# ---- parking_occupancy_counter_flat ----
## config.mk

```make
export PLATFORM = sky130hd
export DESIGN_NAME = parking_occupancy_counter_flat
export DESIGN_NICKNAME = d
export VERILOG_FILES = /design/src/rtl/parking_occupancy_counter_if.sv /design/src/rtl/parking_occupancy_counter.sv /design/src/flat_wrapper.sv
export SDC_FILE = /design/constraint.sdc
export NUM_CORES = 1
export LEC_CHECK = 0
export CAP_MARGIN = 20
export CELL_PAD_IN_SITES_DETAIL_PLACEMENT = 1
export CELL_PAD_IN_SITES_GLOBAL_PLACEMENT = 2
export CORE_MARGIN = 2
export CORE_UTILIZATION = 38
export DETAILED_ROUTE_END_ITERATION = 7
export GPL_ROUTABILITY_DRIVEN = 0
export GPL_TIMING_DRIVEN = 0
export PLACE_DENSITY = 0.82
export SLEW_MARGIN = 20
export SYNTH_ARGS = -nofsm -noshare
export SYNTH_HDL_FRONTEND = slang
export SYNTH_SLANG_ARGS = --single-unit
```

## constraint.sdc

```tcl
create_clock -name clk -period 4.15 [get_ports clk]
set_clock_uncertainty 0.2 [all_clocks]
set_input_delay 0.83 -clock clk [delete_from_list [all_inputs] [get_ports clk]]
set_output_delay 0.83 -clock clk [all_outputs]
set_load 0.005 [all_outputs]
```

## src/rtl/parking_occupancy_counter_if.sv

```systemverilog
// Sensor inputs and occupancy/gate outputs of the parking occupancy counter.
interface parking_occupancy_counter_if #(
  parameter int CNT_W = 5
);
  logic             entry_sensor;
  logic             exit_sensor;
  logic             next_full;
  logic [CNT_W-1:0] count;
  logic [CNT_W-1:0] free_slots;
  logic             entry_gate_open;
  logic             exit_gate_open;
  logic             entry_reject;
  logic             exit_error;

  modport master (
    output entry_sensor, exit_sensor,
    input  next_full, count, free_slots, entry_gate_open, exit_gate_open,
           entry_reject, exit_error
  );

  modport slave (
    input  entry_sensor, exit_sensor,
    output next_full, count, free_slots, entry_gate_open, exit_gate_open,
           entry_reject, exit_error
  );
endinterface

```

## src/rtl/parking_occupancy_counter.sv

```systemverilog
// Parking lot occupancy counter: debounced entry/exit lanes, saturating count, gate control.
// Optional macro GATE_HOLD_EN keeps each gate open GATE_HOLD_CYCLES after its lane releases.
module parking_occupancy_counter #(
  parameter int CAPACITY         = 16,
  parameter int CNT_W            = 5,
  parameter int DEBOUNCE_CYCLES  = 500000,
  parameter int GATE_HOLD_CYCLES = 1000000
) (
  input logic                       clk,
  input logic                       rst_n,
  parking_occupancy_counter_if.slave bus
);
  typedef enum logic [1:0] {S_LOW, S_PH, S_HIGH, S_PL} lane_state_e;

  localparam int             DB_W   = (DEBOUNCE_CYCLES > 1) ? $clog2(DEBOUNCE_CYCLES) : 1;
  localparam logic [DB_W-1:0] DB_MAX = DB_W'(DEBOUNCE_CYCLES - 1);
  localparam logic [CNT_W-1:0] CAP_C = CNT_W'(CAPACITY);

  logic [1:0]       raw_s;
  logic [1:0]       sync1_r;
  logic [1:0]       sync2_r;
  logic [1:0]       event_s;
  logic [1:0]       to_low_s;
  logic [1:0]       accept_s;
  logic [1:0]       gate_s;
  logic             reject_s;
  logic             error_s;
  logic [CNT_W-1:0] cnt_nxt_s;
  logic [CNT_W-1:0] count_r;
  logic [CNT_W-1:0] free_r;
  logic             full_r;
  logic             reject_r;
  logic             error_r;

  // Lane 0 is entry, lane 1 is exit.
  assign raw_s = {bus.exit_sensor, bus.entry_sensor};

  // Two-flop synchronisers for the asynchronous sensor inputs.
  always_ff @(posedge clk or negedge rst_n) begin
    if (!rst_n) begin
      sync1_r <= 2'b00;
      sync2_r <= 2'b00;
    end else begin
      sync1_r <= raw_s;
      sync2_r <= sync1_r;
    end
  end

  for (genvar g = 0; g < 2; g++) begin : g_lane
    lane_state_e     state_r;
    lane_state_e     state_nxt_s;
    logic [DB_W-1:0] timer_r;
    logic [DB_W-1:0] timer_nxt_s;
    logic            done_s;
    logic            gate_r;

    assign done_s      = (timer_r == DB_MAX);
    assign event_s[g]  = (state_r == S_PH) && sync2_r[g] && done_s;
    assign to_low_s[g] = (state_r == S_PL) && !sync2_r[g] && done_s;
    assign gate_s[g]   = gate_r;

    // Debounce state and stability timer registers.
    always_ff @(posedge clk or negedge rst_n) begin
      if (!rst_n) begin
        state_r <= S_LOW;
        timer_r <= {DB_W{1'b0}};
      end else begin
        state_r <= state_nxt_s;
        timer_r <= timer_nxt_s;
      end
    end

    // Debounce next-state: a level is accepted only after it has been stable long enough.
    always_comb begin
      state_nxt_s = state_r;
      timer_nxt_s = {DB_W{1'b0}};
      case (state_r)
        S_LOW: begin
          if (sync2_r[g]) begin
            state_nxt_s = S_PH;
          end else begin
            state_nxt_s = S_LOW;
          end
        end
        S_PH: begin
          if (!sync2_r[g]) begin
            state_nxt_s = S_LOW;
          end else if (done_s) begin
            state_nxt_s = S_HIGH;
          end else begin
            timer_nxt_s = timer_r + DB_W'(1);
          end
        end
        S_HIGH: begin
          if (!sync2_r[g]) begin
            state_nxt_s = S_PL;
          end else begin
            state_nxt_s = S_HIGH;
          end
        end
        S_PL: begin
          if (sync2_r[g]) begin
            state_nxt_s = S_HIGH;
          end else if (done_s) begin
            state_nxt_s = S_LOW;
          end else begin
            timer_nxt_s = timer_r + DB_W'(1);
          end
        end
        default: begin
          state_nxt_s = S_LOW;
        end
      endcase
    end

`ifdef GATE_HOLD_EN
    localparam int HOLD_W = $clog2(GATE_HOLD_CYCLES + 1);
    logic [HOLD_W-1:0] hold_r;

    // Gate opens on an accepted car; closes once the hold timer runs out after release.
    always_ff @(posedge clk or negedge rst_n) begin
      if (!rst_n) begin
        gate_r <= 1'b0;
        hold_r <= {HOLD_W{1'b0}};
      end else if (accept_s[g]) begin
        gate_r <= 1'b1;
        hold_r <= {HOLD_W{1'b0}};
      end else if (to_low_s[g] && gate_r) begin
        gate_r <= (GATE_HOLD_CYCLES != 0);
        hold_r <= HOLD_W'(GATE_HOLD_CYCLES);
      end else if (hold_r != {HOLD_W{1'b0}}) begin
        gate_r <= (hold_r != HOLD_W'(1));
        hold_r <= hold_r - HOLD_W'(1);
      end else begin
        gate_r <= gate_r;
        hold_r <= hold_r;
      end
    end
`else
    // Gate opens on an accepted car and closes as the lane returns to idle.
    always_ff @(posedge clk or negedge rst_n) begin
      if (!rst_n) begin
        gate_r <= 1'b0;
      end else if (accept_s[g]) begin
        gate_r <= 1'b1;
      end else if (to_low_s[g]) begin
        gate_r <= 1'b0;
      end else begin
        gate_r <= gate_r;
      end
    end
`endif
  end

`ifndef GATE_HOLD_EN
  logic unused_hold_cfg_s;
  assign unused_hold_cfg_s = (GATE_HOLD_CYCLES != 0);
`endif

  // Occupancy update; simultaneous entry and exit cancel out and are always accepted.
  always_comb begin
    cnt_nxt_s = count_r;
    accept_s  = 2'b00;
    reject_s  = 1'b0;
    error_s   = 1'b0;
    case (event_s)
      2'b11: begin
        accept_s = 2'b11;
      end
      2'b01: begin
        if (count_r < CAP_C) begin
          cnt_nxt_s = count_r + CNT_W'(1);
          accept_s  = 2'b01;
        end else begin
          reject_s = 1'b1;
        end
      end
      2'b10: begin
        if (count_r != {CNT_W{1'b0}}) begin
          cnt_nxt_s = count_r - CNT_W'(1);
          accept_s  = 2'b10;
        end else begin
          error_s = 1'b1;
        end
      end
      default: begin
        cnt_nxt_s = count_r;
      end
    endcase
  end

  // Count, derived flags and pulses are registered together so they never disagree.
  always_ff @(posedge clk or negedge rst_n) begin
    if (!rst_n) begin
      count_r  <= {CNT_W{1'b0}};
      free_r   <= CAP_C;
      full_r   <= 1'b0;
      reject_r <= 1'b0;
      error_r  <= 1'b0;
    end else begin
      count_r  <= cnt_nxt_s;
      free_r   <= CAP_C - cnt_nxt_s;
      full_r   <= (cnt_nxt_s == CAP_C);
      reject_r <= reject_s;
      error_r  <= error_s;
    end
  end

  assign bus.count           = count_r;
  assign bus.free_slots      = free_r;
  assign bus.next_full       = full_r;
  assign bus.entry_reject    = reject_r;
  assign bus.exit_error      = error_r;
  assign bus.entry_gate_open = gate_s[0];
  assign bus.exit_gate_open  = gate_s[1];
endmodule

```

## src/flat_wrapper.sv

```systemverilog
// flat-port wrapper written by rule: the top's interface ports become plain ports
module parking_occupancy_counter_flat 
#(
  parameter int CAPACITY         = 16,
  parameter int CNT_W            = 5,
  parameter int DEBOUNCE_CYCLES  = 500000,
  parameter int GATE_HOLD_CYCLES = 1000000
)
  (clk, rst_n, bus_entry_sensor, bus_exit_sensor, bus_next_full, bus_count, bus_free_slots, bus_entry_gate_open, bus_exit_gate_open, bus_entry_reject, bus_exit_error);
  parking_occupancy_counter_if #(.CNT_W(CNT_W)) bus_i ();
  input logic clk;
  input logic rst_n;
  input wire logic [$bits(bus_i.entry_sensor)-1:0] bus_entry_sensor;
  input wire logic [$bits(bus_i.exit_sensor)-1:0] bus_exit_sensor;
  output wire logic [$bits(bus_i.next_full)-1:0] bus_next_full;
  output wire logic [$bits(bus_i.count)-1:0] bus_count;
  output wire logic [$bits(bus_i.free_slots)-1:0] bus_free_slots;
  output wire logic [$bits(bus_i.entry_gate_open)-1:0] bus_entry_gate_open;
  output wire logic [$bits(bus_i.exit_gate_open)-1:0] bus_exit_gate_open;
  output wire logic [$bits(bus_i.entry_reject)-1:0] bus_entry_reject;
  output wire logic [$bits(bus_i.exit_error)-1:0] bus_exit_error;
  assign bus_i.entry_sensor = bus_entry_sensor;
  assign bus_i.exit_sensor = bus_exit_sensor;
  assign bus_next_full = bus_i.next_full;
  assign bus_count = bus_i.count;
  assign bus_free_slots = bus_i.free_slots;
  assign bus_entry_gate_open = bus_i.entry_gate_open;
  assign bus_exit_gate_open = bus_i.exit_gate_open;
  assign bus_entry_reject = bus_i.entry_reject;
  assign bus_exit_error = bus_i.exit_error;
  parking_occupancy_counter #(.CAPACITY(CAPACITY), .CNT_W(CNT_W), .DEBOUNCE_CYCLES(DEBOUNCE_CYCLES), .GATE_HOLD_CYCLES(GATE_HOLD_CYCLES)) u_core (.clk(clk), .rst_n(rst_n), .bus(bus_i));
endmodule
```

# ---- xor_descrambler ----
===== config.mk =====
export PLATFORM = sky130hd
export DESIGN_NAME = xor_descrambler
export DESIGN_NICKNAME = d
export VERILOG_FILES = /design/src/rtl/xor_descr_pkg.sv /design/src/rtl/xor_descrambler_lfsr8.sv /design/src/rtl/xor_descrambler.sv
export SDC_FILE = /design/constraint.sdc
export NUM_CORES = 1
export LEC_CHECK = 0
export CAP_MARGIN = 20
export CORE_UTILIZATION = 60
export CTS_BUF_LIST = sky130_fd_sc_hd__clkbuf_2 sky130_fd_sc_hd__clkbuf_4 sky130_fd_sc_hd__clkbuf_8
export DETAILED_ROUTE_END_ITERATION = 8
export PLACE_DENSITY = 0.85
export SLEW_MARGIN = 10
export SYNTH_ARGS = -nofsm -noshare
export SYNTH_HDL_FRONTEND = slang
export SYNTH_SLANG_ARGS = --single-unit

===== constraint.sdc =====
create_clock -name clk -period 4.35 [get_ports clk]
set_input_delay 0.87 -clock clk [delete_from_list [all_inputs] [get_ports clk]]
set_output_delay 0.87 -clock clk [all_outputs]
set_load 0.01 [all_outputs]

===== src/rtl/xor_descr_pkg.sv =====
// Shared constants, state type and LFSR step helper for the XOR descrambler.
// Frame length is 9 (8 data + parity) when XOR_DESCR_PARITY_EN is defined, else 8.
package xor_descr_pkg;

  localparam int LFSR_W = 8;
  localparam logic [LFSR_W-1:0] DEFAULT_SEED = 8'hA5;
  localparam logic [LFSR_W-1:0] DEFAULT_TAPS = 8'hB8;

  typedef enum logic {
    IDLE = 1'b0,
    RUN  = 1'b1
  } state_t;

`ifdef XOR_DESCR_PARITY_EN
  localparam int FRAME_LEN = 9;
`else
  localparam int FRAME_LEN = 8;
`endif

  localparam int CNT_W = 4;

  function automatic logic [LFSR_W-1:0] lfsr_step(input logic [LFSR_W-1:0] s,
                                                  input logic [LFSR_W-1:0] taps);
    return {s[LFSR_W-2:0], ^(s & taps)};
  endfunction

endpackage


===== src/rtl/xor_descrambler_lfsr8.sv =====
// Fibonacci keystream generator: load wins over the stored state, so a bit
// accepted in the load cycle sees seed[7] and the register ends one step past seed.
module lfsr8
  import xor_descr_pkg::*;
#(
  parameter logic [LFSR_W-1:0] RESET_VAL = DEFAULT_SEED
) (
  input  logic              clk,
  input  logic              reset,
  input  logic              load,
  input  logic [LFSR_W-1:0] seed,
  input  logic              advance,
  input  logic [LFSR_W-1:0] taps,
  output logic [LFSR_W-1:0] state,
  output logic              key_bit
);

  logic [LFSR_W-1:0] state_q;
  logic [LFSR_W-1:0] state_d;
  logic [LFSR_W-1:0] base;

  assign base    = load ? seed : state_q;
  assign key_bit = base[LFSR_W-1];
  assign state_d = advance ? lfsr_step(base, taps) : base;
  assign state   = state_q;

  always_ff @(posedge clk or negedge reset) begin
    if (!reset) begin
      state_q <= RESET_VAL;
    end else begin
      state_q <= state_d;
    end
  end

endmodule


===== src/rtl/xor_descrambler.sv =====
// Serial XOR descrambler with LSB-first byte assembly and a one-deep output register.
// Optional even-parity frame bit and parity_err output under XOR_DESCR_PARITY_EN.
module xor_descrambler
  import xor_descr_pkg::*;
#(
  parameter logic [7:0] SEED = DEFAULT_SEED,
  parameter logic [7:0] TAPS = DEFAULT_TAPS
) (
  input  logic       clk,
  input  logic       reset,
  input  logic       in_bit,
  input  logic       in_valid,
  input  logic       sync,
  output logic [7:0] data_out,
  output logic       data_valid,
  input  logic       out_ready,
  output logic       overrun
`ifdef XOR_DESCR_PARITY_EN
  ,
  output logic       parity_err
`endif
);

  state_t           state_q, state_d;
  logic [CNT_W-1:0] cnt_q, cnt_d, bit_idx;
  logic [7:0]       asm_q, asm_d, asm_base, byte_done;
  logic [7:0]       data_q, data_d;
  logic             valid_q, valid_d;
  logic             ovr_q, ovr_d;
  logic             accept, key_bit, rec_bit, last_bit, handshake;
  logic [7:0]       lfsr_state;
  logic             lfsr_unused;

  // sync in the same cycle as a bit makes that bit index 0 of a fresh frame
  assign accept    = in_valid && ((state_q == RUN) || sync);
  assign rec_bit   = in_bit ^ key_bit;
  assign bit_idx   = sync ? '0 : cnt_q;
  assign asm_base  = sync ? '0 : asm_q;
  assign last_bit  = accept && (bit_idx == CNT_W'(FRAME_LEN - 1));
  assign handshake = valid_q && out_ready;

  // The running state is kept visible for observation only.
  assign lfsr_unused = ^lfsr_state;

  lfsr8 #(
    .RESET_VAL(SEED)
  ) u_lfsr (
    .clk    (clk),
    .reset  (reset),
    .load   (sync),
    .seed   (SEED),
    .advance(accept),
    .taps   (TAPS),
    .state  (lfsr_state),
    .key_bit(key_bit)
  );

  generate
    for (genvar gi = 0; gi < 8; gi++) begin : g_asm
      assign byte_done[gi] = (accept && (bit_idx == CNT_W'(gi))) ? rec_bit : asm_base[gi];
    end
  endgenerate

`ifdef XOR_DESCR_PARITY_EN
  logic par_q, par_d, par_base, perr_q, perr_d;
  assign par_base   = sync ? 1'b0 : par_q;
  assign parity_err = perr_q;
`endif

  always_comb begin
    state_d = state_q;
    case (state_q)
      IDLE:    if (sync) state_d = RUN;
      RUN:     state_d = RUN;
      default: state_d = IDLE;
    endcase
  end

  always_comb begin
    cnt_d   = bit_idx;
    asm_d   = asm_base;
    data_d  = data_q;
    valid_d = valid_q;
    ovr_d   = sync ? 1'b0 : ovr_q;
`ifdef XOR_DESCR_PARITY_EN
    par_d   = par_base;
    perr_d  = perr_q;
`endif
    if (accept) begin
      if (last_bit) begin
        cnt_d = '0;
        asm_d = '0;
`ifdef XOR_DESCR_PARITY_EN
        par_d = 1'b0;
`endif
      end else begin
        cnt_d = bit_idx + CNT_W'(1);
        asm_d = byte_done;
`ifdef XOR_DESCR_PARITY_EN
        par_d = par_base ^ rec_bit;
`endif
      end
    end
    // A completing byte may replace one being handed off this same edge.
    if (last_bit) begin
      if (!valid_q || out_ready) begin
        data_d  = byte_done;
        valid_d = 1'b1;
`ifdef XOR_DESCR_PARITY_EN
        perr_d  = par_base ^ rec_bit;
`endif
      end else begin
        ovr_d = 1'b1;
      end
    end else if (handshake) begin
      valid_d = 1'b0;
    end
  end

  always_ff @(posedge clk or negedge reset) begin
    if (!reset) begin
      state_q <= IDLE;
      cnt_q   <= '0;
      asm_q   <= '0;
      data_q  <= '0;
      valid_q <= 1'b0;
      ovr_q   <= 1'b0;
`ifdef XOR_DESCR_PARITY_EN
      par_q   <= 1'b0;
      perr_q  <= 1'b0;
`endif
    end else begin
      state_q <= state_d;
      cnt_q   <= cnt_d;
      asm_q   <= asm_d;
      data_q  <= data_d;
      valid_q <= valid_d;
      ovr_q   <= ovr_d;
`ifdef XOR_DESCR_PARITY_EN
      par_q   <= par_d;
      perr_q  <= perr_d;
`endif
    end
  end

  assign data_out   = data_q;
  assign data_valid = valid_q;
  assign overrun    = ovr_q;

endmodule


# ---- video_timing_detector ----
$ cat src/rtl/video_timing_detector.sv
// video_timing_detector: recovers raster coordinates and line/frame geometry
// from a pixel-clocked hsync/vsync/de stream, and locks onto stable timing.
//
// Ports:
//   i_clk_pxl   pixel clock
//   i_reset     synchronous, active-high reset
//   i_hsync     horizontal sync, active-high pulse
//   i_vsync     vertical sync, active-high pulse
//   i_de        data enable, high on active pixels
//   o_sx/o_sy   coordinates of the pixel now on o_de (0,0 = first active)
//   o_de        i_de delayed by one clock
//   o_nf        new-frame pulse on pixel (0,0) while locked
//   o_h_total   measured clocks per line (last lock)
//   o_h_active  measured active clocks per line (last lock)
//   o_v_total   measured lines per frame (last lock)
//   o_v_active  measured active lines per frame (last lock)
//   o_locked    stable timing detected
//   o_err       one-cycle pulse when lock is lost
module video_timing_detector #(
    parameter int MAX_H_TOTAL = 2047,
    parameter int MAX_V_TOTAL = 1023,
    parameter int LOCK_FRAMES = 2,
    localparam int H_W = $clog2(MAX_H_TOTAL + 1),
    localparam int V_W = $clog2(MAX_V_TOTAL + 1)
) (
    input  logic           i_clk_pxl,
    input  logic           i_reset,
    input  logic           i_hsync,
    input  logic           i_vsync,
    input  logic           i_de,
    output logic [H_W-1:0] o_sx,
    output logic [V_W-1:0] o_sy,
    output logic           o_de,
    output logic           o_nf,
    output logic [H_W-1:0] o_h_total,
    output logic [H_W-1:0] o_h_active,
    output logic [V_W-1:0] o_v_total,
    output logic [V_W-1:0] o_v_active,
    output logic           o_locked,
    output logic           o_err
);

    typedef enum logic [1:0] {
        SEARCH  = 2'd0,
        MEASURE = 2'd1,
        LOCKED  = 2'd2
    } state_t;

    typedef struct packed {
        logic [H_W-1:0] h_total;
        logic [H_W-1:0] h_active;
        logic [V_W-1:0] v_total;
        logic [V_W-1:0] v_active;
    } geom_t;

    localparam logic [H_W-1:0] H_SAT  = H_W'(MAX_H_TOTAL);
    localparam logic [H_W-1:0] H_ONES = '1;
    localparam logic [V_W-1:0] V_ONES = '1;
    localparam logic [3:0]     LOCK_LAST = 4'(LOCK_FRAMES - 1);

    // previous input samples for edge detection
    logic hs_p;
    logic vs_p;
    logic de_p;

    logic hs_rise;
    logic vs_rise;
    logic de_rise;
    logic de_fall;

    assign hs_rise = i_hsync & ~hs_p;
    assign vs_rise = i_vsync & ~vs_p;
    assign de_rise = i_de & ~de_p;
    assign de_fall = ~i_de & de_p;

    // per-line and per-frame counters
    logic [H_W-1:0] h_cnt;
    logic [H_W-1:0] a_cnt;
    logic [H_W-1:0] line_h_total;
    logic [H_W-1:0] line_h_active;
    logic [V_W-1:0] l_cnt;
    logic [V_W-1:0] la_cnt;
    logic           first_line_pending;
    logic           h_sat;

    // a line that never ends (no hsync) pins h_cnt at its ceiling
    assign h_sat = !hs_rise && (h_cnt == H_SAT);

    // candidate geometry for the frame ending on this vs_rise; an
    // hsync/de edge coinciding with vsync still belongs to the old frame
    geom_t cand;

    always_comb begin
        cand.h_total  = hs_rise ? h_cnt : line_h_total;
        cand.h_active = de_fall ? a_cnt : line_h_active;
        cand.v_total  = (hs_rise && l_cnt != V_ONES) ? l_cnt + 1'b1 : l_cnt;
        cand.v_active = la_cnt;
    end

    always_ff @(posedge i_clk_pxl) begin
        if (i_reset) begin
            hs_p               <= 1'b0;
            vs_p               <= 1'b0;
            de_p               <= 1'b0;
            h_cnt              <= '0;
            a_cnt              <= '0;
            line_h_total       <= '0;
            line_h_active      <= '0;
            l_cnt              <= '0;
            la_cnt             <= '0;
            first_line_pending <= 1'b0;
            o_sx               <= '0;
            o_sy               <= '0;
            o_de               <= 1'b0;
            o_nf               <= 1'b0;
        end else begin
            hs_p <= i_hsync;
            vs_p <= i_vsync;
            de_p <= i_de;

            if (hs_rise) begin
                line_h_total <= h_cnt;
                h_cnt        <= H_W'(1);
            end else if (h_cnt != H_SAT) begin
                h_cnt <= h_cnt + 1'b1;
            end

            if (de_rise) begin
                a_cnt <= H_W'(1);
            end else if (i_de && a_cnt != H_ONES) begin
                a_cnt <= a_cnt + 1'b1;
            end

            if (de_fall) begin
                line_h_active <= a_cnt;
            end

            if (vs_rise) begin
                l_cnt  <= '0;
                la_cnt <= {{(V_W-1){1'b0}}, de_rise};
            end else begin
                if (hs_rise && l_cnt != V_ONES) begin
                    l_cnt <= l_cnt + 1'b1;
                end
                if (de_rise && la_cnt != V_ONES) begin
                    la_cnt <= la_cnt + 1'b1;
                end
            end

            o_de <= i_de;

            if (de_rise) begin
                o_sx <= '0;
            end else if (i_de && o_sx != H_ONES) begin
                o_sx <= o_sx + 1'b1;
            end

            if (de_rise) begin
                if (first_line_pending || vs_rise) begin
                    o_sy <= '0;
                end else if (o_sy != V_ONES) begin
                    o_sy <= o_sy + 1'b1;
                end
            end

            if (de_rise) begin
                first_line_pending <= 1'b0;
            end else if (vs_rise) begin
                first_line_pending <= 1'b1;
            end

            o_nf <= o_locked && de_rise && (first_line_pending || vs_rise);
        end
    end

    // lock state machine
    state_t state_q;
    state_t state_d;
    logic [3:0] match_q;
    logic [3:0] match_d;
    geom_t ref_q;
    geom_t ref_d;
    logic  ref_vld_q;
    logic  ref_vld_d;
    geom_t meas_q;
    geom_t meas_d;
    logic  locked_d;
    logic  err_d;
    logic  cand_eq;

    // an invalid reference never matches, so a fresh search always
    // needs one full frame to seed it before counting matches
    assign cand_eq = ref_vld_q && (cand == ref_q);

    always_comb begin
        state_d   = state_q;
        match_d   = match_q;
        ref_d     = ref_q;
        ref_vld_d = ref_vld_q;
        meas_d    = meas_q;
        locked_d  = o_locked;
        err_d     = 1'b0;
        if (h_sat) begin
            state_d   = SEARCH;
            match_d   = '0;
            ref_vld_d = 1'b0;
            locked_d  = 1'b0;
            err_d     = (state_q == LOCKED);
        end else begin
            unique case (state_q)
                SEARCH: begin
                    if (vs_rise) begin
                        state_d = MEASURE;
                        match_d = '0;
                    end
                end
                MEASURE: begin
                    if (vs_rise) begin
                        if (LOCK_FRAMES == 1) begin
                            ref_d     = cand;
                            ref_vld_d = 1'b1;
                            meas_d    = cand;
                            locked_d  = 1'b1;
                            match_d   = '0;
                            state_d   = LOCKED;
                        end else if (cand_eq) begin
                            if (match_q + 4'd1 == LOCK_LAST) begin
                                meas_d   = ref_q;
                                locked_d = 1'b1;
                                match_d  = '0;
                                state_d  = LOCKED;
                            end else begin
                                match_d = match_q + 4'd1;
                            end
                        end else begin
                            ref_d     = cand;
                            ref_vld_d = 1'b1;
                            match_d   = '0;
                        end
                    end
                end
                LOCKED: begin
                    if (hs_rise && h_cnt != meas_q.h_total) begin
                        err_d     = 1'b1;
                        locked_d  = 1'b0;
                        ref_vld_d = 1'b0;
                        match_d   = '0;
                        state_d   = SEARCH;
                    end else if (vs_rise && !cand_eq) begin
                        err_d     = 1'b1;
                        locked_d  = 1'b0;
                        ref_d     = cand;
                        ref_vld_d = 1'b1;
                        match_d   = '0;
                        state_d   = MEASURE;
                    end
                end
                default: begin
                    state_d  = SEARCH;
                    locked_d = 1'b0;
                end
            endcase
        end
    end

    always_ff @(posedge i_clk_pxl) begin
        if (i_reset) begin
            state_q   <= SEARCH;
            match_q   <= '0;
            ref_q     <= '0;
            ref_vld_q <= 1'b0;
            meas_q    <= '0;
            o_locked  <= 1'b0;
            o_err     <= 1'b0;
        end else begin
            state_q   <= state_d;
            match_q   <= match_d;
            ref_q     <= ref_d;
            ref_vld_q <= ref_vld_d;
            meas_q    <= meas_d;
            o_locked  <= locked_d;
            o_err     <= err_d;
        end
    end

    assign o_h_total  = meas_q.h_total;
    assign o_h_active = meas_q.h_active;
    assign o_v_total  = meas_q.v_total;
    assign o_v_active = meas_q.v_active;

endmodule

$ cat config.mk
export PLATFORM = sky130hd
export DESIGN_NAME = video_timing_detector
export DESIGN_NICKNAME = d
export VERILOG_FILES = /design/src/rtl/video_timing_detector.sv
export SDC_FILE = /design/constraint.sdc
export NUM_CORES = 1
export LEC_CHECK = 0
export CAP_MARGIN = 10
export CELL_PAD_IN_SITES_DETAIL_PLACEMENT = 1
export CELL_PAD_IN_SITES_GLOBAL_PLACEMENT = 2
export CORE_MARGIN = 1
export CORE_UTILIZATION = 36
export DETAILED_ROUTE_END_ITERATION = 10
export PLACE_DENSITY_LB_ADDON = 0.08
export SLEW_MARGIN = 20
export SYNTH_ARGS = -nofsm -noshare
export SYNTH_HDL_FRONTEND = slang
export SYNTH_SLANG_ARGS = --single-unit
$ cat constraint.sdc
create_clock -name i_clk_pxl -period 5.7 [get_ports i_clk_pxl]
set_clock_uncertainty 0.15 [all_clocks]
set_input_delay 1.71 -clock i_clk_pxl [delete_from_list [all_inputs] [get_ports i_clk_pxl]]
set_output_delay 1.71 -clock i_clk_pxl [all_outputs]
set_load 0.01 [all_outputs]

==> notes/layouts.md <==
Pictures saved along the way, in no particular order.

Cell classes on the final placement.
Plate I
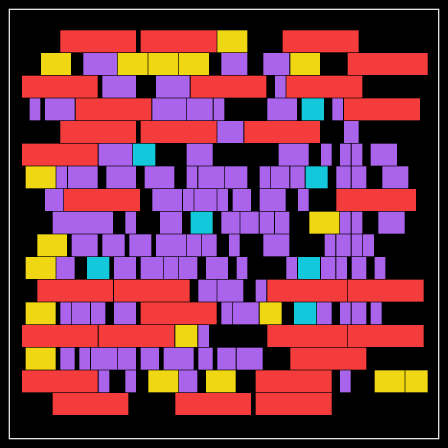
Plate II
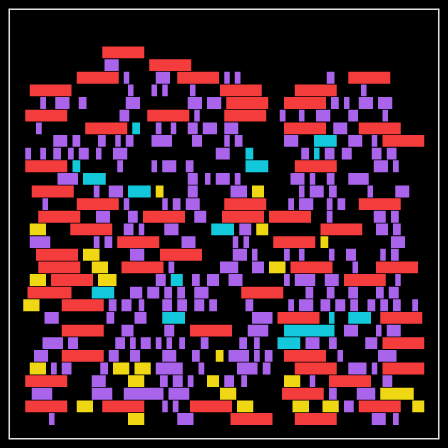
Plate III
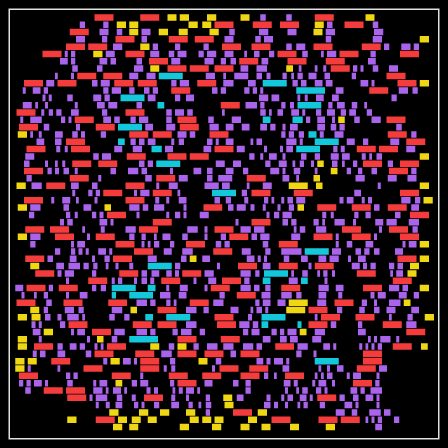
Of these, fewest sequential cells: Plate I
parking_occupancy_counter_flat -> Plate II
xor_descrambler -> Plate I
video_timing_detector -> Plate III

Key to Plate III:
[red] flops | cells: 183
[cyan] clock drivers and dummy loads | cells: 32
[purple] all other logic | cells: 749
[yellow] other buffers and delay cells | cells: 88

**xor_descrambler: congestion heat map**

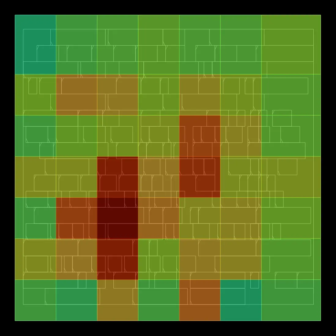
Total GRT Usage: 0.265
global routing usage on met1: 0.331

**xor_descrambler: power grid**

The bar under the picture is 20 um long. Pins as bars on the die edge.
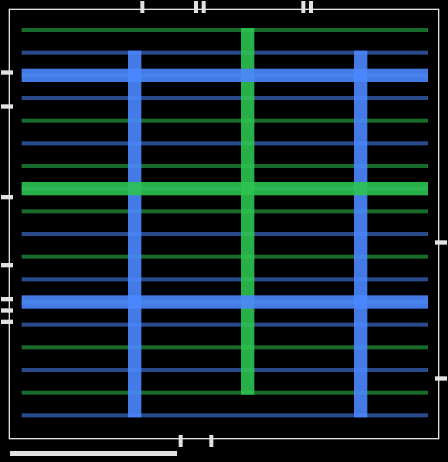
[blue] VSS
[green] VDD
met5 straps: 3
met1 rails: 18

==> CHANGELOG.md, xor_descrambler <==
### Changed

* Status: completed
* Yosys cell count at 141
* Signal buffers at 18
* Simple share at 0.187
* Core Util, Final at 0.747
* #MultiIn Comb at 97
* XOR Share, Synth at 0.0360
* Pins Over Slew Limit at 0
* Ys async rst share at 1.00
* Internal power at 0.404 mW
* Clock power share at 0.287
* Layout Nets at 165
* Root buf cell: clkbuf_4
* Drt via density at 5.94
* Sequential cell area share at 0.449
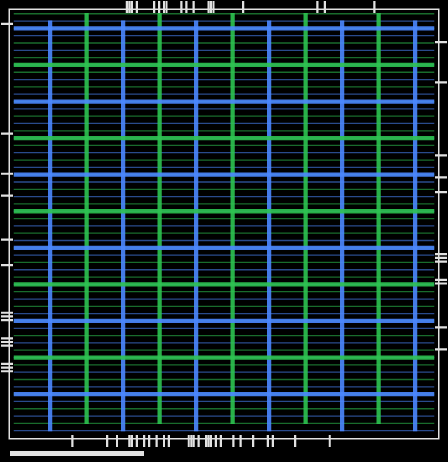
**Above:** video_timing_detector (power grid).
The bar under the picture is 50 um long. Pins as bars on the die edge.
[blue] VSS
[green] VDD
rows: 57
met5 straps: 11
signal pins: 72

==> CHANGELOG.md, video_timing_detector <==
### Changed

* Signal buffers at 88
* Setup slack, reg-to-reg at 1610 ps
* FF-to-FF path depth at 10
* Total number of yosys warnings at 0
* Hold-fix buffers, CTS at 0
* Status: completed
* Final setup viols at 0
* Dominant logic cell type in the layout: dfxtp_1
* Die width at 159 um
* NonClk Buf Share at 0.0830
* Reg with most FFs: ref_q
* CP Class: primary input to flip-flop
* Hold-critical path depth at 2
* Clk sinks at 183
* Most common cell in the netlist: dfxtp_1
* Register share after synthesis at 0.412
* Chip area at 25300 um2
* Area growth from synthesis to layout at 18.4%
* Core Util, Final at 0.434
* Simple share at 0.249
**parking_occupancy_counter_flat: congestion heat map**

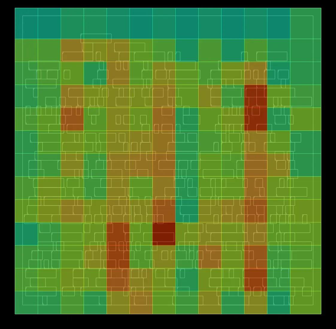
wire per inst: 14.6 um
Total GRT Usage: 0.163

**parking_occupancy_counter_flat: power grid**

The bar under the picture is 20 um long. Pins as bars on the die edge.
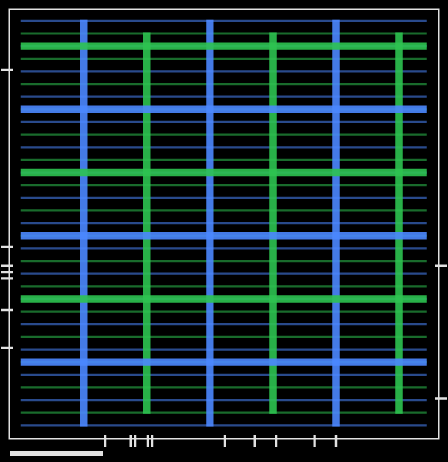
[blue] VSS
[green] VDD
rows: 32
met1 rails: 33

==> CHANGELOG.md, parking_occupancy_counter_flat <==
### Changed

* Registers at 60
* Status: completed
* Clk pwr at 0.502 mW
* Drt total wl at 6250 um
* Met2 wire length at 3050 um
* Drt via density at 5.06
* Ys flops at 60
* FF-to-FF path depth at 13
* Critical Path End: u_core.bus.free_slots[4]$_DFF_PN1_
* Busiest grt layer: met2
* Total I/O pin count at 19
* Crit path capture type: flip-flop
* Register share after synthesis at 0.510
* Reg area at 1500 um2
* Post-Syn Area at 2950 um2
* Leakage at 1.49 nW
* Combinational gate power at 0.0287 mW
* Worst slack, placed at 62.5 ps
* Max power group: sequential cells
* Yosys stat area at 2950 um2
* Reg power frac at 0.528
* Crit start category: flip-flop
* Core area at 7610 um2

# ---- tx_gate_ctrl_list_flat ----
**tx_gate_ctrl_list_flat: nets reached from selected ports**

The bar under the picture is 50 um long.
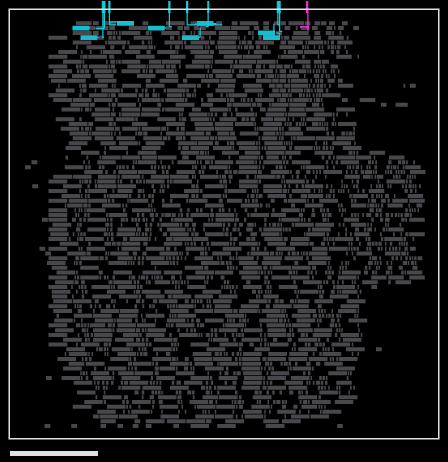

==> src/rtl/tx_gate_ctrl_list_if.sv <==
// Gate-state interface between the TX gate control list executor and its environment.
// Carries the GCL table write port, the enable/admin controls and the registered
// gate vector consumed by the QoS scheduler.
//   master : drives i_* signals (configuration / control side)
//   slave  : the executor itself; drives o_* signals
// Optional macro TX_GCL_GUARD_BAND_EN adds i_guard_band.
interface tx_gate_ctrl_list_if #(
  parameter int unsigned PORT_FIFO_PRI_NUM = 8,
  parameter int unsigned GCL_DEPTH         = 16,
  parameter int unsigned INTV_W            = 24
) ();
  localparam int unsigned IdxW = $clog2(GCL_DEPTH);
  localparam int unsigned LenW = IdxW + 1;

  logic                         i_gate_en;
  logic [PORT_FIFO_PRI_NUM-1:0] i_admin_gate_state;
  logic [LenW-1:0]              i_gcl_len;
  logic                         i_gcl_wr_en;
  logic [IdxW-1:0]              i_gcl_wr_addr;
  logic [PORT_FIFO_PRI_NUM-1:0] i_gcl_wr_state;
  logic [INTV_W-1:0]            i_gcl_wr_intv;
`ifdef TX_GCL_GUARD_BAND_EN
  logic [15:0]                  i_guard_band;
`endif
  logic [PORT_FIFO_PRI_NUM-1:0] o_ControlList_state;
  logic [IdxW-1:0]              o_gcl_idx;
  logic                         o_cycle_start;
  logic                         o_gcl_wr_err;

  modport master (
`ifdef TX_GCL_GUARD_BAND_EN
    output i_guard_band,
`endif
    output i_gate_en, i_admin_gate_state, i_gcl_len, i_gcl_wr_en, i_gcl_wr_addr,
    output i_gcl_wr_state, i_gcl_wr_intv,
    input  o_ControlList_state, o_gcl_idx, o_cycle_start, o_gcl_wr_err
  );

  modport slave (
`ifdef TX_GCL_GUARD_BAND_EN
    input  i_guard_band,
`endif
    input  i_gate_en, i_admin_gate_state, i_gcl_len, i_gcl_wr_en, i_gcl_wr_addr,
    input  i_gcl_wr_state, i_gcl_wr_intv,
    output o_ControlList_state, o_gcl_idx, o_cycle_start, o_gcl_wr_err
  );
endinterface

==> src/rtl/tx_gate_ctrl_list.sv <==
// Per-port 802.1Qbv gate control list executor.
// Stores GCL_DEPTH (gate-state, interval) entries and steps through the first
// i_gcl_len of them cyclically while enabled; otherwise drives the admin gate vector.
// All outputs are registered so the QoS scheduler sees glitch-free gate vectors.
// Ports:
//   i_clk  : clock
//   i_rst  : asynchronous active-high reset (table contents are kept)
//   bus    : tx_gate_ctrl_list_if slave (controls, table write port, gate outputs)
// Optional macro TX_GCL_GUARD_BAND_EN: closes gates that the next entry closes during
// the last i_guard_band cycles of each entry.
module tx_gate_ctrl_list #(
  parameter int unsigned PORT_FIFO_PRI_NUM = 8,
  parameter int unsigned GCL_DEPTH         = 16,
  parameter int unsigned INTV_W            = 24
) (
  input logic                i_clk,
  input logic                i_rst,
  tx_gate_ctrl_list_if.slave bus
);
  localparam int unsigned IdxW = $clog2(GCL_DEPTH);
  localparam int unsigned LenW = IdxW + 1;

  typedef logic [PORT_FIFO_PRI_NUM-1:0] gate_t;
  typedef enum logic [0:0] {StIdle, StRun} fsm_e;

  // Table: plain flops, no reset so configuration survives a port reset.
  gate_t             tbl_state_q [GCL_DEPTH];
  logic [INTV_W-1:0] tbl_intv_q  [GCL_DEPTH];

  fsm_e              fsm_q, fsm_d;
  logic [LenW-1:0]   len_q, len_d;
  logic [IdxW-1:0]   idx_q, idx_d;
  logic [INTV_W-1:0] rem_q, rem_d;
  gate_t             gate_q, gate_d;
  logic              cyc_start_q, cyc_start_d;
  logic              wr_err_q, wr_err_d;

  logic              wr_ok;
  logic [LenW-1:0]   len_in;
  logic [LenW-1:0]   len_eff;
  logic              load;
  logic [INTV_W-1:0] intv_raw;

  // Successor index within a list of length len (len >= 1).
  function automatic logic [IdxW-1:0] wrap_next(input logic [IdxW-1:0] idx,
                                                input logic [LenW-1:0] len);
    logic [LenW-1:0] inc;
    inc = {1'b0, idx} + LenW'(1);
    return (inc >= len) ? '0 : inc[IdxW-1:0];
  endfunction

  // Writes only while idle and not about to start, so the running list is never torn.
  assign wr_ok  = bus.i_gcl_wr_en && (fsm_q == StIdle) && !bus.i_gate_en;
  assign len_in = (bus.i_gcl_len > LenW'(GCL_DEPTH)) ? LenW'(GCL_DEPTH) : bus.i_gcl_len;

  always_ff @(posedge i_clk) begin
    if (wr_ok) begin
      tbl_state_q[bus.i_gcl_wr_addr] <= bus.i_gcl_wr_state;
      tbl_intv_q[bus.i_gcl_wr_addr]  <= bus.i_gcl_wr_intv;
    end
  end

  always_comb begin
    fsm_d       = fsm_q;
    len_d       = len_q;
    len_eff     = len_q;
    idx_d       = idx_q;
    rem_d       = rem_q;
    cyc_start_d = 1'b0;
    load        = 1'b0;
    intv_raw    = '0;
    wr_err_d    = bus.i_gcl_wr_en && !wr_ok;

    unique case (fsm_q)
      StIdle: begin
        if (bus.i_gate_en && (len_in != '0)) begin
          fsm_d       = StRun;
          len_d       = len_in;
          len_eff     = len_in;
          idx_d       = '0;
          load        = 1'b1;
          cyc_start_d = 1'b1;
        end
      end
      StRun: begin
        if (!bus.i_gate_en) begin
          fsm_d = StIdle;
          idx_d = '0;
          rem_d = '0;
        end else if (rem_q == INTV_W'(1)) begin
          // Last cycle of current entry: next entry is driven without a bubble.
          idx_d       = wrap_next(idx_q, len_q);
          load        = 1'b1;
          cyc_start_d = (idx_d == '0);
        end else begin
          rem_d = rem_q - INTV_W'(1);
        end
      end
      default: begin
        fsm_d = StIdle;
        idx_d = '0;
      end
    endcase

    if (load) begin
      intv_raw = tbl_intv_q[idx_d];
      rem_d    = (intv_raw == '0) ? INTV_W'(1) : intv_raw;
    end

    // rem_d is the remaining count of the cycle gate_d will be shown in.
    gate_d = bus.i_admin_gate_state;
    if (fsm_d == StRun) begin
      gate_d = tbl_state_q[idx_d];
`ifdef TX_GCL_GUARD_BAND_EN
      if (32'(rem_d) <= 32'(bus.i_guard_band)) begin
        gate_d = gate_d & tbl_state_q[wrap_next(idx_d, len_eff)];
      end
`endif
    end
  end

  always_ff @(posedge i_clk or posedge i_rst) begin
    if (i_rst) begin
      fsm_q       <= StIdle;
      len_q       <= '0;
      idx_q       <= '0;
      rem_q       <= '0;
      gate_q      <= '1;
      cyc_start_q <= 1'b0;
      wr_err_q    <= 1'b0;
    end else begin
      fsm_q       <= fsm_d;
      len_q       <= len_d;
      idx_q       <= idx_d;
      rem_q       <= rem_d;
      gate_q      <= gate_d;
      cyc_start_q <= cyc_start_d;
      wr_err_q    <= wr_err_d;
    end
  end

  assign bus.o_ControlList_state = gate_q;
  assign bus.o_gcl_idx           = idx_q;
  assign bus.o_cycle_start       = cyc_start_q;
  assign bus.o_gcl_wr_err        = wr_err_q;

endmodule
==> src/flat_wrapper.sv <==
// flat-port wrapper written by rule: the top's interface ports become plain ports
module tx_gate_ctrl_list_flat 
#(
  parameter int unsigned PORT_FIFO_PRI_NUM = 8,
  parameter int unsigned GCL_DEPTH         = 16,
  parameter int unsigned INTV_W            = 24
)
  (i_clk, i_rst, bus_i_gate_en, bus_i_admin_gate_state, bus_i_gcl_len, bus_i_gcl_wr_en, bus_i_gcl_wr_addr, bus_i_gcl_wr_state, bus_i_gcl_wr_intv, bus_o_ControlList_state, bus_o_gcl_idx, bus_o_cycle_start, bus_o_gcl_wr_err);
  tx_gate_ctrl_list_if #(.PORT_FIFO_PRI_NUM(PORT_FIFO_PRI_NUM), .GCL_DEPTH(GCL_DEPTH), .INTV_W(INTV_W)) bus_i ();
  input logic i_clk;
  input logic i_rst;
  input wire logic [$bits(bus_i.i_gate_en)-1:0] bus_i_gate_en;
  input wire logic [$bits(bus_i.i_admin_gate_state)-1:0] bus_i_admin_gate_state;
  input wire logic [$bits(bus_i.i_gcl_len)-1:0] bus_i_gcl_len;
  input wire logic [$bits(bus_i.i_gcl_wr_en)-1:0] bus_i_gcl_wr_en;
  input wire logic [$bits(bus_i.i_gcl_wr_addr)-1:0] bus_i_gcl_wr_addr;
  input wire logic [$bits(bus_i.i_gcl_wr_state)-1:0] bus_i_gcl_wr_state;
  input wire logic [$bits(bus_i.i_gcl_wr_intv)-1:0] bus_i_gcl_wr_intv;
  output wire logic [$bits(bus_i.o_ControlList_state)-1:0] bus_o_ControlList_state;
  output wire logic [$bits(bus_i.o_gcl_idx)-1:0] bus_o_gcl_idx;
  output wire logic [$bits(bus_i.o_cycle_start)-1:0] bus_o_cycle_start;
  output wire logic [$bits(bus_i.o_gcl_wr_err)-1:0] bus_o_gcl_wr_err;
  assign bus_i.i_gate_en = bus_i_gate_en;
  assign bus_i.i_admin_gate_state = bus_i_admin_gate_state;
  assign bus_i.i_gcl_len = bus_i_gcl_len;
  assign bus_i.i_gcl_wr_en = bus_i_gcl_wr_en;
  assign bus_i.i_gcl_wr_addr = bus_i_gcl_wr_addr;
  assign bus_i.i_gcl_wr_state = bus_i_gcl_wr_state;
  assign bus_i.i_gcl_wr_intv = bus_i_gcl_wr_intv;
  assign bus_o_ControlList_state = bus_i.o_ControlList_state;
  assign bus_o_gcl_idx = bus_i.o_gcl_idx;
  assign bus_o_cycle_start = bus_i.o_cycle_start;
  assign bus_o_gcl_wr_err = bus_i.o_gcl_wr_err;
  tx_gate_ctrl_list #(.PORT_FIFO_PRI_NUM(PORT_FIFO_PRI_NUM), .GCL_DEPTH(GCL_DEPTH), .INTV_W(INTV_W)) u_core (.i_clk(i_clk), .i_rst(i_rst), .bus(bus_i));
endmodule
==> config.mk <==
export PLATFORM = sky130hd
export DESIGN_NAME = tx_gate_ctrl_list_flat
export DESIGN_NICKNAME = d
export VERILOG_FILES = /design/src/rtl/tx_gate_ctrl_list_if.sv /design/src/rtl/tx_gate_ctrl_list.sv /design/src/flat_wrapper.sv
export SDC_FILE = /design/constraint.sdc
export NUM_CORES = 1
export LEC_CHECK = 0
export ABC_AREA = 1
export CORE_MARGIN = 5
export CORE_UTILIZATION = 45
export DETAILED_ROUTE_END_ITERATION = 10
export GPL_TIMING_DRIVEN = 0
export PLACE_DENSITY_LB_ADDON = 0.25
export SLEW_MARGIN = 20
export SYNTH_ARGS = -nofsm -noshare
export SYNTH_HDL_FRONTEND = slang
export SYNTH_SLANG_ARGS = --single-unit
==> constraint.sdc <==
create_clock -name i_clk -period 4.15 [get_ports i_clk]
set_input_delay 1.0375 -clock i_clk [delete_from_list [all_inputs] [get_ports i_clk]]
set_output_delay 1.0375 -clock i_clk [all_outputs]
set_load 0.01 [all_outputs]
# ---- score_scan_ctrl ----
File: src/rtl/score_scan_ctrl.sv
// ---------------------------------------------------------------------------
// score_scan_ctrl
//
// Sequential score engine for the 2048 board. When the move/merge logic
// pulses board_valid, the 64-bit board is copied into a private snapshot and
// walked one tile per clock through a single shared adder. At the end of the
// walk the score, largest tile, empty-cell count and win flag are published
// together with a one-cycle done pulse.
//
// Ports:
//   clk          in   1   system clock
//   rst_n        in   1   asynchronous active-low reset
//   board        in  64   tile codes, tile i = board[4i+3:4i]
//   board_valid  in   1   pulse: board holds a new settled position
//   clear        in   1   new-game pulse: abort scan, zero results
//   busy         out  1   high while a scan is in progress
//   done         out  1   one-cycle pulse when results are updated
//   score        out 32   sum of tile values of the last completed scan
//   max_tile     out  4   largest counted tile code of the last scan
//   empty_count  out  5   number of code-0 tiles in the last scan
//   win          out  1   max_tile >= WIN_CODE in the last scan
//   best_score   out 32   highest score seen since reset (optional)
//
// Optional feature macro: SCORE_BEST_TRACK_EN
//   defined   : best_score tracks max(best_score, score), cleared by rst_n only
//   undefined : best_score is tied to zero, no register or comparator built
// ---------------------------------------------------------------------------
module score_scan_ctrl #(
   parameter int N_TILES  = 16,
   parameter int TILE_W   = 4,
   parameter int WIN_CODE = 11
) (
   input  logic                      clk,
   input  logic                      rst_n,
   input  logic [N_TILES*TILE_W-1:0] board,
   input  logic                      board_valid,
   input  logic                      clear,
   output logic                      busy,
   output logic                      done,
   output logic [31:0]               score,
   output logic [TILE_W-1:0]         max_tile,
   output logic [4:0]                empty_count,
   output logic                      win,
   output logic [31:0]               best_score
);

   localparam int BOARD_W = N_TILES * TILE_W;
   localparam int IDX_W   = $clog2(N_TILES);
   // 16 tiles of at most 2^15 sum to 2^19, so 20 bits never overflow.
   localparam int ACC_W   = 20;

   localparam logic [IDX_W-1:0]  LAST_IDX     = IDX_W'(N_TILES - 1);
   localparam logic [TILE_W-1:0] BLOCKED_CODE = TILE_W'(12);
   localparam logic [TILE_W-1:0] WIN_T        = TILE_W'(WIN_CODE);

   typedef enum logic [1:0] {
      IDLE = 2'd0,
      SCAN = 2'd1,
      DONE = 2'd2
   } stateT;

   stateT               r_state;
   stateT               w_nextState;
   logic                w_load;
   logic                w_step;
   logic                w_commit;

   logic [BOARD_W-1:0]  r_snap;
   logic [IDX_W-1:0]    r_idx;
   logic [ACC_W-1:0]    r_acc;
   logic [TILE_W-1:0]   r_runMax;
   logic [4:0]          r_runEmpty;

   logic [31:0]         r_score;
   logic [TILE_W-1:0]   r_maxTile;
   logic [4:0]          r_emptyCount;
   logic                r_win;
   logic                r_done;

   logic [TILE_W-1:0]   w_code;
   logic                w_counted;
   logic [ACC_W-1:0]    w_tileVal;

   // Current tile under the scan pointer and its score contribution.
   // Empty (0) and blocked (12) cells add nothing and never set the max.
   assign w_code    = r_snap[TILE_W*r_idx +: TILE_W];
   assign w_counted = (w_code != '0) && (w_code != BLOCKED_CODE);

   always_comb begin
      w_tileVal = '0;
      if (w_counted) begin
         w_tileVal = ACC_W'(1) << w_code;
      end
   end

   always_ff @(posedge clk or negedge rst_n) begin
      if (!rst_n) begin
         r_state <= IDLE;
      end else begin
         r_state <= w_nextState;
      end
   end

   // clear overrides everything, including a simultaneous board_valid.
   // A new board in SCAN restarts the walk; a new board in DONE is taken
   // while the finished results are published, skipping IDLE.
   always_comb begin
      w_nextState = r_state;
      w_load      = 1'b0;
      w_step      = 1'b0;
      w_commit    = 1'b0;
      if (clear) begin
         w_nextState = IDLE;
      end else begin
         case (r_state)
            IDLE: begin
               if (board_valid) begin
                  w_load      = 1'b1;
                  w_nextState = SCAN;
               end
            end
            SCAN: begin
               if (board_valid) begin
                  w_load = 1'b1;
               end else begin
                  w_step = 1'b1;
                  if (r_idx == LAST_IDX) begin
                     w_nextState = DONE;
                  end
               end
            end
            DONE: begin
               w_commit = 1'b1;
               if (board_valid) begin
                  w_load      = 1'b1;
                  w_nextState = SCAN;
               end else begin
                  w_nextState = IDLE;
               end
            end
            default: begin
               w_nextState = IDLE;
            end
         endcase
      end
   end

   // Scan datapath: snapshot, pointer and running accumulators.
   always_ff @(posedge clk or negedge rst_n) begin
      if (!rst_n) begin
         r_snap     <= '0;
         r_idx      <= '0;
         r_acc      <= '0;
         r_runMax   <= '0;
         r_runEmpty <= '0;
      end else if (w_load) begin
         r_snap     <= board;
         r_idx      <= '0;
         r_acc      <= '0;
         r_runMax   <= '0;
         r_runEmpty <= '0;
      end else if (w_step) begin
         r_acc <= r_acc + w_tileVal;
         r_idx <= r_idx + IDX_W'(1);
         if (w_counted && (w_code > r_runMax)) begin
            r_runMax <= w_code;
         end
         if (w_code == '0) begin
            r_runEmpty <= r_runEmpty + 5'd1;
         end
      end
   end

   // Published results only move on commit, clear or reset, so the display
   // keeps showing the previous position while a new one is being scanned.
   always_ff @(posedge clk or negedge rst_n) begin
      if (!rst_n) begin
         r_score      <= '0;
         r_maxTile    <= '0;
         r_emptyCount <= '0;
         r_win        <= 1'b0;
         r_done       <= 1'b0;
      end else begin
         r_done <= w_commit;
         if (clear) begin
            r_score      <= '0;
            r_maxTile    <= '0;
            r_emptyCount <= '0;
            r_win        <= 1'b0;
         end else if (w_commit) begin
            r_score      <= 32'(r_acc);
            r_maxTile    <= r_runMax;
            r_emptyCount <= r_runEmpty;
            r_win        <= (r_runMax >= WIN_T);
         end
      end
   end

`ifdef SCORE_BEST_TRACK_EN
   logic [31:0] r_bestScore;

   // High-score register survives clear so it persists across games.
   always_ff @(posedge clk or negedge rst_n) begin
      if (!rst_n) begin
         r_bestScore <= '0;
      end else if (w_commit && !clear && (32'(r_acc) > r_bestScore)) begin
         r_bestScore <= 32'(r_acc);
      end
   end

   assign best_score = r_bestScore;
`else
   assign best_score = '0;
`endif

   assign busy        = (r_state == SCAN);
   assign done        = r_done;
   assign score       = r_score;
   assign max_tile    = r_maxTile;
   assign empty_count = r_emptyCount;
   assign win         = r_win;

endmodule

File: config.mk
export PLATFORM = sky130hd
export DESIGN_NAME = score_scan_ctrl
export DESIGN_NICKNAME = d
export VERILOG_FILES = /design/src/rtl/score_scan_ctrl.sv
export SDC_FILE = /design/constraint.sdc
export NUM_CORES = 1
export LEC_CHECK = 0
export CORE_ASPECT_RATIO = 1.5
export CORE_MARGIN = 1
export CORE_UTILIZATION = 46
export DETAILED_ROUTE_END_ITERATION = 12
export PLACE_DENSITY = 0.76
export SKIP_LAST_GASP = 1
export SYNTH_ARGS = -nofsm -noshare
export SYNTH_HDL_FRONTEND = slang
export SYNTH_SLANG_ARGS = --single-unit
File: constraint.sdc
create_clock -name clk -period 3.4 [get_ports clk]
set_input_delay 0.68 -clock clk [delete_from_list [all_inputs] [get_ports clk]]
set_output_delay 0.68 -clock clk [all_outputs]
set_load 0.05 [all_outputs]
# ---- ex_operand_stage_flat ----
--- config.mk ---
export PLATFORM = sky130hd
export DESIGN_NAME = ex_operand_stage_flat
export DESIGN_NICKNAME = d
export VERILOG_FILES = /design/src/rtl/ex_operand_stage_pkg.sv /design/src/rtl/ex_operand_stage_if.sv /design/src/rtl/ex_operand_stage_fwd_select.sv /design/src/rtl/ex_operand_stage.sv /design/src/flat_wrapper.sv
export SDC_FILE = /design/constraint.sdc
export NUM_CORES = 1
export LEC_CHECK = 0
export CAP_MARGIN = 40
export CORE_AREA = 2 2 103 205
export CTS_BUF_LIST = sky130_fd_sc_hd__clkbuf_16
export DETAILED_ROUTE_END_ITERATION = 12
export DIE_AREA = 0 0 105 207
export GPL_ROUTABILITY_DRIVEN = 1
export HOLD_SLACK_MARGIN = 0.03
export PLACE_DENSITY = 0.78
export SETUP_SLACK_MARGIN = 0.4
export SYNTH_ARGS = -nofsm -noshare
export SYNTH_HDL_FRONTEND = slang
export SYNTH_SLANG_ARGS = --single-unit
--- constraint.sdc ---
create_clock -name clk -period 4.8 [get_ports clk]
set_clock_uncertainty 0.1 [all_clocks]
set_input_delay 0.48 -clock clk [delete_from_list [all_inputs] [get_ports clk]]
set_output_delay 0.48 -clock clk [all_outputs]
set_load 0.01 [all_outputs]
--- src/rtl/ex_operand_stage_pkg.sv ---
// Shared constants for the ID/EX operand stage: datapath widths, ALU opcode
// encodings and operand-source select codes.
package ex_operand_stage_pkg;

  localparam int unsigned XLEN   = 32;
  localparam int unsigned REG_AW = 5;
  localparam int unsigned OP_W   = 4;

  // ALU opcodes; ADD is the all-zero reset value.
  localparam logic [OP_W-1:0] AluAdd  = 4'b0000;
  localparam logic [OP_W-1:0] AluSub  = 4'b0001;
  localparam logic [OP_W-1:0] AluAnd  = 4'b0010;
  localparam logic [OP_W-1:0] AluOr   = 4'b0011;
  localparam logic [OP_W-1:0] AluXor  = 4'b0100;
  localparam logic [OP_W-1:0] AluSll  = 4'b0101;
  localparam logic [OP_W-1:0] AluSrl  = 4'b0110;
  localparam logic [OP_W-1:0] AluSlt  = 4'b0111;
  localparam logic [OP_W-1:0] AluSltu = 4'b1000;
  localparam logic [OP_W-1:0] AluSra  = 4'b1001;

  // Operand 0 source; both 2'b10 and 2'b11 select zero.
  localparam logic [1:0] Src1Rs1  = 2'b00;
  localparam logic [1:0] Src1Pc   = 2'b01;
  localparam logic [1:0] Src1Zero = 2'b10;

  // Operand 1 source.
  localparam logic Src2Rs2 = 1'b0;
  localparam logic Src2Imm = 1'b1;

endpackage

--- src/rtl/ex_operand_stage_if.sv ---
// Bundle of the operand stage's decode-side, forwarding and ALU-side signals.
//   master : environment (decode, forwarding sources, ALU consumer)
//   slave  : the operand stage itself
interface ex_operand_stage_if
  import ex_operand_stage_pkg::*;
();
  logic              flush;
  logic              id_valid;
  logic              id_ready;
  logic [XLEN-1:0]   id_pc;
  logic [REG_AW-1:0] id_rs1_addr;
  logic [REG_AW-1:0] id_rs2_addr;
  logic [XLEN-1:0]   id_rs1_data;
  logic [XLEN-1:0]   id_rs2_data;
  logic [XLEN-1:0]   id_imm;
  logic [REG_AW-1:0] id_rd_addr;
  logic [OP_W-1:0]   id_alu_op;
  logic [1:0]        id_src1_sel;
  logic              id_src2_sel;
  logic              fwd_mem_en;
  logic [REG_AW-1:0] fwd_mem_rd;
  logic [XLEN-1:0]   fwd_mem_data;
  logic              fwd_wb_en;
  logic [REG_AW-1:0] fwd_wb_rd;
  logic [XLEN-1:0]   fwd_wb_data;
  logic              ex_valid;
  logic              ex_ready;
  logic [XLEN-1:0]   alu_in0;
  logic [XLEN-1:0]   alu_in1;
  logic [OP_W-1:0]   alu_op;
  logic [REG_AW-1:0] ex_rd_addr;
  logic [XLEN-1:0]   ex_store_data;

  modport master (
    output flush, id_valid, id_pc, id_rs1_addr, id_rs2_addr, id_rs1_data, id_rs2_data,
           id_imm, id_rd_addr, id_alu_op, id_src1_sel, id_src2_sel,
           fwd_mem_en, fwd_mem_rd, fwd_mem_data, fwd_wb_en, fwd_wb_rd, fwd_wb_data, ex_ready,
    input  id_ready, ex_valid, alu_in0, alu_in1, alu_op, ex_rd_addr, ex_store_data
  );

  modport slave (
    input  flush, id_valid, id_pc, id_rs1_addr, id_rs2_addr, id_rs1_data, id_rs2_data,
           id_imm, id_rd_addr, id_alu_op, id_src1_sel, id_src2_sel,
           fwd_mem_en, fwd_mem_rd, fwd_mem_data, fwd_wb_en, fwd_wb_rd, fwd_wb_data, ex_ready,
    output id_ready, ex_valid, alu_in0, alu_in1, alu_op, ex_rd_addr, ex_store_data
  );
endinterface

--- src/rtl/ex_operand_stage_fwd_select.sv ---
// Combinational forwarding resolver for one source operand.
//   addr_i          : source register address (x0 always reads zero)
//   rf_data_i       : fallback value (regfile read or currently held value)
//   mem_*_i, wb_*_i : MEM / WB write-back ports; MEM has priority
//   data_o          : resolved operand value
module ex_operand_stage_fwd_select
  import ex_operand_stage_pkg::*;
(
  input  logic [REG_AW-1:0] addr_i,
  input  logic [XLEN-1:0]   rf_data_i,
  input  logic              mem_en_i,
  input  logic [REG_AW-1:0] mem_rd_i,
  input  logic [XLEN-1:0]   mem_data_i,
  input  logic              wb_en_i,
  input  logic [REG_AW-1:0] wb_rd_i,
  input  logic [XLEN-1:0]   wb_data_i,
  output logic [XLEN-1:0]   data_o
);

  always_comb begin
    data_o = rf_data_i;
    if (addr_i == '0) begin
      data_o = '0;
    end else if (mem_en_i && (mem_rd_i == addr_i)) begin
      data_o = mem_data_i;
    end else if (wb_en_i && (wb_rd_i == addr_i)) begin
      data_o = wb_data_i;
    end
  end

endmodule

--- src/rtl/ex_operand_stage.sv ---
// ID/EX pipeline register feeding the ALU. Captures decoded operands with
// RAW forwarding, keeps re-forwarding held operands while stalled, and
// presents ALU operands through combinational muxes on the registered fields.
//   clk, rst : clock, synchronous active-high reset
//   bus      : decode handshake/fields, MEM/WB forwarding, ALU-side outputs
module ex_operand_stage
  import ex_operand_stage_pkg::*;
(
  input logic               clk,
  input logic               rst,
  ex_operand_stage_if.slave bus
);

  logic              valid_q;
  logic [XLEN-1:0]   pc_q, imm_q, rs1_val_q, rs2_val_q;
  logic [REG_AW-1:0] rs1_addr_q, rs2_addr_q, rd_q;
  logic [OP_W-1:0]   op_q;
  logic [1:0]        src1_sel_q;
  logic              src2_sel_q;

  logic              id_ready;
  logic              hold;
  logic              load;
  logic [REG_AW-1:0] rs1_addr_mux, rs2_addr_mux;
  logic [XLEN-1:0]   rs1_base_mux, rs2_base_mux;
  logic [XLEN-1:0]   rs1_fwd, rs2_fwd;

  assign id_ready = !valid_q || bus.ex_ready;
  assign hold     = valid_q && !bus.ex_ready;
  // Fields load even under flush; the cleared valid makes them don't-care.
  assign load     = bus.id_valid && id_ready;

  // One resolver per source, shared between capture and held re-forwarding.
  assign rs1_addr_mux = hold ? rs1_addr_q : bus.id_rs1_addr;
  assign rs2_addr_mux = hold ? rs2_addr_q : bus.id_rs2_addr;
  assign rs1_base_mux = hold ? rs1_val_q  : bus.id_rs1_data;
  assign rs2_base_mux = hold ? rs2_val_q  : bus.id_rs2_data;

  ex_operand_stage_fwd_select u_fwd_rs1 (
    .addr_i     (rs1_addr_mux),
    .rf_data_i  (rs1_base_mux),
    .mem_en_i   (bus.fwd_mem_en),
    .mem_rd_i   (bus.fwd_mem_rd),
    .mem_data_i (bus.fwd_mem_data),
    .wb_en_i    (bus.fwd_wb_en),
    .wb_rd_i    (bus.fwd_wb_rd),
    .wb_data_i  (bus.fwd_wb_data),
    .data_o     (rs1_fwd)
  );

  ex_operand_stage_fwd_select u_fwd_rs2 (
    .addr_i     (rs2_addr_mux),
    .rf_data_i  (rs2_base_mux),
    .mem_en_i   (bus.fwd_mem_en),
    .mem_rd_i   (bus.fwd_mem_rd),
    .mem_data_i (bus.fwd_mem_data),
    .wb_en_i    (bus.fwd_wb_en),
    .wb_rd_i    (bus.fwd_wb_rd),
    .wb_data_i  (bus.fwd_wb_data),
    .data_o     (rs2_fwd)
  );

  always_ff @(posedge clk) begin
    if (rst) begin
      valid_q    <= 1'b0;
      pc_q       <= '0;
      imm_q      <= '0;
      rs1_val_q  <= '0;
      rs2_val_q  <= '0;
      rs1_addr_q <= '0;
      rs2_addr_q <= '0;
      rd_q       <= '0;
      op_q       <= AluAdd;
      src1_sel_q <= Src1Rs1;
      src2_sel_q <= Src2Rs2;
    end else begin
      if (bus.flush) begin
        valid_q <= 1'b0;
      end else if (load) begin
        valid_q <= 1'b1;
      end else if (bus.ex_ready) begin
        valid_q <= 1'b0;
      end

      if (hold) begin
        rs1_val_q <= rs1_fwd;
        rs2_val_q <= rs2_fwd;
      end else if (load) begin
        pc_q       <= bus.id_pc;
        imm_q      <= bus.id_imm;
        rs1_val_q  <= rs1_fwd;
        rs2_val_q  <= rs2_fwd;
        rs1_addr_q <= bus.id_rs1_addr;
        rs2_addr_q <= bus.id_rs2_addr;
        rd_q       <= bus.id_rd_addr;
        op_q       <= bus.id_alu_op;
        src1_sel_q <= bus.id_src1_sel;
        src2_sel_q <= bus.id_src2_sel;
      end
    end
  end

  always_comb begin
    bus.alu_in0 = '0;
    if (src1_sel_q == Src1Rs1) begin
      bus.alu_in0 = rs1_val_q;
    end else if (src1_sel_q == Src1Pc) begin
      bus.alu_in0 = pc_q;
    end
  end

  assign bus.alu_in1       = (src2_sel_q == Src2Imm) ? imm_q : rs2_val_q;
  assign bus.id_ready      = id_ready;
  assign bus.ex_valid      = valid_q;
  assign bus.alu_op        = op_q;
  assign bus.ex_rd_addr    = rd_q;
  assign bus.ex_store_data = rs2_val_q;

endmodule

--- src/flat_wrapper.sv ---
// flat-port wrapper written by rule: the top's interface ports become plain ports
module ex_operand_stage_flat import ex_operand_stage_pkg::*;
  (clk, rst, bus_flush, bus_id_valid, bus_id_pc, bus_id_rs1_addr, bus_id_rs2_addr, bus_id_rs1_data, bus_id_rs2_data, bus_id_imm, bus_id_rd_addr, bus_id_alu_op, bus_id_src1_sel, bus_id_src2_sel, bus_fwd_mem_en, bus_fwd_mem_rd, bus_fwd_mem_data, bus_fwd_wb_en, bus_fwd_wb_rd, bus_fwd_wb_data, bus_ex_ready, bus_id_ready, bus_ex_valid, bus_alu_in0, bus_alu_in1, bus_alu_op, bus_ex_rd_addr, bus_ex_store_data);
  ex_operand_stage_if bus_i ();
  input logic clk;
  input logic rst;
  input wire logic [$bits(bus_i.flush)-1:0] bus_flush;
  input wire logic [$bits(bus_i.id_valid)-1:0] bus_id_valid;
  input wire logic [$bits(bus_i.id_pc)-1:0] bus_id_pc;
  input wire logic [$bits(bus_i.id_rs1_addr)-1:0] bus_id_rs1_addr;
  input wire logic [$bits(bus_i.id_rs2_addr)-1:0] bus_id_rs2_addr;
  input wire logic [$bits(bus_i.id_rs1_data)-1:0] bus_id_rs1_data;
  input wire logic [$bits(bus_i.id_rs2_data)-1:0] bus_id_rs2_data;
  input wire logic [$bits(bus_i.id_imm)-1:0] bus_id_imm;
  input wire logic [$bits(bus_i.id_rd_addr)-1:0] bus_id_rd_addr;
  input wire logic [$bits(bus_i.id_alu_op)-1:0] bus_id_alu_op;
  input wire logic [$bits(bus_i.id_src1_sel)-1:0] bus_id_src1_sel;
  input wire logic [$bits(bus_i.id_src2_sel)-1:0] bus_id_src2_sel;
  input wire logic [$bits(bus_i.fwd_mem_en)-1:0] bus_fwd_mem_en;
  input wire logic [$bits(bus_i.fwd_mem_rd)-1:0] bus_fwd_mem_rd;
  input wire logic [$bits(bus_i.fwd_mem_data)-1:0] bus_fwd_mem_data;
  input wire logic [$bits(bus_i.fwd_wb_en)-1:0] bus_fwd_wb_en;
  input wire logic [$bits(bus_i.fwd_wb_rd)-1:0] bus_fwd_wb_rd;
  input wire logic [$bits(bus_i.fwd_wb_data)-1:0] bus_fwd_wb_data;
  input wire logic [$bits(bus_i.ex_ready)-1:0] bus_ex_ready;
  output wire logic [$bits(bus_i.id_ready)-1:0] bus_id_ready;
  output wire logic [$bits(bus_i.ex_valid)-1:0] bus_ex_valid;
  output wire logic [$bits(bus_i.alu_in0)-1:0] bus_alu_in0;
  output wire logic [$bits(bus_i.alu_in1)-1:0] bus_alu_in1;
  output wire logic [$bits(bus_i.alu_op)-1:0] bus_alu_op;
  output wire logic [$bits(bus_i.ex_rd_addr)-1:0] bus_ex_rd_addr;
  output wire logic [$bits(bus_i.ex_store_data)-1:0] bus_ex_store_data;
  assign bus_i.flush = bus_flush;
  assign bus_i.id_valid = bus_id_valid;
  assign bus_i.id_pc = bus_id_pc;
  assign bus_i.id_rs1_addr = bus_id_rs1_addr;
  assign bus_i.id_rs2_addr = bus_id_rs2_addr;
  assign bus_i.id_rs1_data = bus_id_rs1_data;
  assign bus_i.id_rs2_data = bus_id_rs2_data;
  assign bus_i.id_imm = bus_id_imm;
  assign bus_i.id_rd_addr = bus_id_rd_addr;
  assign bus_i.id_alu_op = bus_id_alu_op;
  assign bus_i.id_src1_sel = bus_id_src1_sel;
  assign bus_i.id_src2_sel = bus_id_src2_sel;
  assign bus_i.fwd_mem_en = bus_fwd_mem_en;
  assign bus_i.fwd_mem_rd = bus_fwd_mem_rd;
  assign bus_i.fwd_mem_data = bus_fwd_mem_data;
  assign bus_i.fwd_wb_en = bus_fwd_wb_en;
  assign bus_i.fwd_wb_rd = bus_fwd_wb_rd;
  assign bus_i.fwd_wb_data = bus_fwd_wb_data;
  assign bus_i.ex_ready = bus_ex_ready;
  assign bus_id_ready = bus_i.id_ready;
  assign bus_ex_valid = bus_i.ex_valid;
  assign bus_alu_in0 = bus_i.alu_in0;
  assign bus_alu_in1 = bus_i.alu_in1;
  assign bus_alu_op = bus_i.alu_op;
  assign bus_ex_rd_addr = bus_i.ex_rd_addr;
  assign bus_ex_store_data = bus_i.ex_store_data;
  ex_operand_stage u_core (.clk(clk), .rst(rst), .bus(bus_i));
endmodule
**tx_gate_ctrl_list_flat: cell classes on the final placement**

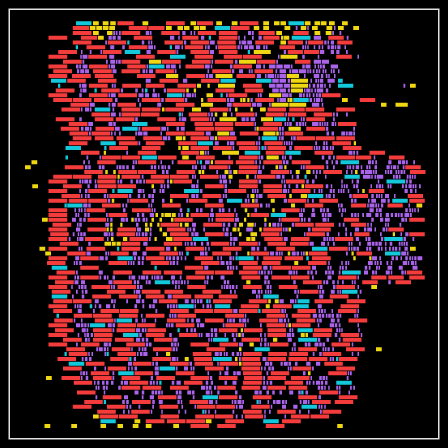
[yellow] other buffers and delay cells | cells: 215
[red] flops | cells: 556
[cyan] clock drivers and dummy loads | cells: 105
[purple] all other logic | cells: 1488

Notes on 'nets reached from selected ports' of tx_gate_ctrl_list_flat above:
[cyan] `bus_o_ControlList_state` | bits: 8 | direction: output | end cells: 8 | buffers: 8 | wire: 146 um
[magenta] `bus_i_gcl_wr_en` | bits: 1 | direction: input | end cells: 1 | buffers: 1 | wire: 14.9 um

==> CHANGELOG.md, tx_gate_ctrl_list_flat <==
### Changed

* CP top delay family: buffers and inverters
* # Max-Cap Violations at 0
* Reg power frac at 0.525
* Sequential cell area share at 0.578
* Gpl congestion at 0.865
* Wire per inst at 24.2 um
* DRC at 0
* IO Port Bufs at 66
* Setup slack, reg-to-reg at 190 ps
* Synth cell count leaders: edfxtp_1 (512), nand2_1 (370), nand3_1 (351)
* Met2 wire length at 34500 um
* First DRT Iteration DRCs at 2001
* Yosys stat area at 24400 um2
* Status: completed
* Max FFs per register at 384
* Synth Instances at 2169
* Clock Skew at 28.7 ps
* CP Launch Point: u_core.bus.o_gcl_idx[0]$_DFF_PP0_
* Post-synth top area cell: edfxtp_1
* Clock-pin slew on the worst setup and hold paths at 60 ps
* Max power group: sequential cells
* Post-DP HPWL at 49700 um
**ex_operand_stage_flat: nets reached from selected ports**

The bar under the picture is 20 um long.
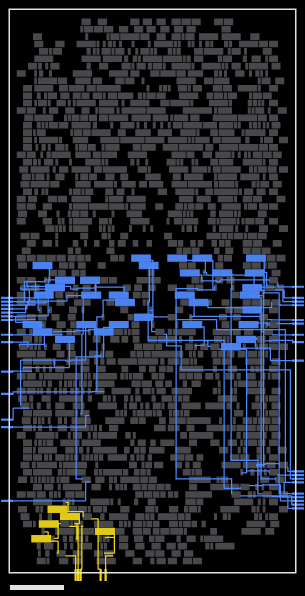
[yellow] `bus_ex_rd_addr` | bits: 5 | direction: output | end cells: 5 | buffers: 5 | wire: 133 um
[blue] `bus_ex_store_data` | bits: 32 | direction: output | end cells: 32 | buffers: 32 | wire: 1940 um

==> CHANGELOG.md, ex_operand_stage_flat <==
### Changed

* Clock buf/inv share at 0.0425
* Crit start category: primary input
* Tool warnings at 26
* Worst-Margin Slew at 792 ps
* Yosys adder share at 0
* Post-synth top area cell: dfxtp_1
* CTS tree: done
* Yosys cell count at 1076
* Synth mux share at 0.0449
* Worst slack, placed at 984 ps
* Vias at 9580
* Worst path max stage delay at 640 ps
* XOR Share, Synth at 0.0164
* Synthesized Nets at 1307
* Clkbuf count at 17
* Fill cells at 1842
* Total grt overflow at 0
* M3 GR Usage at 0.0875
* Post-CTS setup repair buffer count at 0
* Hold-critical path depth at 2
* Status: completed
* Area of placed instances at 12100 um2
**score_scan_ctrl: cell classes on the final placement**

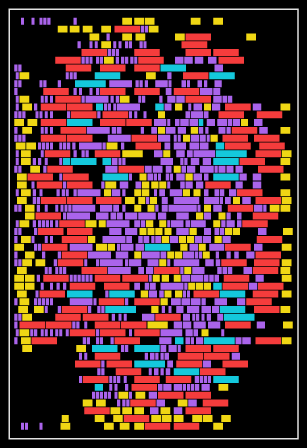
[yellow] other buffers and delay cells | cells: 170
[red] flops | cells: 130
[cyan] clock drivers and dummy loads | cells: 32
[purple] all other logic | cells: 531

==> CHANGELOG.md, score_scan_ctrl <==
### Changed

* Failing checks: negative setup slack
* Final setup viols at 9
* Buf+Inv Stages, Crit Path at 4
* Post-DP HPWL at 11400 um
* Unrepaired setup endpoints after global routing: yes
* Clk sinks at 130
* Post-Syn Area at 6670 um2
* Final worst slack at -154 ps
* Crit path DRT at 3700 ps
* Drt via density at 5.31
* Primary FF master, synth: dfrtp_1
* First DRT Iteration DRCs at 235
* Crit path cell chain: buf_6, buf_4, mux4_2, a22oi_2, nand2_2, buf_4, or2_4, nor3b_2, ha_2, a2111oi_4, buf_4, o21ai_2, a31oi_1, xor2_1, o21ai_1
* Top routing layer used: met4
* Metal3 WL at 951 um
* Initial antenna violation count at 0
* Reg-to-Reg Start: r_idx[0]$_DFFE_PN0P_
* Pre-antenna DRT Iters at 5
* Gpl congestion at 0.908
* Met2 Use GR at 0.395
* Gate power share at 0.216
* Post-synth cell types at 50
* Hold_ws at 225 ps
* Leakage at 4.33 nW
* Slowest cell on the critical path: mux4_2
* Status: complete, but fails checks


==> screenshots <==
Congestion heat map.
image #1
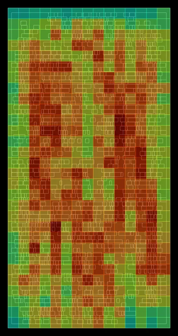
image #2
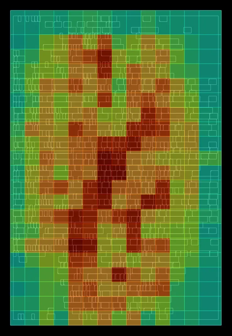
image #3
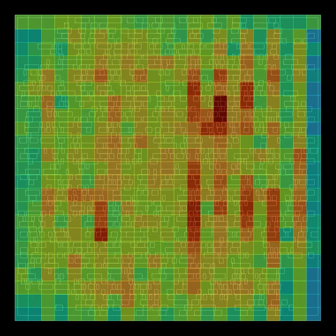
image #4
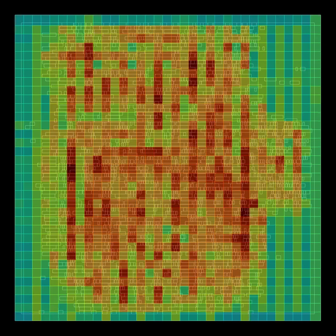
Image #4 is tx_gate_ctrl_list_flat.
Image #1 is ex_operand_stage_flat.
Image #2 is score_scan_ctrl.
Image #3 is video_timing_detector.


==> layout pictures side by side <==
Nets reached from selected ports.
shot_01.png
The bar under the picture is 20 um long.
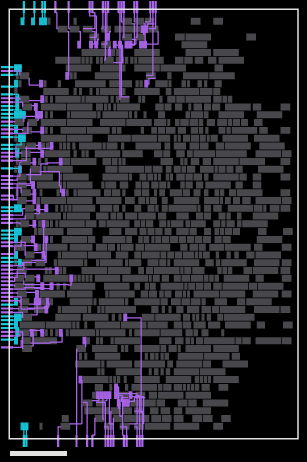
shot_02.png
The bar under the picture is 50 um long.
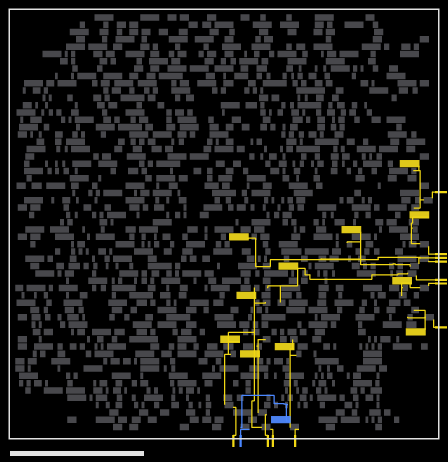
shot_03.png
The bar under the picture is 20 um long.
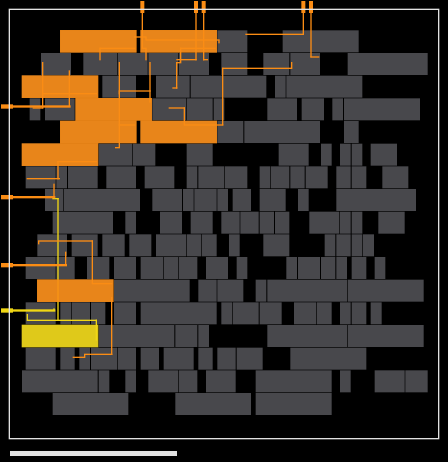
shot_04.png
The bar under the picture is 20 um long.
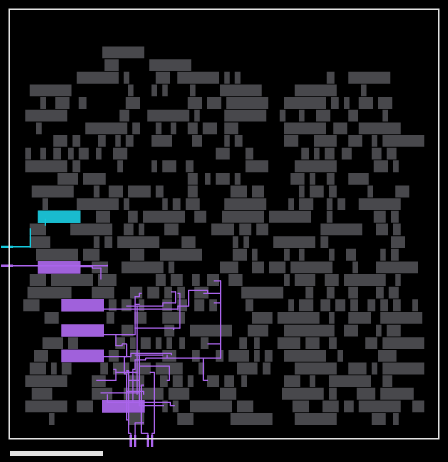
| picture | from |
|---|---|
| shot_01.png | score_scan_ctrl |
| shot_03.png | xor_descrambler |
| shot_04.png | parking_occupancy_counter_flat |
| shot_02.png | video_timing_detector |
Of these, largest die: shot_02.png
Of these, most cells: shot_02.png

Key to shot_01.png:
[purple] `board` | bits: 64 | direction: input | end cells: 64 | buffers: 64 | wire: 1030 um
[cyan] `best_score` | bits: 32 | direction: output | end cells: 32 | buffers: 0 | wire: 108 um

Power and IR drop assume default switching activity.
